# ---- uart_tx_sched ----
Figure 1. Selected gate families (uart_tx_sched).
Bar = 20 µm.
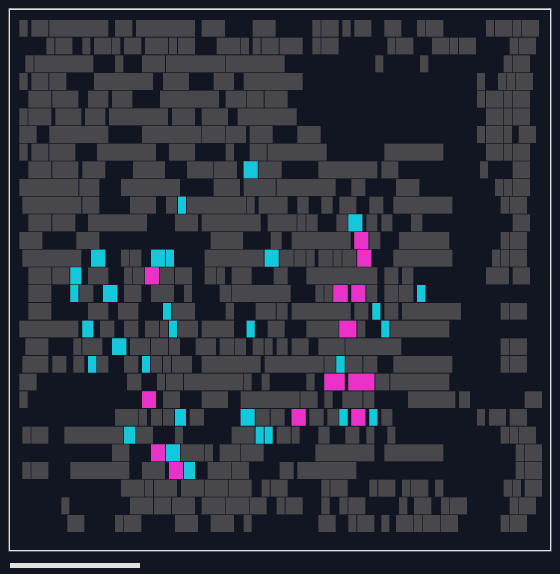
Figure 2. Cell placement (uart_tx_sched).
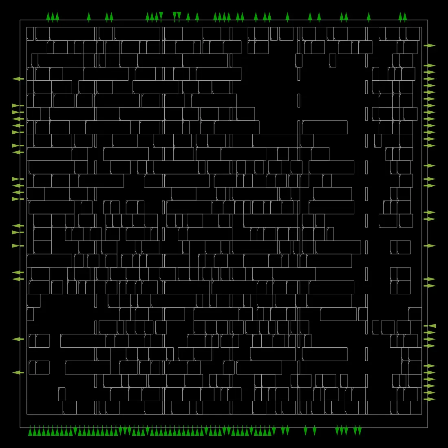
`src/rtl/uart_tx_sched.sv`:
```
// Drives a UART through a TL-UL host port: one CTRL write at start-up, then a
// STATUS poll followed by a WDATA write for each byte offered by the requester.
`timescale 1ns/1ps
module uart_tx_sched #(
    parameter logic [15:0] NcoVal     = 16'd1024,
    parameter logic [31:0] CtrlAddr   = 32'h10,
    parameter logic [31:0] StatusAddr = 32'h14,
    parameter logic [31:0] WdataAddr  = 32'h1C,
    parameter logic [7:0]  SrcId      = 8'h5A,
    parameter int unsigned PollGap    = 4
) (
    input  logic        clk_i,
    input  logic        rst_ni,
    input  logic        byte_valid_i,
    input  logic [7:0]  byte_data_i,
    output logic        byte_ready_o,
    output logic        tl_a_valid_o,
    output logic [2:0]  tl_a_opcode_o,
    output logic [1:0]  tl_a_size_o,
    output logic [3:0]  tl_a_mask_o,
    output logic [31:0] tl_a_address_o,
    output logic [31:0] tl_a_data_o,
    output logic [7:0]  tl_a_source_o,
    output logic [2:0]  tl_a_param_o,
    output logic        tl_d_ready_o,
    input  logic        tl_a_ready_i,
    input  logic        tl_d_valid_i,
    input  logic [2:0]  tl_d_opcode_i,
    input  logic [31:0] tl_d_data_i,
    input  logic [7:0]  tl_d_source_i,
    input  logic        tl_d_error_i,
    output logic        init_done_o,
    output logic        err_o
);

    localparam logic [2:0]  OpPut     = 3'd0;
    localparam logic [2:0]  OpGet     = 3'd4;
    localparam logic [2:0]  OpAck     = 3'd0;
    localparam logic [2:0]  OpAckData = 3'd1;
    localparam logic [31:0] CtrlWord  = {NcoVal, 15'b0, 1'b1};
    localparam logic [15:0] GapLoad   = 16'(PollGap);

    typedef enum logic [2:0] {
        INIT_A, INIT_D, IDLE, GAP, POLL_A, POLL_D, WR_A, WR_D
    } state_e;

    state_e      r_state;
    logic        r_a_valid;
    logic [2:0]  r_a_opcode;
    logic [31:0] r_a_address;
    logic [31:0] r_a_data;
    logic        r_byte_ready;
    logic        r_init_done;
    logic        r_err;
    logic [7:0]  r_byte;
    logic [15:0] r_gap_cnt;

    logic        w_in_d;
    logic [2:0]  w_exp_opcode;
    logic        w_resp_err;
    logic        w_unused_data;

    assign w_in_d        = (r_state == INIT_D) || (r_state == POLL_D) || (r_state == WR_D);
    assign w_exp_opcode  = (r_state == POLL_D) ? OpAckData : OpAck;
    assign w_resp_err    = tl_d_error_i || (tl_d_source_i != SrcId) ||
                           (tl_d_opcode_i != w_exp_opcode);
    assign w_unused_data = ^tl_d_data_i[31:1];

    always_ff @(posedge clk_i or negedge rst_ni) begin
        if (!rst_ni) begin
            r_state      <= INIT_A;
            r_a_valid    <= 1'b0;
            r_a_opcode   <= OpPut;
            r_a_address  <= '0;
            r_a_data     <= '0;
            r_byte_ready <= 1'b0;
            r_init_done  <= 1'b0;
            r_err        <= 1'b0;
            r_byte       <= '0;
            r_gap_cnt    <= '0;
        end else begin
            // Stray responses and malformed acks both latch the sticky error.
            if (tl_d_valid_i && (!w_in_d || w_resp_err)) begin
                r_err <= 1'b1;
            end
            case (r_state)
                INIT_A: begin
                    if (!r_a_valid) begin
                        r_a_valid   <= 1'b1;
                        r_a_opcode  <= OpPut;
                        r_a_address <= CtrlAddr;
                        r_a_data    <= CtrlWord;
                    end else if (tl_a_ready_i) begin
                        r_a_valid <= 1'b0;
                        r_state   <= INIT_D;
                    end
                end
                INIT_D: begin
                    if (tl_d_valid_i) begin
                        if (w_resp_err) begin
                            r_a_valid   <= 1'b1;
                            r_a_opcode  <= OpPut;
                            r_a_address <= CtrlAddr;
                            r_a_data    <= CtrlWord;
                            r_state     <= INIT_A;
                        end else begin
                            r_init_done  <= 1'b1;
                            r_byte_ready <= 1'b1;
                            r_state      <= IDLE;
                        end
                    end
                end
                IDLE: begin
                    if (byte_valid_i && r_byte_ready) begin
                        r_byte       <= byte_data_i;
                        r_byte_ready <= 1'b0;
                        r_a_valid    <= 1'b1;
                        r_a_opcode   <= OpGet;
                        r_a_address  <= StatusAddr;
                        r_a_data     <= '0;
                        r_state      <= POLL_A;
                    end
                end
                GAP: begin
                    if (r_gap_cnt <= 16'd1) begin
                        r_gap_cnt   <= '0;
                        r_a_valid   <= 1'b1;
                        r_a_opcode  <= OpGet;
                        r_a_address <= StatusAddr;
                        r_a_data    <= '0;
                        r_state     <= POLL_A;
                    end else begin
                        r_gap_cnt <= r_gap_cnt - 16'd1;
                    end
                end
                POLL_A: begin
                    if (tl_a_ready_i) begin
                        r_a_valid <= 1'b0;
                        r_state   <= POLL_D;
                    end
                end
                POLL_D: begin
                    if (tl_d_valid_i) begin
                        if (w_resp_err) begin
                            r_byte_ready <= 1'b1;
                            r_state      <= IDLE;
                        end else if (tl_d_data_i[0]) begin
                            // TX FIFO full: back off before polling again.
                            if (PollGap == 0) begin
                                r_a_valid   <= 1'b1;
                                r_a_opcode  <= OpGet;
                                r_a_address <= StatusAddr;
                                r_a_data    <= '0;
                                r_state     <= POLL_A;
                            end else begin
                                r_gap_cnt <= GapLoad;
                                r_state   <= GAP;
                            end
                        end else begin
                            r_a_valid   <= 1'b1;
                            r_a_opcode  <= OpPut;
                            r_a_address <= WdataAddr;
                            r_a_data    <= {24'b0, r_byte};
                            r_state     <= WR_A;
                        end
                    end
                end
                WR_A: begin
                    if (tl_a_ready_i) begin
                        r_a_valid <= 1'b0;
                        r_state   <= WR_D;
                    end
                end
                WR_D: begin
                    if (tl_d_valid_i) begin
                        r_byte_ready <= 1'b1;
                        r_state      <= IDLE;
                    end
                end
                default: r_state <= INIT_A;
            endcase
        end
    end

    assign byte_ready_o   = r_byte_ready;
    assign tl_a_valid_o   = r_a_valid;
    assign tl_a_opcode_o  = r_a_opcode;
    assign tl_a_size_o    = 2'b10;
    assign tl_a_mask_o    = 4'hF;
    assign tl_a_address_o = r_a_address;
    assign tl_a_data_o    = r_a_data;
    assign tl_a_source_o  = SrcId;
    assign tl_a_param_o   = 3'b000;
    assign tl_d_ready_o   = 1'b1;
    assign init_done_o    = r_init_done;
    assign err_o          = r_err;

endmodule

```
`config.mk`:
```
export PLATFORM = sky130hd
export DESIGN_NAME = uart_tx_sched
export DESIGN_NICKNAME = d
export VERILOG_FILES = /design/src/rtl/uart_tx_sched.sv
export SDC_FILE = /design/constraint.sdc
export NUM_CORES = 1
export LEC_CHECK = 0
export CAP_MARGIN = 10
export CORE_MARGIN = 1
export CORE_UTILIZATION = 44
export DETAILED_ROUTE_END_ITERATION = 8
export GPL_TIMING_DRIVEN = 0
export PLACE_DENSITY = 0.87
export SYNTH_ARGS = -nofsm -noshare
export SYNTH_HDL_FRONTEND = slang
export SYNTH_SLANG_ARGS = --single-unit
```
`constraint.sdc`:
```
create_clock -name clk_i -period 6.1 [get_ports clk_i]
set_clock_uncertainty 0.2 [all_clocks]
set_input_delay 0.61 -clock clk_i [delete_from_list [all_inputs] [get_ports clk_i]]
set_output_delay 0.61 -clock clk_i [all_outputs]
set_load 0.03 [all_outputs]
```
==> summary.txt <==
Implementation status.

- The flow ran to the end, and the final reports show no timing, DRC or antenna violations.
- The leakage component of the power was reported as 1.88 nW.
- Summing over the stages, the warning tally comes to 58.
- The number of antenna violations at the first check in global routing is 0.
- The origin of the critical flop-to-flop path is r_state[2].
- The fmax is 326 MHz.
- The report counts max-capacitance violations totalling 0.
- OpenSTA lists the critical path endpoint as r_gap_cnt[13].
- In the global route stage, met2 resource usage came out at 0.306.
- The most utilized layer in the global route result is met2.
- After layout, the inverter instance count without clock inverters stands at 11.
- The weighted congestion at the end of routability-driven global placement is 0.904.
- The most common cell in the synthesized netlist is sky130_fd_sc_hd__buf_4.
- The cell-mix breakdown from Yosys lists the simple-gate area share as 0.164.
- The number of instances in the placed design is 497.
- The met3 demand-to-capacity share in global routing is 0.0358.
- Leaving out fill and tap cells, the most frequent cells in the layout are sky130_fd_sc_hd__buf_4, sky130_fd_sc_hd__conb_1, sky130_fd_sc_hd__dfrtp_1.
- The die area is 0.00690 mm².
- Counting buffers and inverters, the worst setup path is 6 cells deep.
- The number of gates resized after CTS was 0.
- The number of enable-type register cells in the synthesized netlist is 0.
- The share of the core area taken by cells at floorplan is 0.455.
- The finished cells cover 0.00379 mm².
- The final HPWL from detailed placement is 4670 µm.
Notes on Figure 1 above:
Key: magenta = and/or cells [cells 13]; cyan = nand cells [cells 30]

Notes on Figure 2 above:
Core Util, Final: 0.597
Fill cells: 586
number of well taps: 77
proportion of cell area occupied by registers: 0.290
cell row count: 29


# ---- keypad_entry ----
Figure 3. Selected gate families (keypad_entry).
Bar = 10 µm.
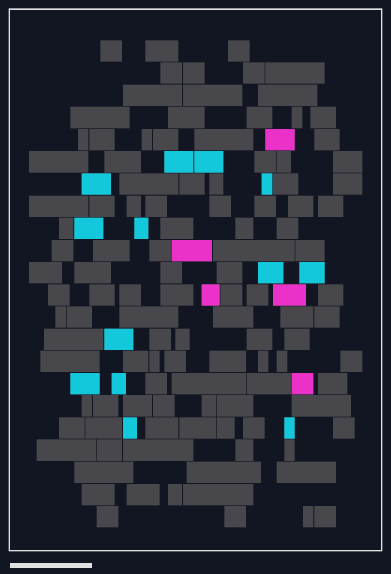
Figure 4. Nets reached from selected ports (keypad_entry).
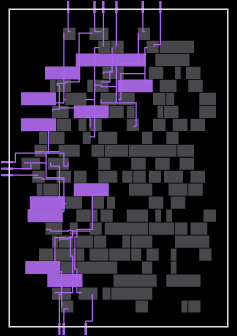
`src/rtl/keypad_entry.sv`:
```
// keypad_entry
// Keypad front-end for the door security checker. It collects decimal digit
// keystrokes into a DIGITS-wide BCD code and issues a one-cycle submit strobe.
// It also handles backspace, clear, rejection of incomplete entries, alarm
// lockout and an optional inter-key timeout.
//
// Optional feature macro: KEYPAD_TIMEOUT_EN
//   defined   -> a partial entry is discarded after TIMEOUT idle cycles
//   undefined -> no timer; partial entries persist; timeout tied to 0
//
// Ports:
//   clk        in   single clock, rising edge
//   reset      in   synchronous active-high reset, dominates all inputs
//   key_valid  in   one-cycle qualifier for key_code
//   key_code   in   0-9 digit, A clear, B backspace, E enter, C/D/F ignored
//   lockout    in   alarm from the checker; keys ignored and entry flushed
//   passin     out  assembled code, most recent digit in [3:0]
//   enter      out  one-cycle submit strobe
//   digits     out  number of digits currently held
//   err        out  one-cycle pulse on a rejected enter
//   timeout    out  one-cycle pulse when a partial entry expires
//
// State table:
//   S_IDLE   | no digits held
//   S_ENTRY  | 0 < digits < DIGITS
//   S_FULL   | digits == DIGITS, waiting for enter
//   S_SUBMIT | the single cycle with enter high

module keypad_entry #(
    parameter int DIGITS  = 3,
    parameter int TIMEOUT = 1000
) (
    input  logic                clk,
    input  logic                reset,
    input  logic                key_valid,
    input  logic [3:0]          key_code,
    input  logic                lockout,
    output logic [DIGITS*4-1:0] passin,
    output logic                enter,
    output logic [1:0]          digits,
    output logic                err,
    output logic                timeout
);

    localparam int         W    = DIGITS * 4;
    localparam logic [1:0] DMAX = 2'(DIGITS);

    if (TIMEOUT < 2) begin : g_bad_timeout
        $error("keypad_entry: TIMEOUT must be at least 2");
    end

    typedef enum logic [1:0] {
        S_IDLE,
        S_ENTRY,
        S_FULL,
        S_SUBMIT
    } state_t;

    state_t       state_q;
    logic [W-1:0] passin_q;
    logic [1:0]   digits_q;
    logic         enter_q;
    logic         err_q;

    logic key_digit;
    logic key_bksp;
    logic key_clear;
    logic key_enter;

    assign key_digit = key_valid && (key_code <= 4'h9) && (digits_q != DMAX);
    assign key_bksp  = key_valid && (key_code == 4'hB) && (digits_q != 2'd0);
    assign key_clear = key_valid && (key_code == 4'hA);
    assign key_enter = key_valid && (key_code == 4'hE);

`ifdef KEYPAD_TIMEOUT_EN
    localparam int TW = $clog2(TIMEOUT);
    logic [TW-1:0] timer_q;
    logic          timeout_q;
`endif

    always_ff @(posedge clk) begin
        enter_q <= 1'b0;
        err_q   <= 1'b0;
`ifdef KEYPAD_TIMEOUT_EN
        timeout_q <= 1'b0;
`endif
        if (reset) begin
            state_q  <= S_IDLE;
            passin_q <= '0;
            digits_q <= 2'd0;
`ifdef KEYPAD_TIMEOUT_EN
            timer_q  <= '0;
`endif
        end else if (state_q == S_SUBMIT) begin
            // The submit cycle always completes; keys and lockout are not
            // looked at until the entry has been flushed.
            state_q  <= S_IDLE;
            passin_q <= '0;
            digits_q <= 2'd0;
`ifdef KEYPAD_TIMEOUT_EN
            timer_q  <= '0;
`endif
        end else if (lockout) begin
            state_q  <= S_IDLE;
            passin_q <= '0;
            digits_q <= 2'd0;
`ifdef KEYPAD_TIMEOUT_EN
            timer_q  <= '0;
`endif
        end else if (key_digit) begin
            passin_q <= {passin_q[W-5:0], key_code};
            digits_q <= digits_q + 2'd1;
            state_q  <= ((digits_q + 2'd1) == DMAX) ? S_FULL : S_ENTRY;
`ifdef KEYPAD_TIMEOUT_EN
            timer_q  <= '0;
`endif
        end else if (key_bksp) begin
            passin_q <= passin_q >> 4;
            digits_q <= digits_q - 2'd1;
            state_q  <= (digits_q == 2'd1) ? S_IDLE : S_ENTRY;
`ifdef KEYPAD_TIMEOUT_EN
            timer_q  <= '0;
`endif
        end else if (key_clear) begin
            state_q  <= S_IDLE;
            passin_q <= '0;
            digits_q <= 2'd0;
`ifdef KEYPAD_TIMEOUT_EN
            timer_q  <= '0;
`endif
        end else if (key_enter) begin
            if (state_q == S_FULL) begin
                state_q <= S_SUBMIT;
                enter_q <= 1'b1;
            end else begin
                state_q  <= S_IDLE;
                passin_q <= '0;
                digits_q <= 2'd0;
                err_q    <= 1'b1;
            end
`ifdef KEYPAD_TIMEOUT_EN
            timer_q  <= '0;
`endif
        end
`ifdef KEYPAD_TIMEOUT_EN
        // Only reached with no accepted key: ignored codes let the timer run.
        else if (state_q != S_IDLE) begin
            if (timer_q == TW'(TIMEOUT - 1)) begin
                state_q   <= S_IDLE;
                passin_q  <= '0;
                digits_q  <= 2'd0;
                timer_q   <= '0;
                timeout_q <= 1'b1;
            end else begin
                timer_q <= timer_q + TW'(1);
            end
        end
`endif
    end

    assign passin = passin_q;
    assign digits = digits_q;
    assign enter  = enter_q;
    assign err    = err_q;
`ifdef KEYPAD_TIMEOUT_EN
    assign timeout = timeout_q;
`else
    assign timeout = 1'b0;
`endif

endmodule

```
`config.mk`:
```
export PLATFORM = sky130hd
export DESIGN_NAME = keypad_entry
export DESIGN_NICKNAME = d
export VERILOG_FILES = /design/src/rtl/keypad_entry.sv
export SDC_FILE = /design/constraint.sdc
export NUM_CORES = 1
export LEC_CHECK = 0
export CORE_ASPECT_RATIO = 1.5
export CORE_MARGIN = 2
export CORE_UTILIZATION = 35
export DETAILED_ROUTE_END_ITERATION = 16
export GPL_ROUTABILITY_DRIVEN = 0
export GPL_TIMING_DRIVEN = 0
export HOLD_SLACK_MARGIN = 0.06
export SLEW_MARGIN = 40
export SYNTH_ARGS = -nofsm -noshare
export SYNTH_HDL_FRONTEND = slang
export SYNTH_SLANG_ARGS = --single-unit
```
`constraint.sdc`:
```
create_clock -name clk -period 1.3 [get_ports clk]
set_input_delay 0.26 -clock clk [delete_from_list [all_inputs] [get_ports clk]]
set_output_delay 0.26 -clock clk [all_outputs]
set_load 0.1 [all_outputs]
```
==> summary.txt <==
Implementation status.

- The final instance count without filler cells is 154.
- The final reports fail on negative setup slack.
- Setup repair after global routing could not meet its margin everywhere.
- The final worst slack is -0.131 ns.
- For met1 alone, demand over resource in global routing was 0.197.
- The highest fanout seen on the critical path is 8.
- The arrival time of data at the worst endpoint is listed as 1.65 ns.
- The final count of negative-setup-slack endpoints is 17.
- The count of clock tree sinks is 18.
- The fraction of met2 tracks used by global routing is 0.305.
- The post-detailed-route via-to-cell ratio is 5.68.
- For this design, the slowest cell found on the critical path is sky130_fd_sc_hd__dfxtp_4.
- The number of logic gates is 67.
- The critical setup path kind is reg2reg.
- The run finished, with violations left.
- The script parses the final routing iteration and logs DRC violations as 0.
- The endpoint of the lowest-slack register-to-register path is passin[5].
- The logic depth of the worst register-to-register path is 6.
Notes on Figure 3 above:
Key: magenta = and/or cells [cells 5]; cyan = nand cells [cells 13]

Notes on Figure 4 above:
Key: purple = `passin` [direction output, edge 6 north, 3 west, 3 south, end cells 12, buffers 12, wire 363 µm]


# ---- udp_cmd_decoder ----
Figure 5. Selected gate families (udp_cmd_decoder).
Bar = 20 µm.
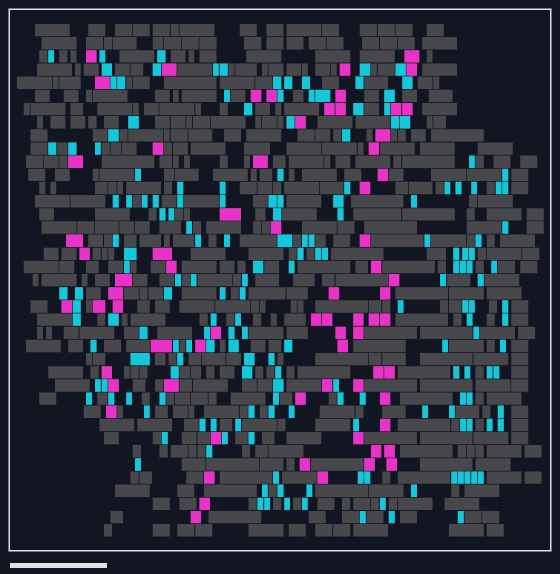
Figure 6. Metal 3 (udp_cmd_decoder).
Bar = 20 µm.
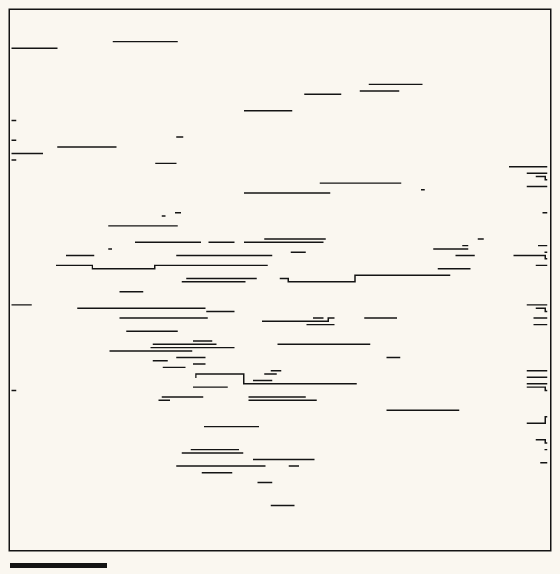
Figure 7. Cell placement (udp_cmd_decoder).
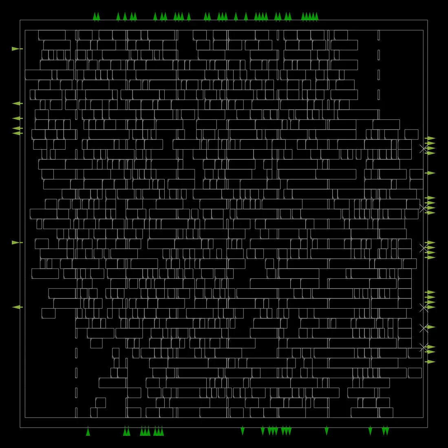
`src/rtl/udp_cmd_pkg.sv`:
```
// -----------------------------------------------------------------------------
// udp_cmd_pkg
//   Shared constants for the UDP command decoder: frame sync byte, opcode
//   values, the payload length each opcode requires, the parser state
//   encoding and a saturating counter helper.
// -----------------------------------------------------------------------------
package udp_cmd_pkg;

  localparam logic [7:0] SYNC_BYTE = 8'hA5;

  localparam logic [7:0] OPC_SET_ADDR   = 8'h01;
  localparam logic [7:0] OPC_SELF_CHECK = 8'h02;
  localparam logic [7:0] OPC_NWR_EN     = 8'h03;
  localparam logic [7:0] OPC_CLR_STATS  = 8'h04;

  localparam logic [7:0] LEN_SET_ADDR   = 8'd5;
  localparam logic [7:0] LEN_SELF_CHECK = 8'd0;
  localparam logic [7:0] LEN_NWR_EN     = 8'd1;
  localparam logic [7:0] LEN_CLR_STATS  = 8'd0;

  localparam logic [15:0] CNT_MAX = 16'hFFFF;

  // Each state names the byte the parser is waiting for next
  typedef enum logic [2:0] {
    ST_IDLE,
    ST_OPC,
    ST_LEN,
    ST_PAY,
    ST_CSUM
  } state_t;

  // Frame statistics stick at all-ones instead of wrapping
  function automatic logic [15:0] sat_inc(input logic [15:0] value);
    return (value == CNT_MAX) ? value : value + 16'd1;
  endfunction

endpackage

```
`src/rtl/udp_cmd_timeout.sv`:
```
// -----------------------------------------------------------------------------
// udp_cmd_timeout
//   Idle watchdog for a frame in progress. Counts cycles in which the parser
//   is busy but no byte arrives; any valid byte, or the parser going idle,
//   clears the count. expire is a combinational one-cycle strobe on the
//   TIMEOUT_CYC-th consecutive idle cycle, so the parser can abort on the
//   same clock edge.
//   Only instantiated when UDP_CMD_TIMEOUT_EN is defined.
// Ports
//   clk     in  clock
//   reset   in  synchronous active-high reset
//   busy    in  parser is inside a frame
//   valid   in  a command byte is present this cycle
//   expire  out idle limit reached this cycle
// -----------------------------------------------------------------------------
module udp_cmd_timeout
  import udp_cmd_pkg::*;
#(
  parameter int TIMEOUT_CYC = 1024
) (
  input  logic clk,
  input  logic reset,
  input  logic busy,
  input  logic valid,
  output logic expire
);

  localparam int CNT_W = $clog2(TIMEOUT_CYC + 1);

  logic [CNT_W-1:0] idle_cnt;
  logic             counting;

  assign counting = busy && !valid;
  assign expire   = counting && (idle_cnt == CNT_W'(TIMEOUT_CYC - 1));

  // The count restarts after expiry so a stale value never leaks into the next frame
  always_ff @(posedge clk) begin
    if (reset) begin
      idle_cnt <= '0;
    end else if (!counting || expire) begin
      idle_cnt <= '0;
    end else begin
      idle_cnt <= idle_cnt + CNT_W'(1);
    end
  end

endmodule

```
`src/rtl/udp_cmd_decoder.sv`:
```
// -----------------------------------------------------------------------------
// udp_cmd_decoder
//   Parses the byte stream from the Ethernet/UDP stage into SRIO control.
//   Frame: A5 | OPCODE | LEN | PAYLOAD[LEN] | CSUM, CSUM = XOR(OPCODE, LEN,
//   payload). Accepted commands update the target address, pulse the
//   self-check trigger, set the NWRITE enable or clear the statistics.
//   All effects are registered on the edge that consumes the CSUM byte.
// Configuration
//   UDP_CMD_TIMEOUT_EN  when defined, a frame idle for TIMEOUT_CYC cycles is
//                       aborted as a rejected frame; otherwise a partial frame
//                       waits indefinitely.
// Ports
//   clk_udp            in   clock
//   reset_udp          in   synchronous active-high reset
//   cmd_data_in        in   command byte
//   cmd_valid_in       in   byte qualifier, every valid byte is consumed
//   taddr_out          out  SRIO target address (held)
//   taddr_update_out   out  pulse on accepted SET_ADDR
//   self_check_out     out  pulse on accepted SELF_CHECK
//   nwr_enable_out     out  NWRITE enable level
//   busy_out           out  frame in progress
//   err_out            out  pulse on any rejected frame
//   frame_ok_cnt_out   out  accepted-frame count, saturating
//   frame_err_cnt_out  out  rejected-frame count, saturating
// -----------------------------------------------------------------------------
module udp_cmd_decoder
  import udp_cmd_pkg::*;
#(
  parameter int ADDR_W      = 34,
  parameter int MAX_PAYLOAD = 8,
  parameter int TIMEOUT_CYC = 1024
) (
  input  logic              clk_udp,
  input  logic              reset_udp,
  input  logic [7:0]        cmd_data_in,
  input  logic              cmd_valid_in,
  output logic [ADDR_W-1:0] taddr_out,
  output logic              taddr_update_out,
  output logic              self_check_out,
  output logic              nwr_enable_out,
  output logic              busy_out,
  output logic              err_out,
  output logic [15:0]       frame_ok_cnt_out,
  output logic [15:0]       frame_err_cnt_out
);

  localparam logic [7:0] MAX_LEN = 8'(MAX_PAYLOAD);

  state_t      state_q, state_d;
  logic [7:0]  opcode_q;
  logic [7:0]  len_q;
  logic [7:0]  csum_q;
  logic [7:0]  idx_q;
  logic [7:0]  pay_q [MAX_PAYLOAD];

  logic        timeout_expire;
  logic        len_reject;
  logic        frame_end;
  logic        csum_good;
  logic        do_set_addr;
  logic        do_self_check;
  logic        do_nwr_en;
  logic        do_clr_stats;
  logic        cmd_accept;
  logic        cmd_reject;
  logic [ADDR_W-1:0] addr_next;

  assign busy_out = (state_q != ST_IDLE);

`ifdef UDP_CMD_TIMEOUT_EN
  udp_cmd_timeout #(
    .TIMEOUT_CYC(TIMEOUT_CYC)
  ) u_timeout (
    .clk   (clk_udp),
    .reset (reset_udp),
    .busy  (busy_out),
    .valid (cmd_valid_in),
    .expire(timeout_expire)
  );
`else
  assign timeout_expire = 1'b0;
`endif

  always_ff @(posedge clk_udp) begin
    if (reset_udp) begin
      state_q <= ST_IDLE;
    end else begin
      state_q <= state_d;
    end
  end

  // Each transition consumes exactly one valid byte; a timeout only fires on
  // idle cycles so it never competes with a byte
  always_comb begin
    state_d    = state_q;
    len_reject = 1'b0;
    frame_end  = 1'b0;
    unique case (state_q)
      ST_IDLE: begin
        if (cmd_valid_in && (cmd_data_in == SYNC_BYTE)) begin
          state_d = ST_OPC;
        end
      end
      ST_OPC: begin
        if (cmd_valid_in) begin
          state_d = ST_LEN;
        end
      end
      ST_LEN: begin
        if (cmd_valid_in) begin
          if (cmd_data_in > MAX_LEN) begin
            state_d    = ST_IDLE;
            len_reject = 1'b1;
          end else if (cmd_data_in == 8'd0) begin
            state_d = ST_CSUM;
          end else begin
            state_d = ST_PAY;
          end
        end
      end
      ST_PAY: begin
        if (cmd_valid_in && (idx_q == len_q - 8'd1)) begin
          state_d = ST_CSUM;
        end
      end
      ST_CSUM: begin
        if (cmd_valid_in) begin
          state_d   = ST_IDLE;
          frame_end = 1'b1;
        end
      end
      default: state_d = ST_IDLE;
    endcase
    if (timeout_expire) begin
      state_d = ST_IDLE;
    end
  end

  // Command decode on the CSUM byte; the address is the first five payload
  // bytes shifted in MSB first, keeping only the low ADDR_W bits
  always_comb begin
    csum_good     = (cmd_data_in == csum_q);
    do_set_addr   = 1'b0;
    do_self_check = 1'b0;
    do_nwr_en     = 1'b0;
    do_clr_stats  = 1'b0;
    addr_next     = '0;
    for (int i = 0; i < 5; i++) begin
      addr_next = {addr_next[ADDR_W-9:0], pay_q[i]};
    end
    if (frame_end && csum_good) begin
      case (opcode_q)
        OPC_SET_ADDR:   do_set_addr   = (len_q == LEN_SET_ADDR);
        OPC_SELF_CHECK: do_self_check = (len_q == LEN_SELF_CHECK);
        OPC_NWR_EN:     do_nwr_en     = (len_q == LEN_NWR_EN);
        OPC_CLR_STATS:  do_clr_stats  = (len_q == LEN_CLR_STATS);
        default:        ;
      endcase
    end
    cmd_accept = do_set_addr || do_self_check || do_nwr_en || do_clr_stats;
    cmd_reject = len_reject || timeout_expire || (frame_end && !cmd_accept);
  end

  // Frame capture: opcode, length, running checksum and payload bytes
  always_ff @(posedge clk_udp) begin
    if (reset_udp) begin
      opcode_q <= '0;
      len_q    <= '0;
      csum_q   <= '0;
      idx_q    <= '0;
      for (int i = 0; i < MAX_PAYLOAD; i++) begin
        pay_q[i] <= '0;
      end
    end else if (cmd_valid_in) begin
      case (state_q)
        ST_OPC: begin
          opcode_q <= cmd_data_in;
          csum_q   <= cmd_data_in;
        end
        ST_LEN: begin
          len_q  <= cmd_data_in;
          csum_q <= csum_q ^ cmd_data_in;
          idx_q  <= '0;
        end
        ST_PAY: begin
          for (int i = 0; i < MAX_PAYLOAD; i++) begin
            if (idx_q == 8'(i)) begin
              pay_q[i] <= cmd_data_in;
            end
          end
          csum_q <= csum_q ^ cmd_data_in;
          idx_q  <= idx_q + 8'd1;
        end
        default: ;
      endcase
    end
  end

  // Registered command effects, pulses and statistics; CLR_STATS is not itself counted
  always_ff @(posedge clk_udp) begin
    if (reset_udp) begin
      taddr_out         <= '0;
      taddr_update_out  <= 1'b0;
      self_check_out    <= 1'b0;
      nwr_enable_out    <= 1'b1;
      err_out           <= 1'b0;
      frame_ok_cnt_out  <= '0;
      frame_err_cnt_out <= '0;
    end else begin
      taddr_update_out <= do_set_addr;
      self_check_out   <= do_self_check;
      err_out          <= cmd_reject;
      if (do_set_addr) begin
        taddr_out <= addr_next;
      end
      if (do_nwr_en) begin
        nwr_enable_out <= pay_q[0][0];
      end
      if (do_clr_stats) begin
        frame_ok_cnt_out  <= '0;
        frame_err_cnt_out <= '0;
      end else begin
        if (cmd_accept) begin
          frame_ok_cnt_out <= sat_inc(frame_ok_cnt_out);
        end
        if (cmd_reject) begin
          frame_err_cnt_out <= sat_inc(frame_err_cnt_out);
        end
      end
    end
  end

endmodule

```
`config.mk`:
```
export PLATFORM = sky130hd
export DESIGN_NAME = udp_cmd_decoder
export DESIGN_NICKNAME = d
export VERILOG_FILES = /design/src/rtl/udp_cmd_pkg.sv /design/src/rtl/udp_cmd_timeout.sv /design/src/rtl/udp_cmd_decoder.sv
export SDC_FILE = /design/constraint.sdc
export NUM_CORES = 1
export LEC_CHECK = 0
export CAP_MARGIN = 40
export CORE_UTILIZATION = 52
export CTS_BUF_LIST = sky130_fd_sc_hd__clkbuf_4 sky130_fd_sc_hd__clkbuf_8
export DETAILED_ROUTE_END_ITERATION = 7
export PLACE_DENSITY = 0.76
export REMOVE_ABC_BUFFERS = 1
export SETUP_SLACK_MARGIN = 0.3
export SKIP_CTS_REPAIR_TIMING = 1
export SYNTH_ARGS = -nofsm -noshare
export SYNTH_HDL_FRONTEND = slang
export SYNTH_HIERARCHICAL = 1
export SYNTH_SLANG_ARGS = --single-unit
```
`constraint.sdc`:
```
create_clock -name clk_udp -period 6.6 [get_ports clk_udp]
set_input_delay 0.66 -clock clk_udp [delete_from_list [all_inputs] [get_ports clk_udp]]
set_output_delay 0.66 -clock clk_udp [all_outputs]
set_load 0.02 [all_outputs]
```
==> summary.txt <==
Implementation status.

- Of the cells placed in the final design, the portion with a size suffix greater than 1 is 0.0594.
- In the log, the iteration count for the first detailed-route pass is 7.
- On the critical path, the stage with the largest delay is an instance of sky130_fd_sc_hd__clkdlybuf4s50_1.
- The number of OpenROAD warnings is 29.
- The met1 usage in global routing is 0.308.
- The clock latency at the later pin of the worst-skew pair is 0.46 ns.
- STA classifies the critical path endpoint as a flop.
- The most common logic cell in the final layout is sky130_fd_sc_hd__nand2_1.
- The number of remaining DRC errors is 6.
- The number of sequential cells is 139.
- The part of the cycle the worst path needs is 0.483.
- In the post-synthesis netlist, the biggest area contributors are sky130_fd_sc_hd__dfxtp_1, sky130_fd_sc_hd__edfxtp_1, sky130_fd_sc_hd__nand2_1.
- For this run the detailed placement stage logged an HPWL of 9620 µm.
- The routed wirelength on the met1 layer is recorded as 6290 µm.
- The critical path crosses 8 cells after its start point.
- Subtracting the final worst setup slack from the clock period gives 3.19 ns.
- The net count reported at finish is 780.
- The largest registers in the layout are pay_q: 34 flops, taddr_out: 34 flops.
- The number of buffers inserted by port buffering is 81.
- The number of hold violations in the final report is 0.
- The number of antenna violations at the first check in global routing is 0.
- The checks that failed: design-rule violations.
- The most utilized layer in the global route result is met2.
- The number of global-route vias before repair was 4950.
- For this run, the share of the core covered by cells in the final layout is 0.652.
- The critical path in the final layout is reported with a setup slack of 3.41 ns.
- The run finished, with violations left.
- The report shows a maximum critical-path fanout of 18.
- In this run the number of H-tree levels came out at 4.
- Among all flip-flop cells after synthesis, the most frequent one is sky130_fd_sc_hd__dfxtp_1.
- The peak per-stage delay on the critical path is 0.73 ns.
- Ranked by power, first place goes to registers.
- The area fraction of the largest cell type after synthesis is 0.337.
- The count of cell types in the netlist is 56.
- The cell class with the largest area share is registers.
- The aoi/oai-family share of the synthesized area is 0.0964.
- According to the timing report, the critical path is captured at taddr_out[28].
- Per STA, the worst path is made up of clkdlybuf4s50_1 > xnor2_1 > nand4_1 > nor3_1 > and3_1 > buf_6 > nand2_1 > a21oi_1.
- The floorplan step set the die height to 112 µm.
- The share of total power dissipated in the clock network is 0.436.
- The minimum setup slack after placement is 3.00 ns.
- The area taken by multi-input combinational cells is reported as 0.00290 mm².
## Picture notes: Figure 5
Key: cyan = nand cells [cells 181, where widely spread]; magenta = and/or cells [cells 70]

## Picture notes: Figure 6
66 nets have wire on it. The layer carries 768 µm of wire. The longest straight run is 26.2 µm. The layer holds 5.3% of the routed length.

## Picture notes: Figure 7
standard cell core area: 0.0116 mm²
cell row count: 39
number of well taps: 143
Fill cells: 959


# ---- lcd_bus_master_flat ----
--- src/rtl/ngv_lcd_pkg.sv ---
// ngv_lcd_pkg: shared definitions for the 8080-style LCD bus master.
//   - lcd_state_t : FSM state encoding (read states only with LCD_READ_EN)
//   - DEF_*       : default timing constants, in pclk cycles
//   - DATA_W      : panel data bus width
//   - TIMER_W     : width of the dwell down-counter
//   - dwell()     : converts a dwell length in cycles to the timer load value
// Optional feature macro: LCD_READ_EN (adds the panel read states).
package ngv_lcd_pkg;

  localparam int DATA_W  = 16;
  localparam int TIMER_W = 16;

  localparam int DEF_WR_LOW_CYC   = 2;
  localparam int DEF_WR_HIGH_CYC  = 2;
  localparam int DEF_RST_CYC      = 1000;
  localparam int DEF_RST_WAIT_CYC = 1000;

  typedef enum logic [2:0] {
    RST_ASSERT = 3'd0,
    RST_WAIT   = 3'd1,
    IDLE       = 3'd2,
    SETUP      = 3'd3,
    WR_LOW     = 3'd4,
    WR_HIGH    = 3'd5
`ifdef LCD_READ_EN
    ,
    RD_LOW     = 3'd6,
    RD_HIGH    = 3'd7
`endif
  } lcd_state_t;

  // The timer is loaded on the edge that enters a state and the state is left
  // on the edge where the count is zero, so an N-cycle dwell loads N-1.
  function automatic logic [TIMER_W-1:0] dwell(input int unsigned cyc);
    return TIMER_W'(cyc - 1);
  endfunction

endpackage

--- src/rtl/lcd_bus_master_if.sv ---
// lcd_bus_master_if: request handshake and panel strobes of lcd_bus_master.
//   master modport : the bus master block (drives in_ready, busy, lcd_*)
//   slave modport  : the request source / panel side
//   Request side : in_valid, in_ready, in_rs, in_data, bl_en, busy
//   Panel side   : lcd_cs, lcd_rs, lcd_wr, lcd_rd, lcd_rst, lcd_blk,
//                  lcd_data, lcd_doe
//   With LCD_READ_EN: in_rd, lcd_din, rd_valid, rd_data
interface lcd_bus_master_if;
  import ngv_lcd_pkg::*;

  logic              in_valid;
  logic              in_ready;
  logic              in_rs;
  logic [DATA_W-1:0] in_data;
  logic              bl_en;
  logic              busy;

  logic              lcd_cs;
  logic              lcd_rs;
  logic              lcd_wr;
  logic              lcd_rd;
  logic              lcd_rst;
  logic              lcd_blk;
  logic [DATA_W-1:0] lcd_data;
  logic              lcd_doe;

`ifdef LCD_READ_EN
  logic              in_rd;
  logic [DATA_W-1:0] lcd_din;
  logic              rd_valid;
  logic [DATA_W-1:0] rd_data;
`endif

  modport master (
    input  in_valid, in_rs, in_data, bl_en,
`ifdef LCD_READ_EN
    input  in_rd, lcd_din,
    output rd_valid, rd_data,
`endif
    output in_ready, busy,
    output lcd_cs, lcd_rs, lcd_wr, lcd_rd, lcd_rst, lcd_blk, lcd_data, lcd_doe
  );

  modport slave (
    output in_valid, in_rs, in_data, bl_en,
`ifdef LCD_READ_EN
    output in_rd, lcd_din,
    input  rd_valid, rd_data,
`endif
    input  in_ready, busy,
    input  lcd_cs, lcd_rs, lcd_wr, lcd_rd, lcd_rst, lcd_blk, lcd_data, lcd_doe
  );

endinterface

--- src/rtl/lcd_timer.sv ---
// lcd_timer: loadable 16-bit down-counter used for every FSM dwell.
//   pclk     : clock
//   prst     : asynchronous active-high reset (count cleared)
//   load     : load load_val this cycle (takes priority over counting)
//   load_val : value to load
//   done     : count has reached zero
module lcd_timer
  import ngv_lcd_pkg::*;
(
  input  logic               pclk,
  input  logic               prst,
  input  logic               load,
  input  logic [TIMER_W-1:0] load_val,
  output logic               done
);

  logic [TIMER_W-1:0] count_reg;

  always_ff @(posedge pclk or posedge prst) begin
    if (prst) begin
      count_reg <= '0;
    end else if (load) begin
      count_reg <= load_val;
    end else if (count_reg != '0) begin
      count_reg <= count_reg - 1'b1;
    end
  end

  assign done = (count_reg == '0);

endmodule

--- src/rtl/lcd_bus_master.sv ---
// lcd_bus_master: 8080-style parallel LCD write master with power-up reset
// sequencing of the panel.
//   pclk : clock, prst : asynchronous active-high reset
//   bus  : lcd_bus_master_if.master (request handshake + panel strobes)
// Parameters: WR_LOW_CYC, WR_HIGH_CYC (1..15), RST_CYC, RST_WAIT_CYC.
// Optional feature macro: LCD_READ_EN (panel read path: in_rd, lcd_din,
// rd_valid, rd_data; RD_LOW/RD_HIGH states). Without it lcd_rd is tied high.
module lcd_bus_master
  import ngv_lcd_pkg::*;
#(
  parameter int WR_LOW_CYC   = DEF_WR_LOW_CYC,
  parameter int WR_HIGH_CYC  = DEF_WR_HIGH_CYC,
  parameter int RST_CYC      = DEF_RST_CYC,
  parameter int RST_WAIT_CYC = DEF_RST_WAIT_CYC
) (
  input logic              pclk,
  input logic              prst,
  lcd_bus_master_if.master bus
);

  lcd_state_t         state_reg, state_next;
  logic               start_reg;
  logic               tmr_load;
  logic [TIMER_W-1:0] tmr_val;
  logic               tmr_done;
  logic               capture;
  logic               xfer_next;
  logic               doe_next;

  logic               cs_reg, rs_reg, wr_reg, rst_reg, blk_reg, doe_reg;
  logic [DATA_W-1:0]  data_reg;

`ifdef LCD_READ_EN
  logic               rd_op_reg, rd_op_next;
  logic               rd_reg;
  logic               rd_valid_reg;
  logic [DATA_W-1:0]  rd_data_reg;
`endif

  lcd_timer u_timer (
    .pclk     (pclk),
    .prst     (prst),
    .load     (tmr_load),
    .load_val (tmr_val),
    .done     (tmr_done)
  );

  // Next state and timer control. Every transition loads the dwell of the
  // state being entered. RST_ASSERT is entered by reset rather than by an
  // edge, so its dwell is loaded on the first clock after release.
  always_comb begin
    state_next = state_reg;
    tmr_load   = 1'b0;
    tmr_val    = '0;
    capture    = 1'b0;
    case (state_reg)
      RST_ASSERT: begin
        if (start_reg) begin
          tmr_load = 1'b1;
          tmr_val  = dwell(RST_CYC);
        end else if (tmr_done) begin
          state_next = RST_WAIT;
          tmr_load   = 1'b1;
          tmr_val    = dwell(RST_WAIT_CYC);
        end
      end
      RST_WAIT: begin
        if (tmr_done) state_next = IDLE;
      end
      IDLE: begin
        if (bus.in_valid) begin
          state_next = SETUP;
          tmr_load   = 1'b1;
          tmr_val    = dwell(1);
          capture    = 1'b1;
        end
      end
      SETUP: begin
        if (tmr_done) begin
`ifdef LCD_READ_EN
          state_next = rd_op_reg ? RD_LOW : WR_LOW;
`else
          state_next = WR_LOW;
`endif
          tmr_load = 1'b1;
          tmr_val  = dwell(WR_LOW_CYC);
        end
      end
      WR_LOW: begin
        if (tmr_done) begin
          state_next = WR_HIGH;
          tmr_load   = 1'b1;
          tmr_val    = dwell(WR_HIGH_CYC);
        end
      end
      WR_HIGH: begin
        if (tmr_done) state_next = IDLE;
      end
`ifdef LCD_READ_EN
      RD_LOW: begin
        if (tmr_done) begin
          state_next = RD_HIGH;
          tmr_load   = 1'b1;
          tmr_val    = dwell(WR_HIGH_CYC);
        end
      end
      RD_HIGH: begin
        if (tmr_done) state_next = IDLE;
      end
`endif
      default: state_next = RST_ASSERT;
    endcase
  end

  // Strobes are registered from the next state so they change exactly on the
  // state edge and never glitch.
  always_comb begin
    xfer_next = (state_next == SETUP) || (state_next == WR_LOW) ||
                (state_next == WR_HIGH);
`ifdef LCD_READ_EN
    xfer_next  = xfer_next || (state_next == RD_LOW) || (state_next == RD_HIGH);
    rd_op_next = capture ? bus.in_rd : rd_op_reg;
    doe_next   = xfer_next && !rd_op_next;
`else
    doe_next   = xfer_next;
`endif
  end

  always_ff @(posedge pclk or posedge prst) begin
    if (prst) begin
      state_reg <= RST_ASSERT;
      start_reg <= 1'b1;
      cs_reg    <= 1'b1;
      rs_reg    <= 1'b0;
      wr_reg    <= 1'b1;
      rst_reg   <= 1'b0;
      blk_reg   <= 1'b0;
      doe_reg   <= 1'b0;
      data_reg  <= '0;
    end else begin
      state_reg <= state_next;
      start_reg <= 1'b0;
      cs_reg    <= !xfer_next;
      wr_reg    <= (state_next != WR_LOW);
      rst_reg   <= (state_next != RST_ASSERT);
      blk_reg   <= bus.bl_en;
      doe_reg   <= doe_next;
      // Word is latched only at the handshake; later in_data changes are
      // invisible and the bus keeps the last word while idle.
      if (capture) begin
        rs_reg   <= bus.in_rs;
        data_reg <= bus.in_data;
      end
    end
  end

`ifdef LCD_READ_EN
  always_ff @(posedge pclk or posedge prst) begin
    if (prst) begin
      rd_op_reg    <= 1'b0;
      rd_reg       <= 1'b1;
      rd_valid_reg <= 1'b0;
      rd_data_reg  <= '0;
    end else begin
      rd_op_reg    <= rd_op_next;
      rd_reg       <= (state_next != RD_LOW);
      rd_valid_reg <= (state_reg == RD_HIGH) && (state_next == IDLE);
      // Panel data is taken on the edge that ends the last RD_LOW cycle.
      if ((state_reg == RD_LOW) && (state_next == RD_HIGH)) begin
        rd_data_reg <= bus.lcd_din;
      end
    end
  end

  assign bus.lcd_rd   = rd_reg;
  assign bus.rd_valid = rd_valid_reg;
  assign bus.rd_data  = rd_data_reg;
`else
  assign bus.lcd_rd   = 1'b1;
`endif

  assign bus.in_ready = (state_reg == IDLE);
  assign bus.busy     = (state_reg != IDLE);
  assign bus.lcd_cs   = cs_reg;
  assign bus.lcd_rs   = rs_reg;
  assign bus.lcd_wr   = wr_reg;
  assign bus.lcd_rst  = rst_reg;
  assign bus.lcd_blk  = blk_reg;
  assign bus.lcd_doe  = doe_reg;
  assign bus.lcd_data = data_reg;

endmodule

--- src/flat_wrapper.sv ---
// flat-port wrapper written by rule: the top's interface ports become plain ports
module lcd_bus_master_flat import ngv_lcd_pkg::*;
#(
  parameter int WR_LOW_CYC   = DEF_WR_LOW_CYC,
  parameter int WR_HIGH_CYC  = DEF_WR_HIGH_CYC,
  parameter int RST_CYC      = DEF_RST_CYC,
  parameter int RST_WAIT_CYC = DEF_RST_WAIT_CYC
)
  (pclk, prst, bus_in_valid, bus_in_rs, bus_in_data, bus_bl_en, bus_in_ready, bus_busy, bus_lcd_cs, bus_lcd_rs, bus_lcd_wr, bus_lcd_rd, bus_lcd_rst, bus_lcd_blk, bus_lcd_data, bus_lcd_doe);
  lcd_bus_master_if bus_i ();
  input logic pclk;
  input logic prst;
  input wire logic [$bits(bus_i.in_valid)-1:0] bus_in_valid;
  input wire logic [$bits(bus_i.in_rs)-1:0] bus_in_rs;
  input wire logic [$bits(bus_i.in_data)-1:0] bus_in_data;
  input wire logic [$bits(bus_i.bl_en)-1:0] bus_bl_en;
  output wire logic [$bits(bus_i.in_ready)-1:0] bus_in_ready;
  output wire logic [$bits(bus_i.busy)-1:0] bus_busy;
  output wire logic [$bits(bus_i.lcd_cs)-1:0] bus_lcd_cs;
  output wire logic [$bits(bus_i.lcd_rs)-1:0] bus_lcd_rs;
  output wire logic [$bits(bus_i.lcd_wr)-1:0] bus_lcd_wr;
  output wire logic [$bits(bus_i.lcd_rd)-1:0] bus_lcd_rd;
  output wire logic [$bits(bus_i.lcd_rst)-1:0] bus_lcd_rst;
  output wire logic [$bits(bus_i.lcd_blk)-1:0] bus_lcd_blk;
  output wire logic [$bits(bus_i.lcd_data)-1:0] bus_lcd_data;
  output wire logic [$bits(bus_i.lcd_doe)-1:0] bus_lcd_doe;
  assign bus_i.in_valid = bus_in_valid;
  assign bus_i.in_rs = bus_in_rs;
  assign bus_i.in_data = bus_in_data;
  assign bus_i.bl_en = bus_bl_en;
  assign bus_in_ready = bus_i.in_ready;
  assign bus_busy = bus_i.busy;
  assign bus_lcd_cs = bus_i.lcd_cs;
  assign bus_lcd_rs = bus_i.lcd_rs;
  assign bus_lcd_wr = bus_i.lcd_wr;
  assign bus_lcd_rd = bus_i.lcd_rd;
  assign bus_lcd_rst = bus_i.lcd_rst;
  assign bus_lcd_blk = bus_i.lcd_blk;
  assign bus_lcd_data = bus_i.lcd_data;
  assign bus_lcd_doe = bus_i.lcd_doe;
  lcd_bus_master #(.WR_LOW_CYC(WR_LOW_CYC), .WR_HIGH_CYC(WR_HIGH_CYC), .RST_CYC(RST_CYC), .RST_WAIT_CYC(RST_WAIT_CYC)) u_core (.pclk(pclk), .prst(prst), .bus(bus_i));
endmodule
--- config.mk ---
export PLATFORM = sky130hd
export DESIGN_NAME = lcd_bus_master_flat
export DESIGN_NICKNAME = d
export VERILOG_FILES = /design/src/rtl/ngv_lcd_pkg.sv /design/src/rtl/lcd_bus_master_if.sv /design/src/rtl/lcd_timer.sv /design/src/rtl/lcd_bus_master.sv /design/src/flat_wrapper.sv
export SDC_FILE = /design/constraint.sdc
export NUM_CORES = 1
export LEC_CHECK = 0
export CAP_MARGIN = 40
export CORE_MARGIN = 2
export CORE_UTILIZATION = 25
export DETAILED_ROUTE_END_ITERATION = 12
export GPL_TIMING_DRIVEN = 0
export SLEW_MARGIN = 30
export SYNTH_ARGS = -nofsm -noshare
export SYNTH_HDL_FRONTEND = slang
export SYNTH_SLANG_ARGS = --single-unit
--- constraint.sdc ---
create_clock -name pclk -period 4.1 [get_ports pclk]
set_clock_uncertainty 0.05 [all_clocks]
set_input_delay 1.23 -clock pclk [delete_from_list [all_inputs] [get_ports pclk]]
set_output_delay 1.23 -clock pclk [all_outputs]
set_load 0.01 [all_outputs]
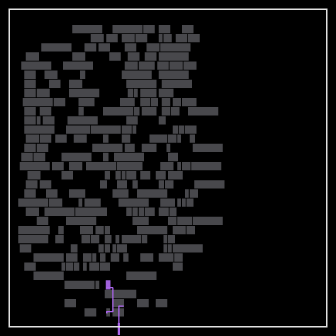
Figure 8: lcd_bus_master_flat, nets reached from selected ports.
Key: purple = `bus_in_ready` [direction output, edge south, end cells 1, buffers 1, wire 18.3 µm]

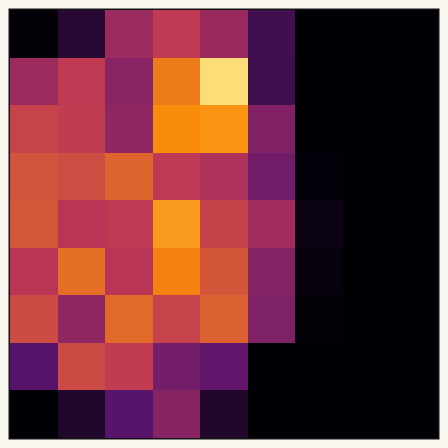
Figure 9: lcd_bus_master_flat, cell area per tile.
The die is cut into 9 by 9 equal tiles; black is low, pale yellow is high, 0 to 100% covered.
4.9% of the tiles are over 75% full. The emptiest ninth of the die: north-east. The mean over all tiles is 29%. The fullest tile reaches 93%. 36% of the tiles are nearly empty.

==> summary.txt <==
Implementation status.

- The weighted congestion at the end of routability-driven global placement is 0.799.
- The cell class with the largest area share is registers.
- The net switching component of the power is 0.176 mW.
- The run finished with clean final reports.
- In the final layout, the clock buffer count is 6.
- Power spread over the standard cell area amounts to 285 mW/mm².
- The detailed router reports a met2 wire length of 1810 µm.
- The clock drives 42 sinks.
- The clock tree root buffer cell is sky130_fd_sc_hd__clkbuf_8.
- The global-route wire length before repair is 6760 µm.
- Row generation in the floorplan step produced 32 rows.
- The number of remaining DRC errors is 0.
- After legalization and detailed placement, the total HPWL measured 2820 µm.
- Per the post-route antenna check, the number of violating nets is 0.
- The count of plain and timing-repair buffers in the layout is 54.
- The leading power group is registers.
- The hold buffer count at CTS is 0.
- Counting instances in the post-synthesis netlist gives the leading cell types as sky130_fd_sc_hd__dfrtp_1, sky130_fd_sc_hd__mux2_2, sky130_fd_sc_hd__o21ai_0.
- The total global routing track utilization is 0.0976.
- Hold analysis shows the worst path with a depth of 1.
- Buffers added to address setup during post-CTS repair amount to 0.
- The top-level I/O count is 46.
- The cell count in the Yosys report is 166.
- The level count of the clock H-tree is 2.
- For this block, the routed nets add up to 3910 µm of wire.
- The origin of the critical flop-to-flop path is u_core.u_timer.count_reg[0].
- The part of the total power dissipated in combinational logic is 0.102.
- Per the slew report, the remaining headroom to the max-slew limit stands at 0.646.
- The fraction of final cell area spent on non-clock buffers in this run is 0.197.
- The total count of max-transition violations in the final report is 0.
- The proportion of cell area occupied by registers is 0.391.
- The endpoint class of the critical path is an output port.
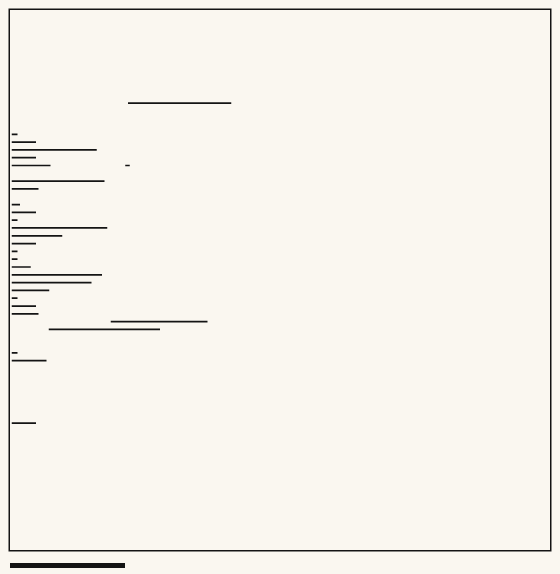
Figure 10: lcd_bus_master_flat, metal 3.
Bar = 20 µm.
The wires run mostly horizontal. The layer carries 197 µm of wire. 26 nets have wire on it.


# ---- uart_tx_frame ----
**src/rtl/uart_pkg.sv**
```systemverilog
// Shared UART definitions: TX/RX FSM state encoding, parity-mode codes and frame helpers.
package uart_pkg;

  typedef enum logic [2:0] {
    IDLE   = 3'd0,
    START  = 3'd1,
    DATA   = 3'd2,
    PARITY = 3'd3,
    STOP   = 3'd4
  } uart_tx_state_t;

  localparam int UART_PARITY_NONE = 0;
  localparam int UART_PARITY_EVEN = 1;
  localparam int UART_PARITY_ODD  = 2;

  // Line bits in one frame: start + data + optional parity + stop bit(s).
  function automatic int uart_frame_bits(input int data_width, input int parity_mode,
                                         input int stop_bits);
    return 1 + data_width + ((parity_mode != UART_PARITY_NONE) ? 1 : 0) + stop_bits;
  endfunction

  // Parity bit for a data word that is zero-extended to 9 bits.
  function automatic logic uart_parity(input logic [8:0] data, input int parity_mode);
    case (parity_mode)
      UART_PARITY_EVEN: return ^data;
      UART_PARITY_ODD:  return ~^data;
      default:          return 1'b0;
    endcase
  endfunction

endpackage

```
**src/rtl/uart_baud_gen.sv**
```systemverilog
// Loadable baud down-counter: runs CLKS_PER_BIT-1..0 and reloads itself at each bit boundary.
module uart_baud_gen #(
  parameter int CLKS_PER_BIT = 16
) (
  input  logic clk,
  input  logic rst,
  input  logic clear,
  input  logic load,
  output logic tick
);

  localparam int CW = $clog2(CLKS_PER_BIT);
  localparam logic [CW-1:0] RELOAD = CW'(CLKS_PER_BIT - 1);

  logic [CW-1:0] cnt_r;

  // Counter register: clear has priority, load starts a fresh bit, zero wraps to a new bit.
  always_ff @(posedge clk or posedge rst) begin
    if (rst) begin
      cnt_r <= '0;
    end else if (clear) begin
      cnt_r <= '0;
    end else if (load) begin
      cnt_r <= RELOAD;
    end else if (cnt_r == '0) begin
      cnt_r <= RELOAD;
    end else begin
      cnt_r <= cnt_r - CW'(1);
    end
  end

  assign tick = (cnt_r == '0);

endmodule

```
**src/rtl/uart_tx_frame.sv**
```systemverilog
// UART transmit framer: start, DATA_WIDTH bits LSB first, optional parity, 1-2 stop bits.
// Parity support is compiled in only when UART_TX_PARITY_EN is defined.
module uart_tx_frame
  import uart_pkg::*;
#(
  parameter int DATA_WIDTH   = 8,
  parameter int CLKS_PER_BIT = 16,
  parameter int PARITY_MODE  = 0,
  parameter int STOP_BITS    = 1
) (
  input  logic                  clk,
  input  logic                  rst,
  input  logic                  tx_enable,
  input  logic                  tx_start,
  input  logic [DATA_WIDTH-1:0] tx_data_in,
  output logic                  tx_out,
  output logic                  busy,
  output logic                  valid
);

  localparam int BCW = $clog2(DATA_WIDTH + 1);

  if (DATA_WIDTH < 5 || DATA_WIDTH > 9) begin : g_bad_width
    $error("uart_tx_frame: DATA_WIDTH must be 5..9");
  end
  if (CLKS_PER_BIT < 2 || CLKS_PER_BIT > 65535) begin : g_bad_cpb
    $error("uart_tx_frame: CLKS_PER_BIT must be 2..65535");
  end
  if (STOP_BITS < 1 || STOP_BITS > 2) begin : g_bad_stop
    $error("uart_tx_frame: STOP_BITS must be 1 or 2");
  end
`ifdef UART_TX_PARITY_EN
  if (PARITY_MODE < UART_PARITY_NONE || PARITY_MODE > UART_PARITY_ODD) begin : g_bad_parity
    $error("uart_tx_frame: PARITY_MODE must be 0, 1 or 2");
  end
`else
  if (PARITY_MODE != UART_PARITY_NONE) begin : g_bad_parity
    $error("uart_tx_frame: PARITY_MODE needs UART_TX_PARITY_EN");
  end
`endif

  uart_tx_state_t        state_r, state_s;
  logic [DATA_WIDTH-1:0] data_r, data_s;
  logic [BCW-1:0]        bit_cnt_r, bit_cnt_s;
  logic                  tx_out_r, tx_s;
  logic                  busy_r, busy_s;
  logic                  valid_r, valid_s;
  logic                  load_s, clear_s, tick_s;
`ifdef UART_TX_PARITY_EN
  logic                  parity_r, parity_s;
`endif

  uart_baud_gen #(.CLKS_PER_BIT(CLKS_PER_BIT)) u_baud (
    .clk   (clk),
    .rst   (rst),
    .clear (clear_s),
    .load  (load_s),
    .tick  (tick_s)
  );

  // Frame state and line registers; every output is driven straight from a flop.
  always_ff @(posedge clk or posedge rst) begin
    if (rst) begin
      state_r   <= IDLE;
      data_r    <= '0;
      bit_cnt_r <= '0;
      tx_out_r  <= 1'b1;
      busy_r    <= 1'b0;
      valid_r   <= 1'b0;
`ifdef UART_TX_PARITY_EN
      parity_r  <= 1'b0;
`endif
    end else begin
      state_r   <= state_s;
      data_r    <= data_s;
      bit_cnt_r <= bit_cnt_s;
      tx_out_r  <= tx_s;
      busy_r    <= busy_s;
      valid_r   <= valid_s;
`ifdef UART_TX_PARITY_EN
      parity_r  <= parity_s;
`endif
    end
  end

  // Next-state logic; tx_s is the level the line takes for the coming bit.
  always_comb begin
    state_s   = state_r;
    data_s    = data_r;
    bit_cnt_s = bit_cnt_r;
    tx_s      = tx_out_r;
    busy_s    = busy_r;
    valid_s   = 1'b0;
    load_s    = 1'b0;
    clear_s   = 1'b0;
`ifdef UART_TX_PARITY_EN
    parity_s  = parity_r;
`endif
    if (!tx_enable) begin
      state_s   = IDLE;
      tx_s      = 1'b1;
      busy_s    = 1'b0;
      bit_cnt_s = '0;
      clear_s   = 1'b1;
    end else begin
      case (state_r)
        IDLE: begin
          tx_s   = 1'b1;
          busy_s = 1'b0;
          if (tx_start && !busy_r) begin
            data_s    = tx_data_in;
`ifdef UART_TX_PARITY_EN
            parity_s  = uart_parity(9'(tx_data_in), PARITY_MODE);
`endif
            load_s    = 1'b1;
            state_s   = START;
            tx_s      = 1'b0;
            busy_s    = 1'b1;
            bit_cnt_s = '0;
          end else begin
            clear_s = 1'b1;
          end
        end
        START: begin
          if (tick_s) begin
            state_s   = DATA;
            tx_s      = data_r[0];
            data_s    = {1'b0, data_r[DATA_WIDTH-1:1]};
            bit_cnt_s = BCW'(1);
          end else begin
            tx_s = 1'b0;
          end
        end
        DATA: begin
          if (tick_s && (bit_cnt_r == BCW'(DATA_WIDTH))) begin
`ifdef UART_TX_PARITY_EN
            if (PARITY_MODE != UART_PARITY_NONE) begin
              state_s = PARITY;
              tx_s    = parity_r;
            end else begin
              state_s   = STOP;
              tx_s      = 1'b1;
              bit_cnt_s = BCW'(1);
            end
`else
            state_s   = STOP;
            tx_s      = 1'b1;
            bit_cnt_s = BCW'(1);
`endif
          end else if (tick_s) begin
            tx_s      = data_r[0];
            data_s    = {1'b0, data_r[DATA_WIDTH-1:1]};
            bit_cnt_s = bit_cnt_r + BCW'(1);
          end else begin
            tx_s = tx_out_r;
          end
        end
`ifdef UART_TX_PARITY_EN
        PARITY: begin
          if (tick_s) begin
            state_s   = STOP;
            tx_s      = 1'b1;
            bit_cnt_s = BCW'(1);
          end else begin
            tx_s = parity_r;
          end
        end
`endif
        STOP: begin
          tx_s = 1'b1;
          if (tick_s && (bit_cnt_r == BCW'(STOP_BITS))) begin
            state_s   = IDLE;
            busy_s    = 1'b0;
            valid_s   = 1'b1;
            bit_cnt_s = '0;
            clear_s   = 1'b1;
          end else if (tick_s) begin
            bit_cnt_s = bit_cnt_r + BCW'(1);
          end else begin
            bit_cnt_s = bit_cnt_r;
          end
        end
        default: begin
          state_s   = IDLE;
          tx_s      = 1'b1;
          busy_s    = 1'b0;
          bit_cnt_s = '0;
          clear_s   = 1'b1;
        end
      endcase
    end
  end

  assign tx_out = tx_out_r;
  assign busy   = busy_r;
  assign valid  = valid_r;

endmodule
```
**config.mk**
```make
export PLATFORM = sky130hd
export DESIGN_NAME = uart_tx_frame
export DESIGN_NICKNAME = d
export VERILOG_FILES = /design/src/rtl/uart_pkg.sv /design/src/rtl/uart_baud_gen.sv /design/src/rtl/uart_tx_frame.sv
export SDC_FILE = /design/constraint.sdc
export NUM_CORES = 1
export LEC_CHECK = 0
export ABC_AREA = 0
export CORE_MARGIN = 2
export CORE_UTILIZATION = 55
export DETAILED_ROUTE_END_ITERATION = 8
export GPL_ROUTABILITY_DRIVEN = 0
export HOLD_SLACK_MARGIN = 0.15
export PLACE_DENSITY = 0.89
export SKIP_CTS_REPAIR_TIMING = 1
export SLEW_MARGIN = 5
export SYNTH_ARGS = -nofsm -noshare
export SYNTH_HDL_FRONTEND = slang
export SYNTH_HIERARCHICAL = 1
export SYNTH_SLANG_ARGS = --single-unit
```
**constraint.sdc**
```tcl
create_clock -name clk -period 2.9 [get_ports clk]
set_input_delay 0.58 -clock clk [delete_from_list [all_inputs] [get_ports clk]]
set_output_delay 0.58 -clock clk [all_outputs]
set_load 0.1 [all_outputs]
```
==> summary.txt <==
Implementation status.

- Per the STA report, the cell with the highest stage delay on the worst path is sky130_fd_sc_hd__a311oi_4.
- The largest combinational cell category by area is simple AND/OR/NAND/NOR gates.
- The register with the most flip-flops is data_r.
- The number of inserted diodes is 0.
- The fraction of met2 tracks used by global routing is 0.393.
- The top flip-flop cell by instance count after synthesis is sky130_fd_sc_hd__dfrtp_1.
- The setup skew after layout is 0.00393 ns.
- The flow ran to the end, and the final reports show no timing, DRC or antenna violations.
- The registers reported with the highest flop counts are data_r: 8 flops, bit_cnt_r: 4 flops, u_baud/cnt_r: 4 flops.
- The transition at the pin with the smallest max-transition slack is 0.763 ns.
- The critical path launch point is u_baud/cnt_r[0].
- The routed design could run at a clock period as short as 2.41 ns.
- The maximum vdd drop is 0.000647 V.
- Sorting the synthesized cells by area gives the leading types as sky130_fd_sc_hd__dfrtp_1, sky130_fd_sc_hd__mux2_2, sky130_fd_sc_hd__buf_6.
- The sum of internal, switching and leakage power is 1.20 mW.
- The warning tally printed by Yosys for this design is 6.
- The setup path with the least slack is of type reg2reg.
- The met2 wire length is 1550 µm.
- The capturing element of the worst setup path is data_r[4].
- At the floorplan stage, the core utilization is reported as 0.575.
- The final count of negative-setup-slack endpoints is 0.
- Per the GRT congestion report, total overflow comes to 0.
- In the synthesized netlist, the cells that appear most often are sky130_fd_sc_hd__dfrtp_1, sky130_fd_sc_hd__mux2_2, sky130_fd_sc_hd__a21oi_1.
- Per the final report, the share of cell area in clock cells is 0.0231.
- The area growth from synthesis to layout is 11.2%.
- The power dissipated in combinational cells is 0.545 mW.
- The most utilized layer in the global route result is met2.
- The number of antenna violations at the first check in global routing is 0.
- The multi-input logic area is 766 µm².
- The clock tree root buffer cell is sky130_fd_sc_hd__clkbuf_4.
- The average cell area after synthesis is 10.5 µm².
- The flow inserted 30 tap cells.
- For met1 alone, demand over resource in global routing was 0.300.
- The sum of negative setup slack is 0 ns.
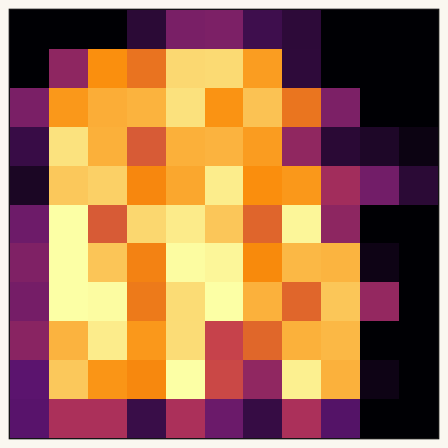
Figure 11: uart_tx_frame, cell area per tile.
The die is cut into 11 by 11 equal tiles; black is low, pale yellow is high, 0 to 100% covered.
The emptiest ninth of the die: north-east. The mean over all tiles is 51%. 41% of the tiles are over 75% full.

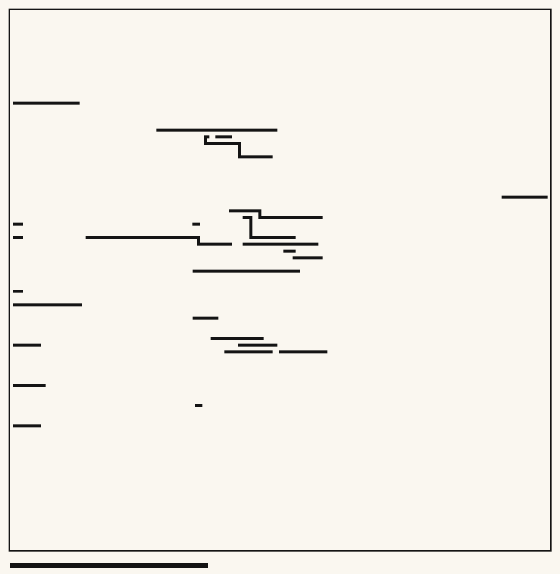
Figure 12: uart_tx_frame, metal 3.
Bar = 20 µm.
The layer holds 4.3% of the routed length. The layer carries 124 µm of wire. The wires run mostly horizontal. 22 nets have wire on it.

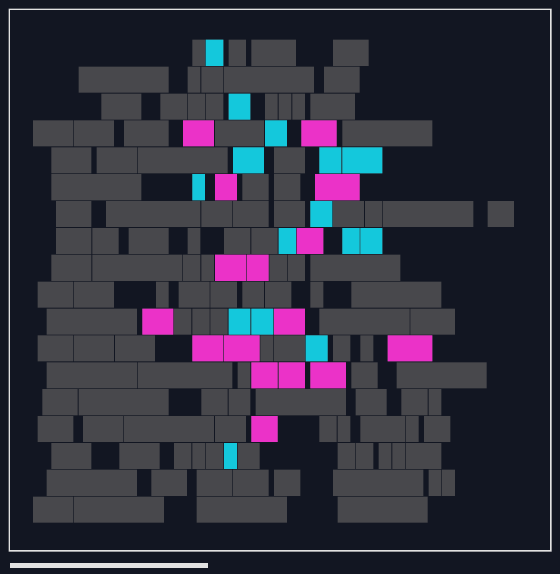
Figure 13: uart_tx_frame, selected gate families.
Bar = 20 µm.
Key: magenta = and/or cells [cells 16]; cyan = nand cells [cells 15]


# ---- mdu_ctrl ----
**config.mk**
```make
export PLATFORM = sky130hd
export DESIGN_NAME = mdu_ctrl
export DESIGN_NICKNAME = d
export VERILOG_FILES = /design/src/rtl/mdu_pkg.sv /design/src/rtl/mdu_ctrl.sv
export SDC_FILE = /design/constraint.sdc
export NUM_CORES = 1
export LEC_CHECK = 0
export ABC_AREA = 1
export CAP_MARGIN = 15
export CELL_PAD_IN_SITES_DETAIL_PLACEMENT = 0
export CELL_PAD_IN_SITES_GLOBAL_PLACEMENT = 1
export CORE_MARGIN = 3
export CORE_UTILIZATION = 39
export DETAILED_ROUTE_END_ITERATION = 10
export PLACE_DENSITY_LB_ADDON = 0.1
export SYNTH_ARGS = -nofsm -noshare
export SYNTH_HDL_FRONTEND = slang
export SYNTH_SLANG_ARGS = --single-unit
```
**constraint.sdc**
```tcl
create_clock -name clk -period 4.83 [get_ports clk]
set_input_delay 0.966 -clock clk [delete_from_list [all_inputs] [get_ports clk]]
set_output_delay 0.966 -clock clk [all_outputs]
set_load 0.05 [all_outputs]
```
**src/rtl/mdu_pkg.sv**
```systemverilog
// mdu_pkg: shared encodings for the multiply/divide sequencer.
package mdu_pkg;

    localparam int ITER_COUNT = 32;

    localparam logic [1:0] OP_MULTU = 2'b00;
    localparam logic [1:0] OP_MULT  = 2'b01;
    localparam logic [1:0] OP_DIVU  = 2'b10;
    localparam logic [1:0] OP_DIV   = 2'b11;

    typedef enum logic [2:0] {
        ST_IDLE,
        ST_ABS_A,
        ST_ABS_B,
        ST_ITER,
        ST_FIX_LO,
        ST_FIX_HI,
        ST_DONE
    } mdu_state_e;

endpackage

```
**src/rtl/mdu_ctrl.sv**
```systemverilog
// mdu_ctrl: multi-cycle MULT/MULTU/DIV/DIVU sequencer.
// Borrows the parent's 32-bit adder whenever busy is high.
module mdu_ctrl
    import mdu_pkg::*;
#(
    parameter int ITER = ITER_COUNT
) (
    input  logic        clk,
    input  logic        rst_n,
    input  logic        start,
    input  logic [1:0]  op,
    input  logic [31:0] opa,
    input  logic [31:0] opb,
    input  logic        abort,
    output logic        busy,
    output logic        done,
    output logic        divz,
    output logic [31:0] hi,
    output logic [31:0] lo,
    output logic [31:0] add_a,
    output logic [31:0] add_b,
    output logic        add_cin,
    input  logic [31:0] add_s,
    input  logic [1:0]  add_cout
);

    localparam logic [5:0] LAST = 6'(ITER - 1);

    mdu_state_e  state, state_n;
    logic [31:0] acc_hi, acc_hi_n;
    logic [31:0] acc_lo, acc_lo_n;
    logic [31:0] dsr, dsr_n;
    logic [5:0]  cnt, cnt_n;
    logic [1:0]  op_q, op_q_n;
    logic        neg_q, neg_q_n;
    logic        neg_r, neg_r_n;
    logic        cy, cy_n;
    logic        divz_n;

    logic        is_div, is_sgn, fix_hi_en;
    logic        accept, q_bit;
    logic [31:0] r_sh;
    logic        unused_cin31;

    assign is_div    = (op_q == OP_DIVU) || (op_q == OP_DIV);
    assign is_sgn    = (op_q == OP_MULT) || (op_q == OP_DIV);
    assign fix_hi_en = is_div ? neg_r : neg_q;
    assign r_sh      = {acc_hi[30:0], acc_lo[31]};
    assign q_bit     = acc_hi[31] | add_cout[1];
    assign accept    = (state == ST_IDLE) && start && !abort;
    assign busy      = (state != ST_IDLE);
    assign done      = (state == ST_DONE);
    assign unused_cin31 = add_cout[0];

    // Adder operands depend only on registered state, never on add_s.
    always_comb begin
        add_a   = '0;
        add_b   = '0;
        add_cin = 1'b0;
        unique case (state)
            ST_ABS_A: begin
                if (acc_lo[31]) begin
                    add_a   = ~acc_lo;
                    add_cin = 1'b1;
                end
            end
            ST_ABS_B: begin
                if (dsr[31]) begin
                    add_a   = ~dsr;
                    add_cin = 1'b1;
                end
            end
            ST_ITER: begin
                if (is_div) begin
                    add_a   = r_sh;
                    add_b   = ~dsr;
                    add_cin = 1'b1;
                end else begin
                    add_a = acc_hi;
                    add_b = acc_lo[0] ? dsr : '0;
                end
            end
            ST_FIX_LO: begin
                if (neg_q) begin
                    add_a   = ~acc_lo;
                    add_cin = 1'b1;
                end
            end
            ST_FIX_HI: begin
                if (fix_hi_en) begin
                    add_a   = ~acc_hi;
                    add_cin = is_div | cy;
                end
            end
            default: ;
        endcase
    end

    always_comb begin
        state_n  = state;
        acc_hi_n = acc_hi;
        acc_lo_n = acc_lo;
        dsr_n    = dsr;
        cnt_n    = cnt;
        op_q_n   = op_q;
        neg_q_n  = neg_q;
        neg_r_n  = neg_r;
        cy_n     = cy;
        divz_n   = divz;
        unique case (state)
            ST_IDLE: begin
                if (accept) begin
                    op_q_n   = op;
                    acc_lo_n = opa;
                    dsr_n    = opb;
                    acc_hi_n = '0;
                    cnt_n    = '0;
                    neg_q_n  = 1'b0;
                    neg_r_n  = 1'b0;
                    cy_n     = 1'b0;
                    divz_n   = op[1] & (opb == '0);
                    state_n  = (op == OP_MULT || op == OP_DIV)
                             ? ST_ABS_A : ST_ITER;
                end
            end
            ST_ABS_A: begin
                neg_q_n = acc_lo[31] ^ dsr[31];
                neg_r_n = is_div & acc_lo[31];
                if (acc_lo[31])
                    acc_lo_n = add_s;
                state_n = ST_ABS_B;
            end
            ST_ABS_B: begin
                if (dsr[31])
                    dsr_n = add_s;
                state_n = ST_ITER;
            end
            ST_ITER: begin
                if (is_div) begin
                    acc_hi_n = q_bit ? add_s : r_sh;
                    acc_lo_n = {acc_lo[30:0], q_bit};
                end else begin
                    acc_hi_n = {add_cout[1], add_s[31:1]};
                    acc_lo_n = {add_s[0], acc_lo[31:1]};
                end
                cnt_n = cnt + 6'd1;
                if (cnt == LAST)
                    state_n = is_sgn ? ST_FIX_LO : ST_DONE;
            end
            ST_FIX_LO: begin
                // cy carries the low-word negate into the high word
                if (neg_q) begin
                    acc_lo_n = add_s;
                    cy_n     = add_cout[1];
                end
                state_n = ST_FIX_HI;
            end
            ST_FIX_HI: begin
                if (fix_hi_en)
                    acc_hi_n = add_s;
                state_n = ST_DONE;
            end
            ST_DONE: state_n = ST_IDLE;
            default: state_n = ST_IDLE;
        endcase
        if (abort && state != ST_IDLE)
            state_n = ST_IDLE;
    end

    always_ff @(posedge clk or negedge rst_n) begin
        if (!rst_n) begin
            state  <= ST_IDLE;
            acc_hi <= '0;
            acc_lo <= '0;
            dsr    <= '0;
            cnt    <= '0;
            op_q   <= '0;
            neg_q  <= 1'b0;
            neg_r  <= 1'b0;
            cy     <= 1'b0;
            divz   <= 1'b0;
            hi     <= '0;
            lo     <= '0;
        end else begin
            state  <= state_n;
            acc_hi <= acc_hi_n;
            acc_lo <= acc_lo_n;
            dsr    <= dsr_n;
            cnt    <= cnt_n;
            op_q   <= op_q_n;
            neg_q  <= neg_q_n;
            neg_r  <= neg_r_n;
            cy     <= cy_n;
            divz   <= divz_n;
            if (state_n == ST_DONE) begin
                hi <= acc_hi_n;
                lo <= acc_lo_n;
            end
        end
    end

endmodule

```
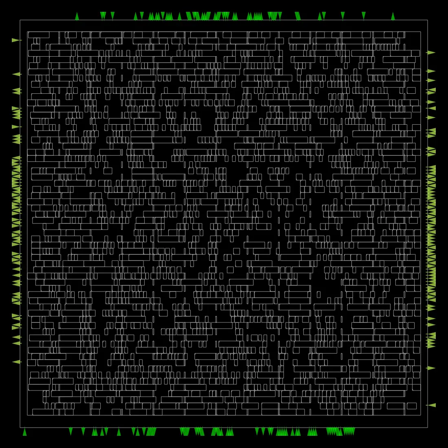
Figure 14: mdu_ctrl, cell placement.
non-filler cells, final: 2385
Flop Count: 175
cell row count: 62
proportion of cell area occupied by registers: 0.290
Fill cells: 3017

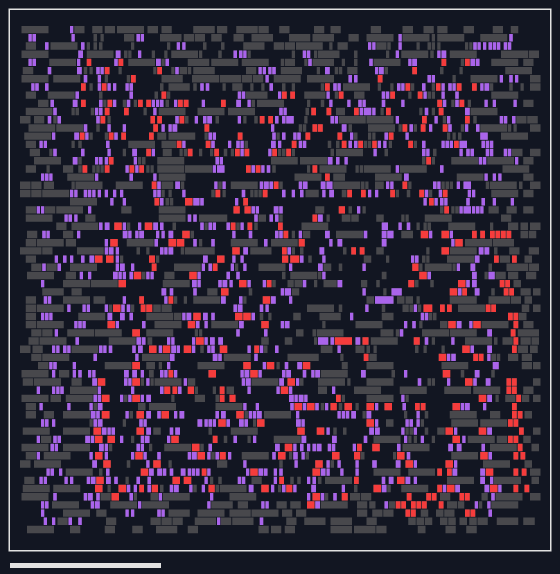
Figure 15: mdu_ctrl, selected gate families.
Bar = 50 µm.
Key: purple = nand cells [cells 844, where widely spread]; red = aoi and oai cells [cells 327, where widely spread]

==> summary.txt <==
Implementation status.

- Max-slew check failures listed in the final report amount to 0.
- The weighted congestion at the end of routability-driven global placement is 0.976.
- The type of the worst min-delay path is in2async.
- Per STA, the worst path accumulates the most delay in the family buffers and inverters.
- By startpoint and endpoint, the worst setup path is classified as reg2out.
- The highest clock rate this design can be run at is 238 MHz.
- In the power breakdown, the internal column shows 4.15 mW.
- The simple-gate area share of the yosys netlist is 0.363.
- The slack of the worst reg-to-reg path is 2.03 ns.
- The hold buffer count at CTS is 0.
- Of the total synthesized cell area, the portion taken by AND-OR and OR-AND cells is 0.168.
- Switching power as a fraction of the total was reported as 0.533.
- The run finished with clean final reports.
- OpenROAD emitted warnings numbering 28.
- Detailed placement ended at an HPWL of 36300 µm.
- At floorplan, the net count of the design was reported as 1931.
- Summed over all sequential cells, the power is 2.47 mW.
- For this run, asynchronously set or reset flops after synthesis account for 1.00.
- The sum of internal, switching and leakage power is 8.89 mW.
- The layout report lists the combined flip-flop and latch area as 0.00438 mm².
- Total power normalized to cell area comes to 588 mW/mm².

# ---- step_sequencer_core ----
Figure 16. Cell placement (step_sequencer_core).
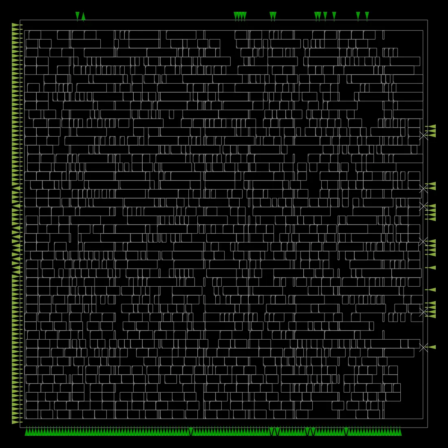
Figure 17. Selected gate families (step_sequencer_core).
Bar = 50 µm.
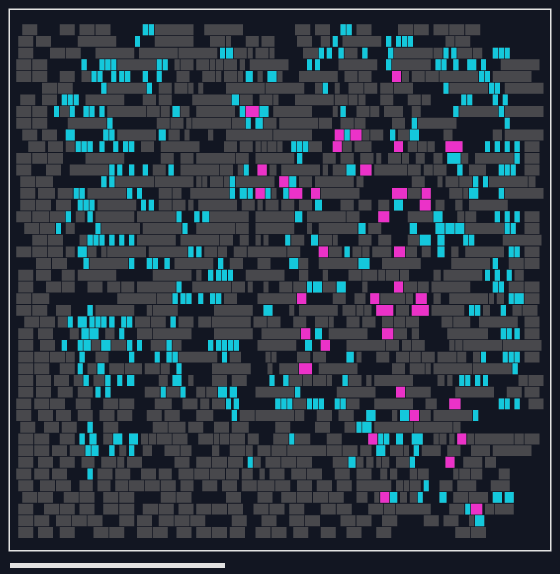
`src/rtl/step_sequencer_core.sv`:
```
// rtl/step_sequencer_core.sv - multi-track step sequencer engine; optional swing timing under SWING_EN
module step_sequencer_core #(
    parameter int NUM_BEATS  = 16,
    parameter int NUM_TRACKS = 2,
    parameter int NOTE_W     = 4,
    parameter int CNT_W      = 32
) (
    input  logic                                   clk,
    input  logic                                   rst,
    input  logic                                   play,
    input  logic                                   restart,
    input  logic [NUM_TRACKS*NUM_BEATS*NOTE_W-1:0] beats,
    input  logic [CNT_W-1:0]                       step_interval,
    input  logic [CNT_W-1:0]                       gate_len,
    input  logic [$clog2(NUM_BEATS):0]             loop_len,
    input  logic [NUM_TRACKS-1:0]                  track_mute,
    input  logic [CNT_W-1:0]                       swing_amt,
    output logic [$clog2(NUM_BEATS)-1:0]           beat_count,
    output logic                                   step_pulse,
    output logic                                   running,
    output logic [NUM_TRACKS*NOTE_W-1:0]           note_out,
    output logic [NUM_TRACKS-1:0]                  gate
);

    localparam int BW = $clog2(NUM_BEATS);
    localparam int LW = BW + 1;

    typedef enum logic {
        ST_STOPPED = 1'b0,
        ST_RUNNING = 1'b1
    } state_t;

    state_t                         state_q, state_d;
    logic [BW-1:0]                  beat_q, beat_d;
    logic [CNT_W-1:0]               cnt_q, cnt_d;
    logic [CNT_W-1:0]               len_q, len_d;
    logic [CNT_W-1:0]               gate_len_q, gate_len_d;
    logic                           pulse_q, pulse_d;
    logic [NUM_TRACKS*NOTE_W-1:0]   note_q, note_d;
    logic [NUM_TRACKS-1:0]          gate_q, gate_d;

    logic [LW-1:0]                  eff_len;
    logic [LW-1:0]                  beat_inc;
    logic [BW-1:0]                  next_beat;
    logic [CNT_W-1:0]               iv_clamped;
    logic [CNT_W-1:0]               step_len;
    logic                           boundary;
    logic                           start_step;
    logic                           clear_pos;
    logic [BW-1:0]                  tgt;
    logic [NUM_TRACKS*NOTE_W-1:0]   sel_note;
    logic [NUM_TRACKS-1:0]          sel_gate;

    // Loop length 0 or beyond the pattern plays the whole pattern; >= also catches a shrunk loop.
    assign eff_len    = (loop_len == '0 || loop_len > LW'(NUM_BEATS)) ? LW'(NUM_BEATS) : loop_len;
    assign beat_inc   = {1'b0, beat_q} + LW'(1);
    assign next_beat  = (beat_inc >= eff_len) ? '0 : beat_inc[BW-1:0];
    assign iv_clamped = (step_interval < CNT_W'(2)) ? CNT_W'(2) : step_interval;
    assign boundary   = (cnt_q == len_q - CNT_W'(1));

`ifdef SWING_EN
    logic [CNT_W-1:0] swing_max;
    logic [CNT_W-1:0] swing_s;

    // Even steps stretch and odd steps shrink by the same amount so a pair keeps its length.
    always_comb begin
        swing_max = (iv_clamped >> 1) - CNT_W'(1);
        swing_s   = (swing_amt < swing_max) ? swing_amt : swing_max;
        step_len  = tgt[0] ? (iv_clamped - swing_s) : (iv_clamped + swing_s);
    end
`else
    logic unused_swing;
    assign unused_swing = ^swing_amt;

    // Without swing every step lasts the clamped interval.
    always_comb begin
        step_len = iv_clamped;
    end
`endif

    // State register.
    always_ff @(posedge clk or posedge rst) begin
        if (rst) begin
            state_q <= ST_STOPPED;
        end else begin
            state_q <= state_d;
        end
    end

    // Next state: play level alone moves between stopped and running.
    always_comb begin
        state_d = state_q;
        case (state_q)
            ST_STOPPED: if (play)  state_d = ST_RUNNING;
            ST_RUNNING: if (!play) state_d = ST_STOPPED;
            default:    state_d = ST_STOPPED;
        endcase
    end

    // Decide whether this edge starts a step and which beat it lands on; restart beats a boundary.
    always_comb begin
        start_step = 1'b0;
        clear_pos  = 1'b0;
        tgt        = beat_q;
        case (state_q)
            ST_STOPPED: begin
                clear_pos = restart;
                if (play) begin
                    start_step = 1'b1;
                    tgt        = restart ? '0 : beat_q;
                end
            end
            ST_RUNNING: begin
                if (!play) begin
                    clear_pos = restart;
                end else if (restart) begin
                    start_step = 1'b1;
                    tgt        = '0;
                end else if (boundary) begin
                    start_step = 1'b1;
                    tgt        = next_beat;
                end
            end
            default: ;
        endcase
    end

    // Note codes and gate enables for the beat a step start would land on.
    always_comb begin
        sel_note = '0;
        sel_gate = '0;
        for (int t = 0; t < NUM_TRACKS; t++) begin
            sel_note[t*NOTE_W +: NOTE_W] = beats[(t*NUM_BEATS + int'(tgt))*NOTE_W +: NOTE_W];
            sel_gate[t] = (sel_note[t*NOTE_W +: NOTE_W] != '0) && !track_mute[t] && (gate_len != '0);
        end
    end

    // Datapath next state: latch step parameters at a start, count and clear gate mid-step, idle when stopped.
    always_comb begin
        beat_d     = beat_q;
        cnt_d      = cnt_q;
        len_d      = len_q;
        gate_len_d = gate_len_q;
        pulse_d    = 1'b0;
        note_d     = note_q;
        gate_d     = gate_q;
        if (start_step) begin
            beat_d     = tgt;
            cnt_d      = '0;
            pulse_d    = 1'b1;
            len_d      = step_len;
            gate_len_d = gate_len;
            note_d     = sel_note;
            gate_d     = sel_gate;
        end else if (state_q == ST_RUNNING && play) begin
            cnt_d = cnt_q + CNT_W'(1);
            if (cnt_q + CNT_W'(1) == gate_len_q) begin
                gate_d = '0;
            end
        end else begin
            cnt_d  = '0;
            gate_d = '0;
            if (clear_pos) begin
                beat_d = '0;
            end
        end
    end

    // Datapath registers.
    always_ff @(posedge clk or posedge rst) begin
        if (rst) begin
            beat_q     <= '0;
            cnt_q      <= '0;
            len_q      <= CNT_W'(2);
            gate_len_q <= '0;
            pulse_q    <= 1'b0;
            note_q     <= '0;
            gate_q     <= '0;
        end else begin
            beat_q     <= beat_d;
            cnt_q      <= cnt_d;
            len_q      <= len_d;
            gate_len_q <= gate_len_d;
            pulse_q    <= pulse_d;
            note_q     <= note_d;
            gate_q     <= gate_d;
        end
    end

    // Outputs.
    always_comb begin
        running    = (state_q == ST_RUNNING);
        beat_count = beat_q;
        step_pulse = pulse_q;
        note_out   = note_q;
        gate       = gate_q;
    end

endmodule

```
`config.mk`:
```
export PLATFORM = sky130hd
export DESIGN_NAME = step_sequencer_core
export DESIGN_NICKNAME = d
export VERILOG_FILES = /design/src/rtl/step_sequencer_core.sv
export SDC_FILE = /design/constraint.sdc
export NUM_CORES = 1
export LEC_CHECK = 0
export CAP_MARGIN = 10
export CORE_UTILIZATION = 51
export CTS_BUF_LIST = sky130_fd_sc_hd__clkbuf_4 sky130_fd_sc_hd__clkbuf_8 sky130_fd_sc_hd__clkbuf_16
export DETAILED_ROUTE_END_ITERATION = 8
export MAX_ROUTING_LAYER = met4
export PLACE_DENSITY_LB_ADDON = 0.08
export SYNTH_ARGS = -nofsm -noshare
export SYNTH_HDL_FRONTEND = slang
export SYNTH_SLANG_ARGS = --single-unit
```
`constraint.sdc`:
```
create_clock -name clk -period 7.8 [get_ports clk]
set_input_delay 1.95 -clock clk [delete_from_list [all_inputs] [get_ports clk]]
set_output_delay 1.95 -clock clk [all_outputs]
set_load 0.01 [all_outputs]
```
==> summary.txt <==
Implementation status.

- The run finished, with violations left.
- The final reports fail on design-rule violations.
- The setup skew after layout is 0.0134 ns.
- Entering global routing, the biggest net connects 85 pins.
- The share of synthesized area in the top cell type comes to 0.356.
- The minimum setup slack after placement is 0.912 ns.
- The number of buffers on the longest clock path is 2.
- The type of element launching the critical path is an input port.
- The synthesized-area fraction occupied by xor and xnor cells is 0.120.
- Per the post-synthesis report, the number of cells in the design is 938.
- The number of OpenROAD warnings is 58.
- Power attributed to the clock group is 0.508 mW.
- In the global route stage, met3 resource usage came out at 0.0561.
- The violation count after the first detailed-routing iteration is 553.
- The power dissipated in combinational cells is 0.327 mW.
- In the final layout, excluding clock inverters the inverter count is 18.
- The DRC violation total left in the routed layout is recorded as 6.
- The launch point of the worst register-to-register path is recorded as len_q[0].
- The cell-internal power is 1.07 mW.
- The post-detailed-route via-to-cell ratio is 5.67.
- The met1 usage in global routing is 0.401.
- At the worst endpoint, the required time is 8.03 ns.
- In this run the count of I/O pins placed on the die edge is 251.
- The hold buffer count at CTS is 0.
- The floorplan utilization is 0.530.
- STA classifies the critical path endpoint as a flop.
- The number of nets with antenna violations after routing is 0.
- The number of hold violations in the final report is 0.
- The count of plain and timing-repair buffers in the layout is 225.
- The proportion of cell area occupied by multi-input gates is 0.456.
- STA shows the worst min-delay path finishing at note_out[5].
- The die covers 0.0158 mm².
About Figure 16:
Fill cells: 1202
cell row count: 44
standard cell core area: 0.0147 mm²
Flop Count: 112

About Figure 17:
Key: magenta = and/or cells [cells 37]; cyan = nand cells [cells 320, where widely spread]


# ---- exmem ----
`config.mk`:
```
export PLATFORM = sky130hd
export DESIGN_NAME = exmem
export DESIGN_NICKNAME = d
export VERILOG_FILES = /design/src/rtl/exmem.sv
export SDC_FILE = /design/constraint.sdc
export NUM_CORES = 1
export LEC_CHECK = 0
export CAP_MARGIN = 20
export CORE_ASPECT_RATIO = 1.75
export CORE_MARGIN = 5
export CORE_UTILIZATION = 41
export CTS_BUF_LIST = sky130_fd_sc_hd__clkbuf_2 sky130_fd_sc_hd__clkbuf_4 sky130_fd_sc_hd__clkbuf_8
export DETAILED_ROUTE_END_ITERATION = 6
export PLACE_DENSITY = 0.82
export SLEW_MARGIN = 20
export SYNTH_ARGS = -nofsm -noshare
export SYNTH_HDL_FRONTEND = slang
export SYNTH_SLANG_ARGS = --single-unit
```
`constraint.sdc`:
```
create_clock -name CLK -period 2 [get_ports CLK]
set_clock_uncertainty 0.15 [all_clocks]
set_input_delay 0.6 -clock CLK [delete_from_list [all_inputs] [get_ports CLK]]
set_output_delay 0.6 -clock CLK [all_outputs]
set_load 0.02 [all_outputs]
```
`src/rtl/exmem.sv`:
```
// EX/MEM pipeline latch with data-memory access FSM; optional forwarding port under EXMEM_FWD_EN.
// Latency: one cycle EX-to-MEM on load; stalls (mem_stall) while a data access waits for dhit.
module exmem (
  input  logic        CLK,
  input  logic        nRST,
  input  logic        ihit,
  input  logic        dhit,
  input  logic        flush,
  input  logic [31:0] pcplus4_in,
  input  logic [31:0] aluOutport_in,
  input  logic [31:0] storeData_in,
  input  logic [4:0]  wsel_in,
  input  logic        MemToReg_in,
  input  logic        MemRead_in,
  input  logic        MemWrite_in,
  input  logic        JType_in,
  input  logic        RegDst_in,
  input  logic        regWEN_in,
  input  logic        PcSrc_in,
  input  logic        JReg_in,
  input  logic        halt_in,
  output logic [31:0] pcplus4_out,
  output logic [31:0] aluOutport_out,
  output logic [4:0]  wsel_out,
  output logic        MemToReg_out,
  output logic        JType_out,
  output logic        RegDst_out,
  output logic        regWEN_out,
  output logic        PcSrc_out,
  output logic        JReg_out,
  output logic        halt_out,
  output logic        dmemREN,
  output logic        dmemWEN,
  output logic [31:0] dmemaddr,
  output logic [31:0] dmemstore,
  output logic        mem_stall,
  output logic        fwd_valid,
  output logic [4:0]  fwd_reg,
  output logic [31:0] fwd_data
);

  typedef enum logic {IDLE, ACCESS} state_t;

  state_t      state_q, state_d;
  logic [31:0] pcplus4_q, pcplus4_d, alu_q, alu_d, store_q, store_d;
  logic [4:0]  wsel_q, wsel_d;
  logic        memtoreg_q, memtoreg_d, memread_q, memread_d, memwrite_q, memwrite_d;
  logic        jtype_q, jtype_d, regdst_q, regdst_d, regwen_q, regwen_d;
  logic        pcsrc_q, pcsrc_d, jreg_q, jreg_d, halt_q, halt_d;
  logic        load;

  assign mem_stall = (state_q == ACCESS) && !dhit;
  assign load      = ihit && !mem_stall && !halt_q;

  always_comb begin
    state_d    = state_q;
    pcplus4_d  = pcplus4_q;
    alu_d      = alu_q;
    store_d    = store_q;
    wsel_d     = wsel_q;
    memtoreg_d = memtoreg_q;
    memread_d  = memread_q;
    memwrite_d = memwrite_q;
    jtype_d    = jtype_q;
    regdst_d   = regdst_q;
    regwen_d   = regwen_q;
    pcsrc_d    = pcsrc_q;
    jreg_d     = jreg_q;
    halt_d     = halt_q;
    // A stalled access freezes everything; otherwise the FSM follows what this cycle captures.
    if (!mem_stall) begin
      state_d = (load && !flush && (MemRead_in || MemWrite_in)) ? ACCESS : IDLE;
    end
    if (load) begin
      if (flush) begin
        pcplus4_d  = '0;
        alu_d      = '0;
        store_d    = '0;
        wsel_d     = '0;
        memtoreg_d = 1'b0;
        memread_d  = 1'b0;
        memwrite_d = 1'b0;
        jtype_d    = 1'b0;
        regdst_d   = 1'b0;
        regwen_d   = 1'b0;
        pcsrc_d    = 1'b0;
        jreg_d     = 1'b0;
        halt_d     = 1'b0;
      end else begin
        pcplus4_d  = pcplus4_in;
        alu_d      = aluOutport_in;
        store_d    = storeData_in;
        wsel_d     = wsel_in;
        memtoreg_d = MemToReg_in;
        memread_d  = MemRead_in && !MemWrite_in;
        memwrite_d = MemWrite_in;
        jtype_d    = JType_in;
        regdst_d   = RegDst_in;
        regwen_d   = regWEN_in;
        pcsrc_d    = PcSrc_in;
        jreg_d     = JReg_in;
        halt_d     = halt_in;
      end
    end
  end

  always_ff @(posedge CLK or negedge nRST) begin
    if (!nRST) begin
      state_q    <= IDLE;
      pcplus4_q  <= '0;
      alu_q      <= '0;
      store_q    <= '0;
      wsel_q     <= '0;
      memtoreg_q <= 1'b0;
      memread_q  <= 1'b0;
      memwrite_q <= 1'b0;
      jtype_q    <= 1'b0;
      regdst_q   <= 1'b0;
      regwen_q   <= 1'b0;
      pcsrc_q    <= 1'b0;
      jreg_q     <= 1'b0;
      halt_q     <= 1'b0;
    end else begin
      state_q    <= state_d;
      pcplus4_q  <= pcplus4_d;
      alu_q      <= alu_d;
      store_q    <= store_d;
      wsel_q     <= wsel_d;
      memtoreg_q <= memtoreg_d;
      memread_q  <= memread_d;
      memwrite_q <= memwrite_d;
      jtype_q    <= jtype_d;
      regdst_q   <= regdst_d;
      regwen_q   <= regwen_d;
      pcsrc_q    <= pcsrc_d;
      jreg_q     <= jreg_d;
      halt_q     <= halt_d;
    end
  end

  assign pcplus4_out    = pcplus4_q;
  assign aluOutport_out = alu_q;
  assign wsel_out       = wsel_q;
  assign MemToReg_out   = memtoreg_q;
  assign JType_out      = jtype_q;
  assign RegDst_out     = regdst_q;
  assign regWEN_out     = regwen_q;
  assign PcSrc_out      = pcsrc_q;
  assign JReg_out       = jreg_q;
  assign halt_out       = halt_q;
  assign dmemREN        = (state_q == ACCESS) && memread_q;
  assign dmemWEN        = (state_q == ACCESS) && memwrite_q;
  assign dmemaddr       = alu_q;
  assign dmemstore      = store_q;

`ifdef EXMEM_FWD_EN
  assign fwd_valid = regwen_q && (wsel_q != 5'd0) && !memtoreg_q;
  assign fwd_reg   = wsel_q;
  assign fwd_data  = jtype_q ? pcplus4_q : alu_q;
`else
  assign fwd_valid = 1'b0;
  assign fwd_reg   = '0;
  assign fwd_data  = '0;
`endif

endmodule

```
==> summary.txt <==
Implementation status.

- Of the total synthesized cell area, the portion taken by AND-OR and OR-AND cells is 0.00297.
- The report puts the hold buffer count at CTS at 1.
- The fraction of met2 tracks used by global routing is 0.344.
- The die area is 0.0159 mm².
- Once synthesis finished, the tally of register bits stood at 111.
- The placement report lists the number of port buffers as 257.
- Together, buffers and inverters on the worst path number 3.
- The final timing summary puts the cycle share of the worst path at 0.994.
- The flow ran to the end, and the final reports show no timing, DRC or antenna violations.
- Nets still carrying antenna violations after routing amount to 0.
- The path class of the tightest hold or removal check is reg2reg.
- The via count is 3919.
- Wire segments on met3 add up to 1140 µm in the final route.
- In the layout the commonest cells are sky130_fd_sc_hd__dlygate4sd2_1, sky130_fd_sc_hd__dfrtp_1, sky130_fd_sc_hd__clkdlybuf4s50_1.
- The leakage component of the power was reported as 4.20 nW.
- The global-route wire length before repair is 22700 µm.
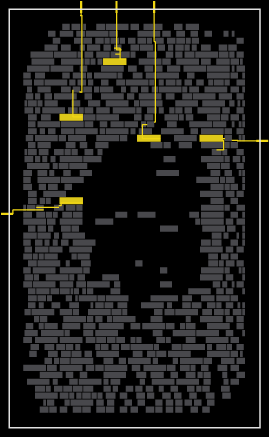
Figure 18: exmem, nets reached from selected ports.
Key: yellow = `wsel_out` [direction output, edge 3 north, 1 east, 1 west, end cells 5, buffers 5, wire 185 µm]

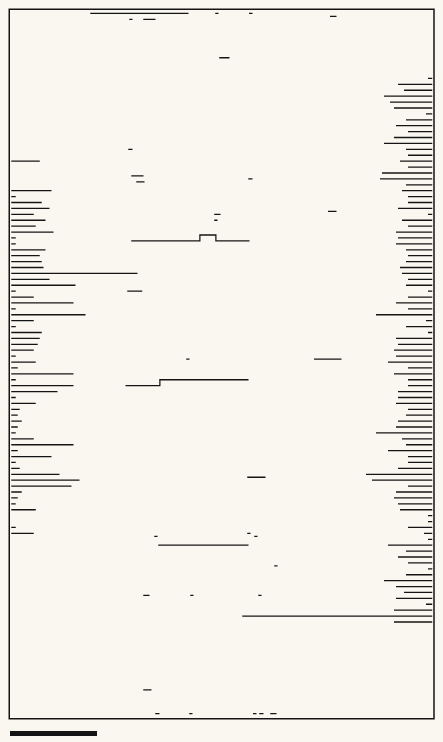
Figure 19: exmem, metal 3.
Bar = 20 µm.
166 nets have wire on it. The longest straight run is 43.5 µm.

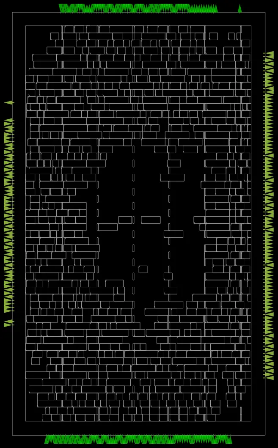
Figure 20: exmem, cell placement.
number of well taps: 174
non-filler cells, final: 854
standard cell core area: 0.0132 mm²
Core Util, Final: 0.628


# ---- param_bit_timer ----
### config.mk
export PLATFORM = sky130hd
export DESIGN_NAME = param_bit_timer
export DESIGN_NICKNAME = d
export VERILOG_FILES = /design/src/rtl/bit_timer_pkg.sv /design/src/rtl/sync_flex_counter.sv /design/src/rtl/param_bit_timer.sv
export SDC_FILE = /design/constraint.sdc
export NUM_CORES = 1
export LEC_CHECK = 0
export CAP_MARGIN = 20
export CELL_PAD_IN_SITES_DETAIL_PLACEMENT = 1
export CELL_PAD_IN_SITES_GLOBAL_PLACEMENT = 1
export CORE_ASPECT_RATIO = 1.25
export CORE_MARGIN = 4
export CORE_UTILIZATION = 35
export CTS_CLUSTER_SIZE = 14
export DETAILED_ROUTE_END_ITERATION = 6
export GPL_ROUTABILITY_DRIVEN = 1
export PLACE_DENSITY = 0.8
export SETUP_SLACK_MARGIN = 0.15
export SLEW_MARGIN = 20
export SYNTH_ARGS = -nofsm -noshare
export SYNTH_HDL_FRONTEND = slang
export SYNTH_SLANG_ARGS = --single-unit
### constraint.sdc
create_clock -name clk -period 3.02 [get_ports clk]
set_clock_uncertainty 0.05 [all_clocks]
set_input_delay 0.604 -clock clk [delete_from_list [all_inputs] [get_ports clk]]
set_output_delay 0.604 -clock clk [all_outputs]
set_load 0.02 [all_outputs]
### src/rtl/bit_timer_pkg.sv
// Purpose: shared types and limits for the configurable bit/packet timer.
// Latency: n/a (types, constants and a clamp helper only).
// Backpressure: n/a.
package bit_timer_pkg;

  typedef enum logic {
    IDLE = 1'b0,
    RUN  = 1'b1
  } timer_state_t;

  // Shortest legal bit period and packet length; smaller requests are raised to these.
  localparam int unsigned MIN_PERIOD = 2;
  localparam int unsigned MIN_BITS   = 1;

  function automatic int unsigned clamp_min(input int unsigned value, input int unsigned lo);
    return (value < lo) ? lo : value;
  endfunction

endpackage

### src/rtl/sync_flex_counter.sv
// Purpose: up-counter with sync clear, count enable and runtime rollover value.
// Latency: count updates one edge after count_enable; rollover_flag is a same-cycle decode.
// Backpressure: none; counts whenever count_enable is high.
// Ports: clk, rst (sync, active-high), clear (wins over count_enable), count_enable,
//        rollover_val (count value that rolls over to 1), count_out, rollover_flag.
module sync_flex_counter #(
  parameter int WIDTH = 8
) (
  input  logic             clk,
  input  logic             rst,
  input  logic             clear,
  input  logic             count_enable,
  input  logic [WIDTH-1:0] rollover_val,
  output logic [WIDTH-1:0] count_out,
  output logic             rollover_flag
);

  logic [WIDTH-1:0] count_q;
  logic [WIDTH-1:0] count_d;

  assign rollover_flag = (count_q == rollover_val);
  assign count_out     = count_q;

  always_comb begin
    count_d = count_q;
    if (clear) begin
      count_d = '0;
    end else if (count_enable) begin
      // Rolling over to 1 (not 0) keeps the count 1-based within each interval.
      count_d = rollover_flag ? WIDTH'(1) : count_q + WIDTH'(1);
    end
  end

  always_ff @(posedge clk) begin
    if (rst) begin
      count_q <= '0;
    end else begin
      count_q <= count_d;
    end
  end

endmodule

### src/rtl/param_bit_timer.sv
// Purpose: runtime-configurable bit/packet timer for the serial receive path.
// Latency: first shift_enable P cycles after enable_timer is sampled; outputs decoded from flops.
// Backpressure: none; enable_timer low aborts the packet and gates shift_enable that same cycle.
// Ports: clk, n_rst (sync, active-high), enable_timer, bit_period, num_bits (sampled at packet
//        start and at each packet_done), shift_enable, packet_done, bit_index, busy.
// Option: define HALF_FIRST_BIT_EN to shorten the first bit of each packet to ceil(period/2).
module param_bit_timer #(
  parameter int CNT_BITS     = 8,
  parameter int BIT_CNT_BITS = 4
) (
  input  logic                    clk,
  input  logic                    n_rst,
  input  logic                    enable_timer,
  input  logic [CNT_BITS-1:0]     bit_period,
  input  logic [BIT_CNT_BITS-1:0] num_bits,
  output logic                    shift_enable,
  output logic                    packet_done,
  output logic [BIT_CNT_BITS-1:0] bit_index,
  output logic                    busy
);

  import bit_timer_pkg::*;

  timer_state_t            state_q, state_d;
  logic [CNT_BITS-1:0]     period_q, period_d;
  logic [BIT_CNT_BITS-1:0] nbits_q, nbits_d;

  logic [CNT_BITS-1:0]     clk_cnt;
  logic [CNT_BITS-1:0]     clk_target;
  logic [BIT_CNT_BITS-1:0] bit_cnt;
  logic [BIT_CNT_BITS-1:0] last_bit;
  logic                    clk_roll;
  logic                    bit_roll;
  logic                    running;
  logic                    latch;
  logic                    shift_int;
  logic                    done_int;
  logic                    bit_clear;

`ifdef HALF_FIRST_BIT_EN
  // One extra bit so period_q + 1 cannot wrap before halving.
  logic [CNT_BITS:0]       half_sum;
`endif

  always_comb begin
    running   = (state_q == RUN);
`ifdef HALF_FIRST_BIT_EN
    half_sum   = {1'b0, period_q} + (CNT_BITS+1)'(1);
    clk_target = (bit_cnt == '0) ? half_sum[CNT_BITS:1] : period_q;
`else
    clk_target = period_q;
`endif
    last_bit  = nbits_q - BIT_CNT_BITS'(1);
    shift_int = running && enable_timer && clk_roll;
    done_int  = shift_int && bit_roll;
    // Config is captured at packet start and again at each packet end, so back-to-back
    // packets pick up new settings without passing through IDLE.
    latch     = ((state_q == IDLE) && enable_timer) || done_int;
    period_d  = latch ? CNT_BITS'(clamp_min(32'(bit_period), MIN_PERIOD)) : period_q;
    nbits_d   = latch ? BIT_CNT_BITS'(clamp_min(32'(num_bits), MIN_BITS)) : nbits_q;
    state_d   = enable_timer ? RUN : IDLE;
    bit_clear = !enable_timer || !running || done_int;
  end

  always_ff @(posedge clk) begin
    if (n_rst) begin
      state_q  <= IDLE;
      period_q <= '0;
      nbits_q  <= '0;
    end else begin
      state_q  <= state_d;
      period_q <= period_d;
      nbits_q  <= nbits_d;
    end
  end

  // Clock counter: cleared while disabled; the enable edge out of IDLE moves it 0 -> 1,
  // which starts the first interval without a separate load path.
  sync_flex_counter #(.WIDTH(CNT_BITS)) u_clk_cnt (
    .clk           (clk),
    .rst           (n_rst),
    .clear         (!enable_timer),
    .count_enable  (enable_timer),
    .rollover_val  (clk_target),
    .count_out     (clk_cnt),
    .rollover_flag (clk_roll)
  );

  // Bit counter: advances per shift; packet end clears it rather than rolling over.
  sync_flex_counter #(.WIDTH(BIT_CNT_BITS)) u_bit_cnt (
    .clk           (clk),
    .rst           (n_rst),
    .clear         (bit_clear),
    .count_enable  (shift_int),
    .rollover_val  (last_bit),
    .count_out     (bit_cnt),
    .rollover_flag (bit_roll)
  );

  assign shift_enable = shift_int;
  assign packet_done  = done_int;
  assign bit_index    = bit_cnt;
  assign busy         = running;

endmodule

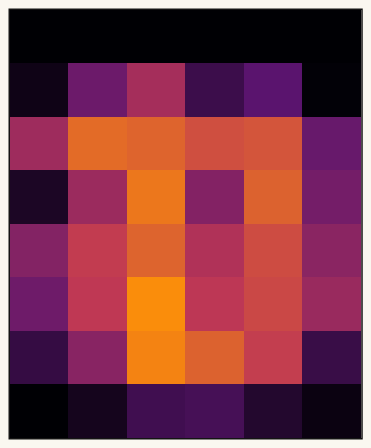
Figure 21: param_bit_timer, cell area per tile.
The die is cut into 6 by 8 equal tiles; black is low, pale yellow is high, 0 to 100% covered.
The densest ninth of the die: centre. 17% of the tiles are nearly empty. 2.1% of the tiles are over 75% full. The mean over all tiles is 33%. The fullest tile reaches 75%.

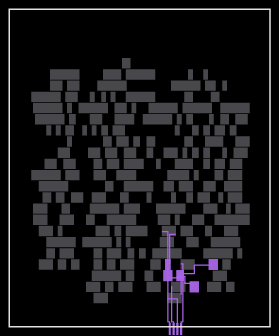
Figure 22: param_bit_timer, nets reached from selected ports.
Key: purple = `num_bits` [direction input, edge south, end cells 5, buffers 4, wire 91.6 µm]

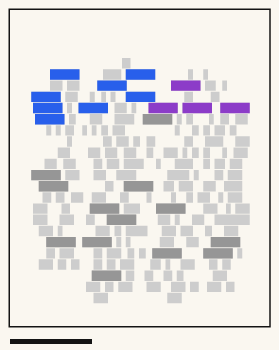
Figure 23: param_bit_timer, flops by top-level scope.
Bar = 20 µm. Other sequential cells in the stronger grey, the rest of the logic in the fainter grey.
Key: blue = `u_clk_cnt` [flops 8]; purple = `u_bit_cnt` [flops 4]
Another 13 sequential cells are not coloured.

==> summary.txt <==
Implementation status.

- The slack of the worst reg-to-reg path is 0.95 ns.
- The cell row count is 24.
- Per STA, the worst path accumulates the most delay in the family simple AND/OR/NAND/NOR gates.
- The sum of negative setup slack is 0 ns.
- Sorting the synthesis cell report by count puts at the top sky130_fd_sc_hd__dfxtp_1.
- The post-synthesis chip area from yosys is 0.00133 mm².
- Detailed placement finished with a half-perimeter wire length of 2560 µm.
- The start point of the worst min-delay path is clk_target[7].
- The horizontal die dimension is 63.1 µm.
- The cell type that accounts for the most area after synthesis is sky130_fd_sc_hd__dfxtp_1.
- Walking the critical path from launch to capture passes 5 cell instances.
- The number of buffers inserted by port buffering is 21.
- TritonRoute output was used to compute an average wire per cell of 15.4 µm.
- Per the final report, the share of cell area in non-clock buffers is 0.144.
- Of the total power, the clock network draws 0.291.
- The level count of the clock H-tree is 1.
- The final layout contains routed wiring with a total length of 3260 µm.
- The instance count of the mapped netlist is 147.
- Setup repair after global routing left no endpoint under its margin.
- For reference, the critical path cell chain is xnor2_1 > nand4_1 > nor4_2 > and2_1 > dlygate4sd2_1.
- The top flip-flop cell by instance count after synthesis is sky130_fd_sc_hd__dfxtp_1.
- Before any placement, the netlist area is recorded as 0.00133 mm².
- The biggest slice of the total power is consumed by registers.
- The critical path in the final layout is reported with a setup slack of 0.318 ns.
- 0 antenna diodes ended up in the layout.
- The aoi/oai-family share of the synthesized area is 0.0687.
- The worst max-slew margin expressed relative to the limit is 0.673.
- The maximum vdd drop is 0.000295 V.
- The tally of yosys warning messages is 0.
- 22 I/O pins were placed.
- TritonCTS built the clock tree.
- Per the synth log, the flip-flop and latch total comes to 25.
- Per the finish-stage timing summary, setup violations number 0.
- The multi-input logic area is 797 µm².
- The number of nets at floorplan is 165.
- The script reports the combined buffer and inverter count of the critical path as 1.
- The first-pass iteration count of the detailed router is 4.
- For this block, the initial DRC count from the detailed router was 52.
- Routing resource usage on met1 recorded by global route was 0.160.
- The flow ran to the end, and the final reports show no timing, DRC or antenna violations.

# ---- imem_loader ----
**src/rtl/imem_loader.sv**
```systemverilog
// -----------------------------------------------------------------------------
// imem_loader
//
// Boot-time front end for the processor core. A program image arrives over a
// UART RX line (8N1, LSB first). It is assembled into little-endian 32-bit
// words and written into the core's instruction memory one word at a time.
// The core is held in reset until the whole image has been written. A line or
// protocol error parks the block in an error state, and the core stays in
// reset until `rst` is asserted.
//
// Image format: the first word is the word count N. It is followed by N data
// words, which are written to addresses 0 .. N-1.
//
// Ports:
//   clk       system clock
//   rst       asynchronous active-high reset
//   rxd       UART receive line, idle high, asynchronous to clk
//   mem_addr  imem word address for the write (ADDR_WIDTH bits)
//   mem_data  imem write data (32 bits)
//   mem_we    imem write strobe, single-cycle pulse
//   proc_rst  reset to the processor core, active high
//   err       sticky error flag
//   done      image fully loaded
//
// Parameters:
//   CLK_PER_BIT  clock cycles per UART bit (must be >= 4)
//   ADDR_WIDTH   instruction memory word-address width
// -----------------------------------------------------------------------------
module imem_loader #(
    parameter int CLK_PER_BIT = 868,
    parameter int ADDR_WIDTH  = 12
) (
    input  logic                  clk,
    input  logic                  rst,
    input  logic                  rxd,
    output logic [ADDR_WIDTH-1:0] mem_addr,
    output logic [31:0]           mem_data,
    output logic                  mem_we,
    output logic                  proc_rst,
    output logic                  err,
    output logic                  done
);

    localparam int CNT_W = $clog2(CLK_PER_BIT);

    // Last count value of a full bit period and of half a bit period.
    localparam logic [CNT_W-1:0] BIT_LAST  = CNT_W'(CLK_PER_BIT - 1);
    localparam logic [CNT_W-1:0] HALF_LAST = CNT_W'(CLK_PER_BIT / 2 - 1);

    // Largest image the memory can hold, in words.
    localparam logic [31:0] MAX_WORDS = 32'd1 << ADDR_WIDTH;

    // The word index has one extra bit, so N = 2**ADDR_WIDTH is representable.
    localparam logic [ADDR_WIDTH:0] IDX_ONE = {{ADDR_WIDTH{1'b0}}, 1'b1};

    // -------------------------------------------------------------------------
    // Stage p0/p1: two-flop synchronizer for the asynchronous RX line.
    // Stage p2: delayed copy of the synchronized line, used for edge detection.
    // -------------------------------------------------------------------------
    logic rxd_p0;
    logic rxd_p1;
    logic rxd_p2;
    logic rx_fall;

    always_ff @(posedge clk or posedge rst) begin
        if (rst) begin
            rxd_p0 <= 1'b1;
            rxd_p1 <= 1'b1;
            rxd_p2 <= 1'b1;
        end else begin
            rxd_p0 <= rxd;
            rxd_p1 <= rxd_p0;
            rxd_p2 <= rxd_p1;
        end
    end

    assign rx_fall = rxd_p2 & ~rxd_p1;

    // -------------------------------------------------------------------------
    // UART byte receiver
    // -------------------------------------------------------------------------
    typedef enum logic [1:0] {
        RX_IDLE,
        RX_START,
        RX_DATA,
        RX_STOP
    } rx_state_t;

    rx_state_t        rx_state;
    logic [CNT_W-1:0] bit_tmr;
    logic [2:0]       bit_idx;
    logic [7:0]       rx_shift;
    logic             byte_valid;
    logic             frame_err;

    always_ff @(posedge clk or posedge rst) begin
        if (rst) begin
            rx_state   <= RX_IDLE;
            bit_tmr    <= '0;
            bit_idx    <= '0;
            rx_shift   <= '0;
            byte_valid <= 1'b0;
            frame_err  <= 1'b0;
        end else begin
            byte_valid <= 1'b0;
            frame_err  <= 1'b0;

            case (rx_state)
                RX_IDLE: begin
                    bit_tmr <= '0;
                    bit_idx <= '0;
                    if (rx_fall) begin
                        rx_state <= RX_START;
                    end
                end

                // Re-check the line at the middle of the start bit. A line that
                // is already high again was a glitch, so drop it silently.
                RX_START: begin
                    if (bit_tmr == HALF_LAST) begin
                        bit_tmr  <= '0;
                        rx_state <= rxd_p1 ? RX_IDLE : RX_DATA;
                    end else begin
                        bit_tmr <= bit_tmr + 1'b1;
                    end
                end

                // Sampling is now aligned to mid-bit. Shift right so that the
                // first bit received (the LSB) ends up in bit 0.
                RX_DATA: begin
                    if (bit_tmr == BIT_LAST) begin
                        bit_tmr  <= '0;
                        rx_shift <= {rxd_p1, rx_shift[7:1]};
                        bit_idx  <= bit_idx + 1'b1;
                        if (bit_idx == 3'd7) begin
                            rx_state <= RX_STOP;
                        end
                    end else begin
                        bit_tmr <= bit_tmr + 1'b1;
                    end
                end

                RX_STOP: begin
                    if (bit_tmr == BIT_LAST) begin
                        bit_tmr  <= '0;
                        rx_state <= RX_IDLE;
                        if (rxd_p1) begin
                            byte_valid <= 1'b1;
                        end else begin
                            frame_err <= 1'b1;
                        end
                    end else begin
                        bit_tmr <= bit_tmr + 1'b1;
                    end
                end

                default: begin
                    rx_state <= RX_IDLE;
                end
            endcase
        end
    end

    // -------------------------------------------------------------------------
    // Little-endian word assembly. Only the first three bytes are stored. The
    // fourth byte is taken straight from the receiver, so the word event occurs
    // in the same cycle as that byte's byte_valid.
    // -------------------------------------------------------------------------
    logic [1:0]  byte_cnt;
    logic [23:0] word_acc;
    logic        word_evt;
    logic [31:0] word_val;

    always_ff @(posedge clk or posedge rst) begin
        if (rst) begin
            byte_cnt <= '0;
            word_acc <= '0;
        end else if (byte_valid) begin
            case (byte_cnt)
                2'd0:    word_acc[7:0]   <= rx_shift;
                2'd1:    word_acc[15:8]  <= rx_shift;
                2'd2:    word_acc[23:16] <= rx_shift;
                default: word_acc        <= word_acc;
            endcase
            byte_cnt <= byte_cnt + 1'b1;
        end
    end

    assign word_evt = byte_valid && (byte_cnt == 2'd3);
    assign word_val = {rx_shift, word_acc};

    // -------------------------------------------------------------------------
    // Loader FSM with registered memory-port and status outputs
    // -------------------------------------------------------------------------
    typedef enum logic [1:0] {
        LD_LEN,
        LD_DATA,
        LD_DONE,
        LD_ERR
    } ld_state_t;

    ld_state_t       ld_state;
    logic [ADDR_WIDTH:0] n_words;
    logic [ADDR_WIDTH:0] wr_idx;

    always_ff @(posedge clk or posedge rst) begin
        if (rst) begin
            ld_state <= LD_LEN;
            n_words  <= '0;
            wr_idx   <= '0;
            mem_addr <= '0;
            mem_data <= '0;
            mem_we   <= 1'b0;
            proc_rst <= 1'b1;
            err      <= 1'b0;
            done     <= 1'b0;
        end else begin
            mem_we <= 1'b0;

            // The status outputs follow the state one cycle later. This keeps
            // the core in reset through the cycle of the final write.
            done     <= (ld_state == LD_DONE);
            proc_rst <= (ld_state != LD_DONE);
            err      <= (ld_state == LD_ERR);

            case (ld_state)
                LD_LEN: begin
                    if (frame_err) begin
                        ld_state <= LD_ERR;
                    end else if (word_evt) begin
                        if (word_val == '0) begin
                            ld_state <= LD_DONE;
                        end else if (word_val > MAX_WORDS) begin
                            ld_state <= LD_ERR;
                        end else begin
                            n_words  <= word_val[ADDR_WIDTH:0];
                            wr_idx   <= '0;
                            ld_state <= LD_DATA;
                        end
                    end
                end

                // The address is the low bits of the index. It wraps only after
                // the final write of a full-size image.
                LD_DATA: begin
                    if (frame_err) begin
                        ld_state <= LD_ERR;
                    end else if (word_evt) begin
                        mem_we   <= 1'b1;
                        mem_addr <= wr_idx[ADDR_WIDTH-1:0];
                        mem_data <= word_val;
                        wr_idx   <= wr_idx + IDX_ONE;
                        if (wr_idx == n_words - IDX_ONE) begin
                            ld_state <= LD_DONE;
                        end
                    end
                end

                // DONE and ERR are terminal: traffic is ignored until rst.
                LD_DONE: begin
                    ld_state <= LD_DONE;
                end

                default: begin
                    ld_state <= LD_ERR;
                end
            endcase
        end
    end

endmodule

```
**config.mk**
```make
export PLATFORM = sky130hd
export DESIGN_NAME = imem_loader
export DESIGN_NICKNAME = d
export VERILOG_FILES = /design/src/rtl/imem_loader.sv
export SDC_FILE = /design/constraint.sdc
export NUM_CORES = 1
export LEC_CHECK = 0
export CORE_ASPECT_RATIO = 0.7
export CORE_UTILIZATION = 24
export CTS_CLUSTER_SIZE = 25
export DETAILED_ROUTE_END_ITERATION = 12
export GPL_TIMING_DRIVEN = 0
export PLACE_DENSITY = 0.41
export SYNTH_ARGS = -nofsm -noshare
export SYNTH_HDL_FRONTEND = slang
export SYNTH_SLANG_ARGS = --single-unit
```
**constraint.sdc**
```tcl
create_clock -name clk -period 6.9 [get_ports clk]
set_input_delay 1.38 -clock clk [delete_from_list [all_inputs] [get_ports clk]]
set_output_delay 1.38 -clock clk [all_outputs]
set_load 0.005 [all_outputs]
```
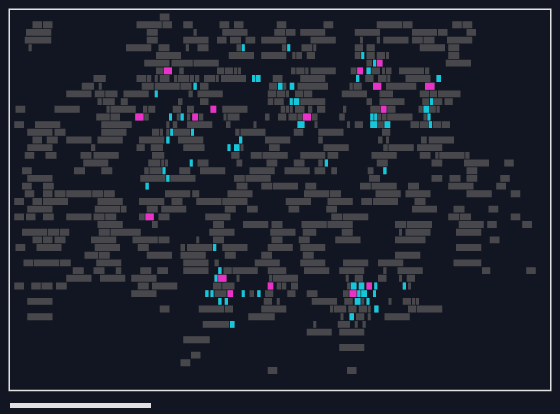
Figure 24: imem_loader, selected gate families.
Bar = 50 µm.
Key: cyan = nand cells [cells 59]; magenta = and/or cells [cells 16]

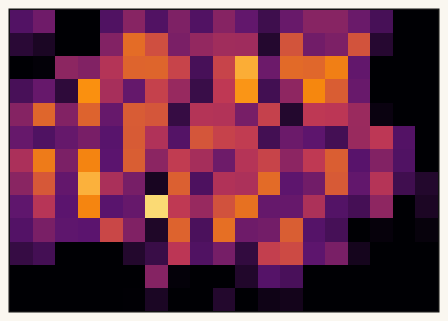
Figure 25: imem_loader, cell area per tile.
The die is cut into 19 by 13 equal tiles; black is low, pale yellow is high, 0 to 100% covered.
The mean over all tiles is 28%. 2.0% of the tiles are over 75% full. The fullest tile reaches 92%. The emptiest ninth of the die: south-east. 25% of the tiles are nearly empty.

==> summary.txt <==
Implementation status.

- Among all cell classes, the greatest summed area belongs to registers.
- The final-layout clock buffer total is 23.
- The critical path maximum fanout is 1.
- The final worst hold slack is 0.356 ns.
- For the clock group, total power comes out at 1.02 mW.
- The synthesis-to-layout area growth is 26.7%.
- The hold buffer count at CTS is 0.
- The maximum vdd drop is 0.000159 V.
- The sequential share of power is 0.417.
- By instance count after routing, the leading logic cell types are sky130_fd_sc_hd__dfrtp_1, sky130_fd_sc_hd__mux2_2, sky130_fd_sc_hd__clkdlybuf4s50_1.
- The number of antenna violations at the first check in global routing was 0.
- The sum of negative setup slack is 0 ns.
- The run finished with clean final reports.
- The final HPWL from detailed placement is 10400 µm.
- The detailed router reports a met3 wire length of 537 µm.
- The worst register-to-register path has a setup slack of 4.17 ns.
- The launch point of the critical path was reported as proc_rst.
- The critical path is of the reg2out type.
- The endpoint of the lowest-slack register-to-register path is ld_state[1].
- The fraction of registers with async set/reset is 1.00.
- The number of stages on the worst setup path is 1.
- The share of synthesized area in the top cell type comes to 0.524.
- The most frequently used cell type in the post-synthesis netlist is sky130_fd_sc_hd__dfrtp_1.
- The routed layout has 4042 vias.
- For this run, the register share of the synthesized area comes to 0.542.
- The violation count after the first detailed-routing iteration is 318.
- The number of storage elements in the synthesis netlist is 130.
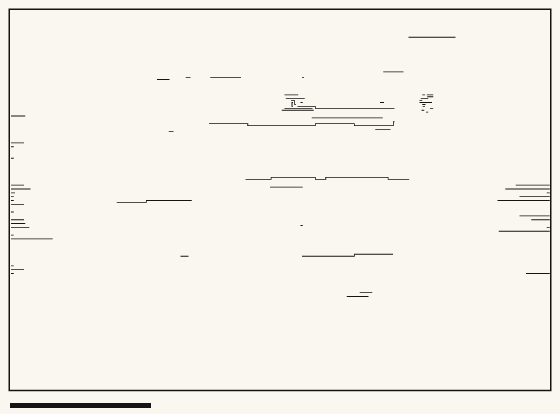
Figure 26: imem_loader, metal 3.
Bar = 50 µm.
The longest straight run is 27.8 µm. The layer holds 3.6% of the routed length. The layer carries 537 µm of wire.



==> layout pictures side by side <==
Selected gate families.
Bar = 20 µm.
image #1
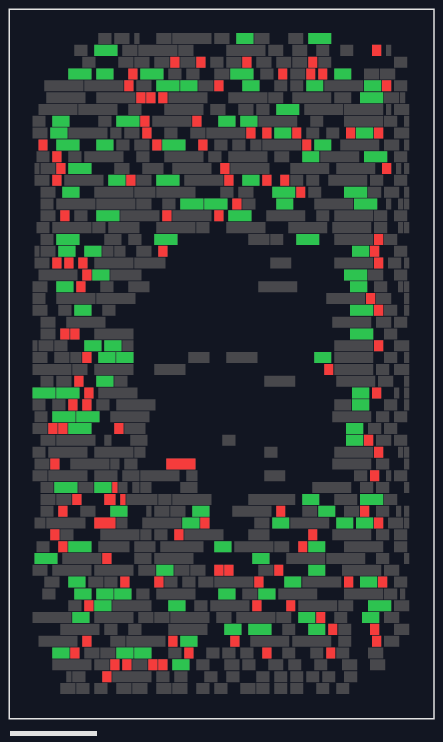
image #2
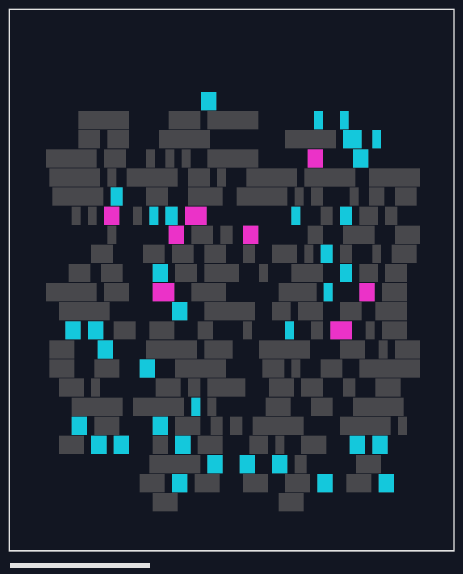
image #3
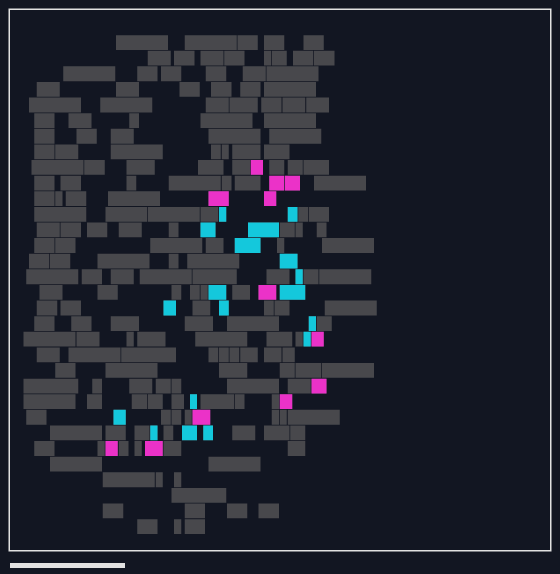
Of these, most cells: image #1
param_bit_timer -> image #2
lcd_bus_master_flat -> image #3
exmem -> image #1


## Gallery

Cell area per tile.
panel A
The die is cut into 13 by 13 equal tiles; black is low, pale yellow is high, 0 to 100% covered.
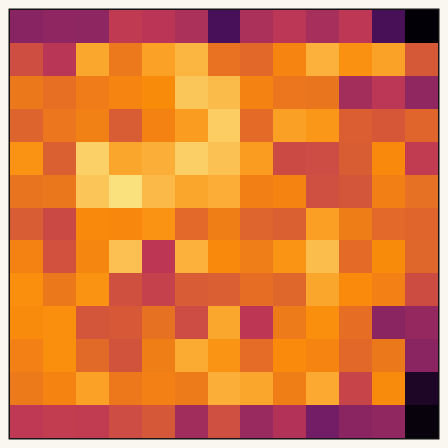
panel B
The die is cut into 10 by 16 equal tiles; black is low, pale yellow is high, 0 to 100% covered.
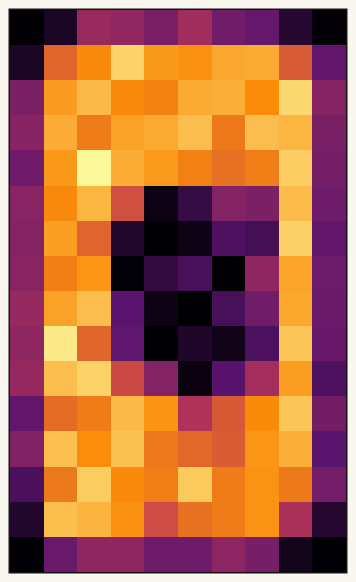
panel C
The die is cut into 8 by 8 equal tiles; black is low, pale yellow is high, 0 to 100% covered.
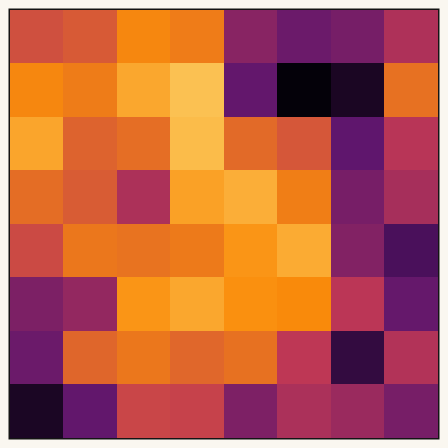
panel D
The die is cut into 5 by 7 equal tiles; black is low, pale yellow is high, 0 to 100% covered.
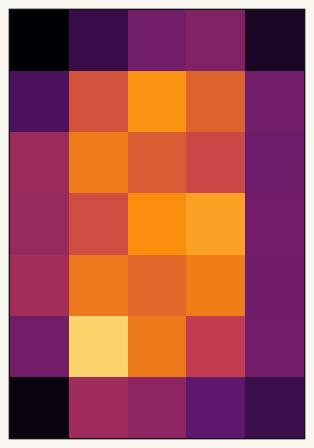
panel E
The die is cut into 18 by 18 equal tiles; black is low, pale yellow is high, 0 to 100% covered.
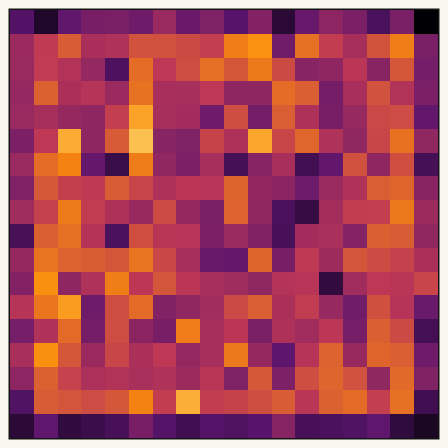
panel F
The die is cut into 11 by 11 equal tiles; black is low, pale yellow is high, 0 to 100% covered.
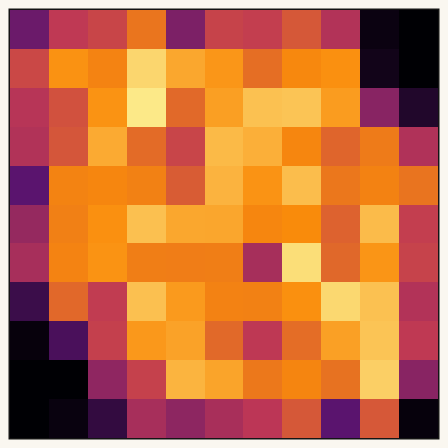
Panel F is udp_cmd_decoder.
Panel B is exmem.
Panel C is uart_tx_sched.
Panel E is mdu_ctrl.
Panel A is step_sequencer_core.
Panel D is keypad_entry.

Key to panel A:
The mean over all tiles is 65%. 25% of the tiles are over 75% full. 0.60% of the tiles are nearly empty. The fullest tile reaches 94%.

Power figures rest on the tool's default switching activity, not on a simulated workload.
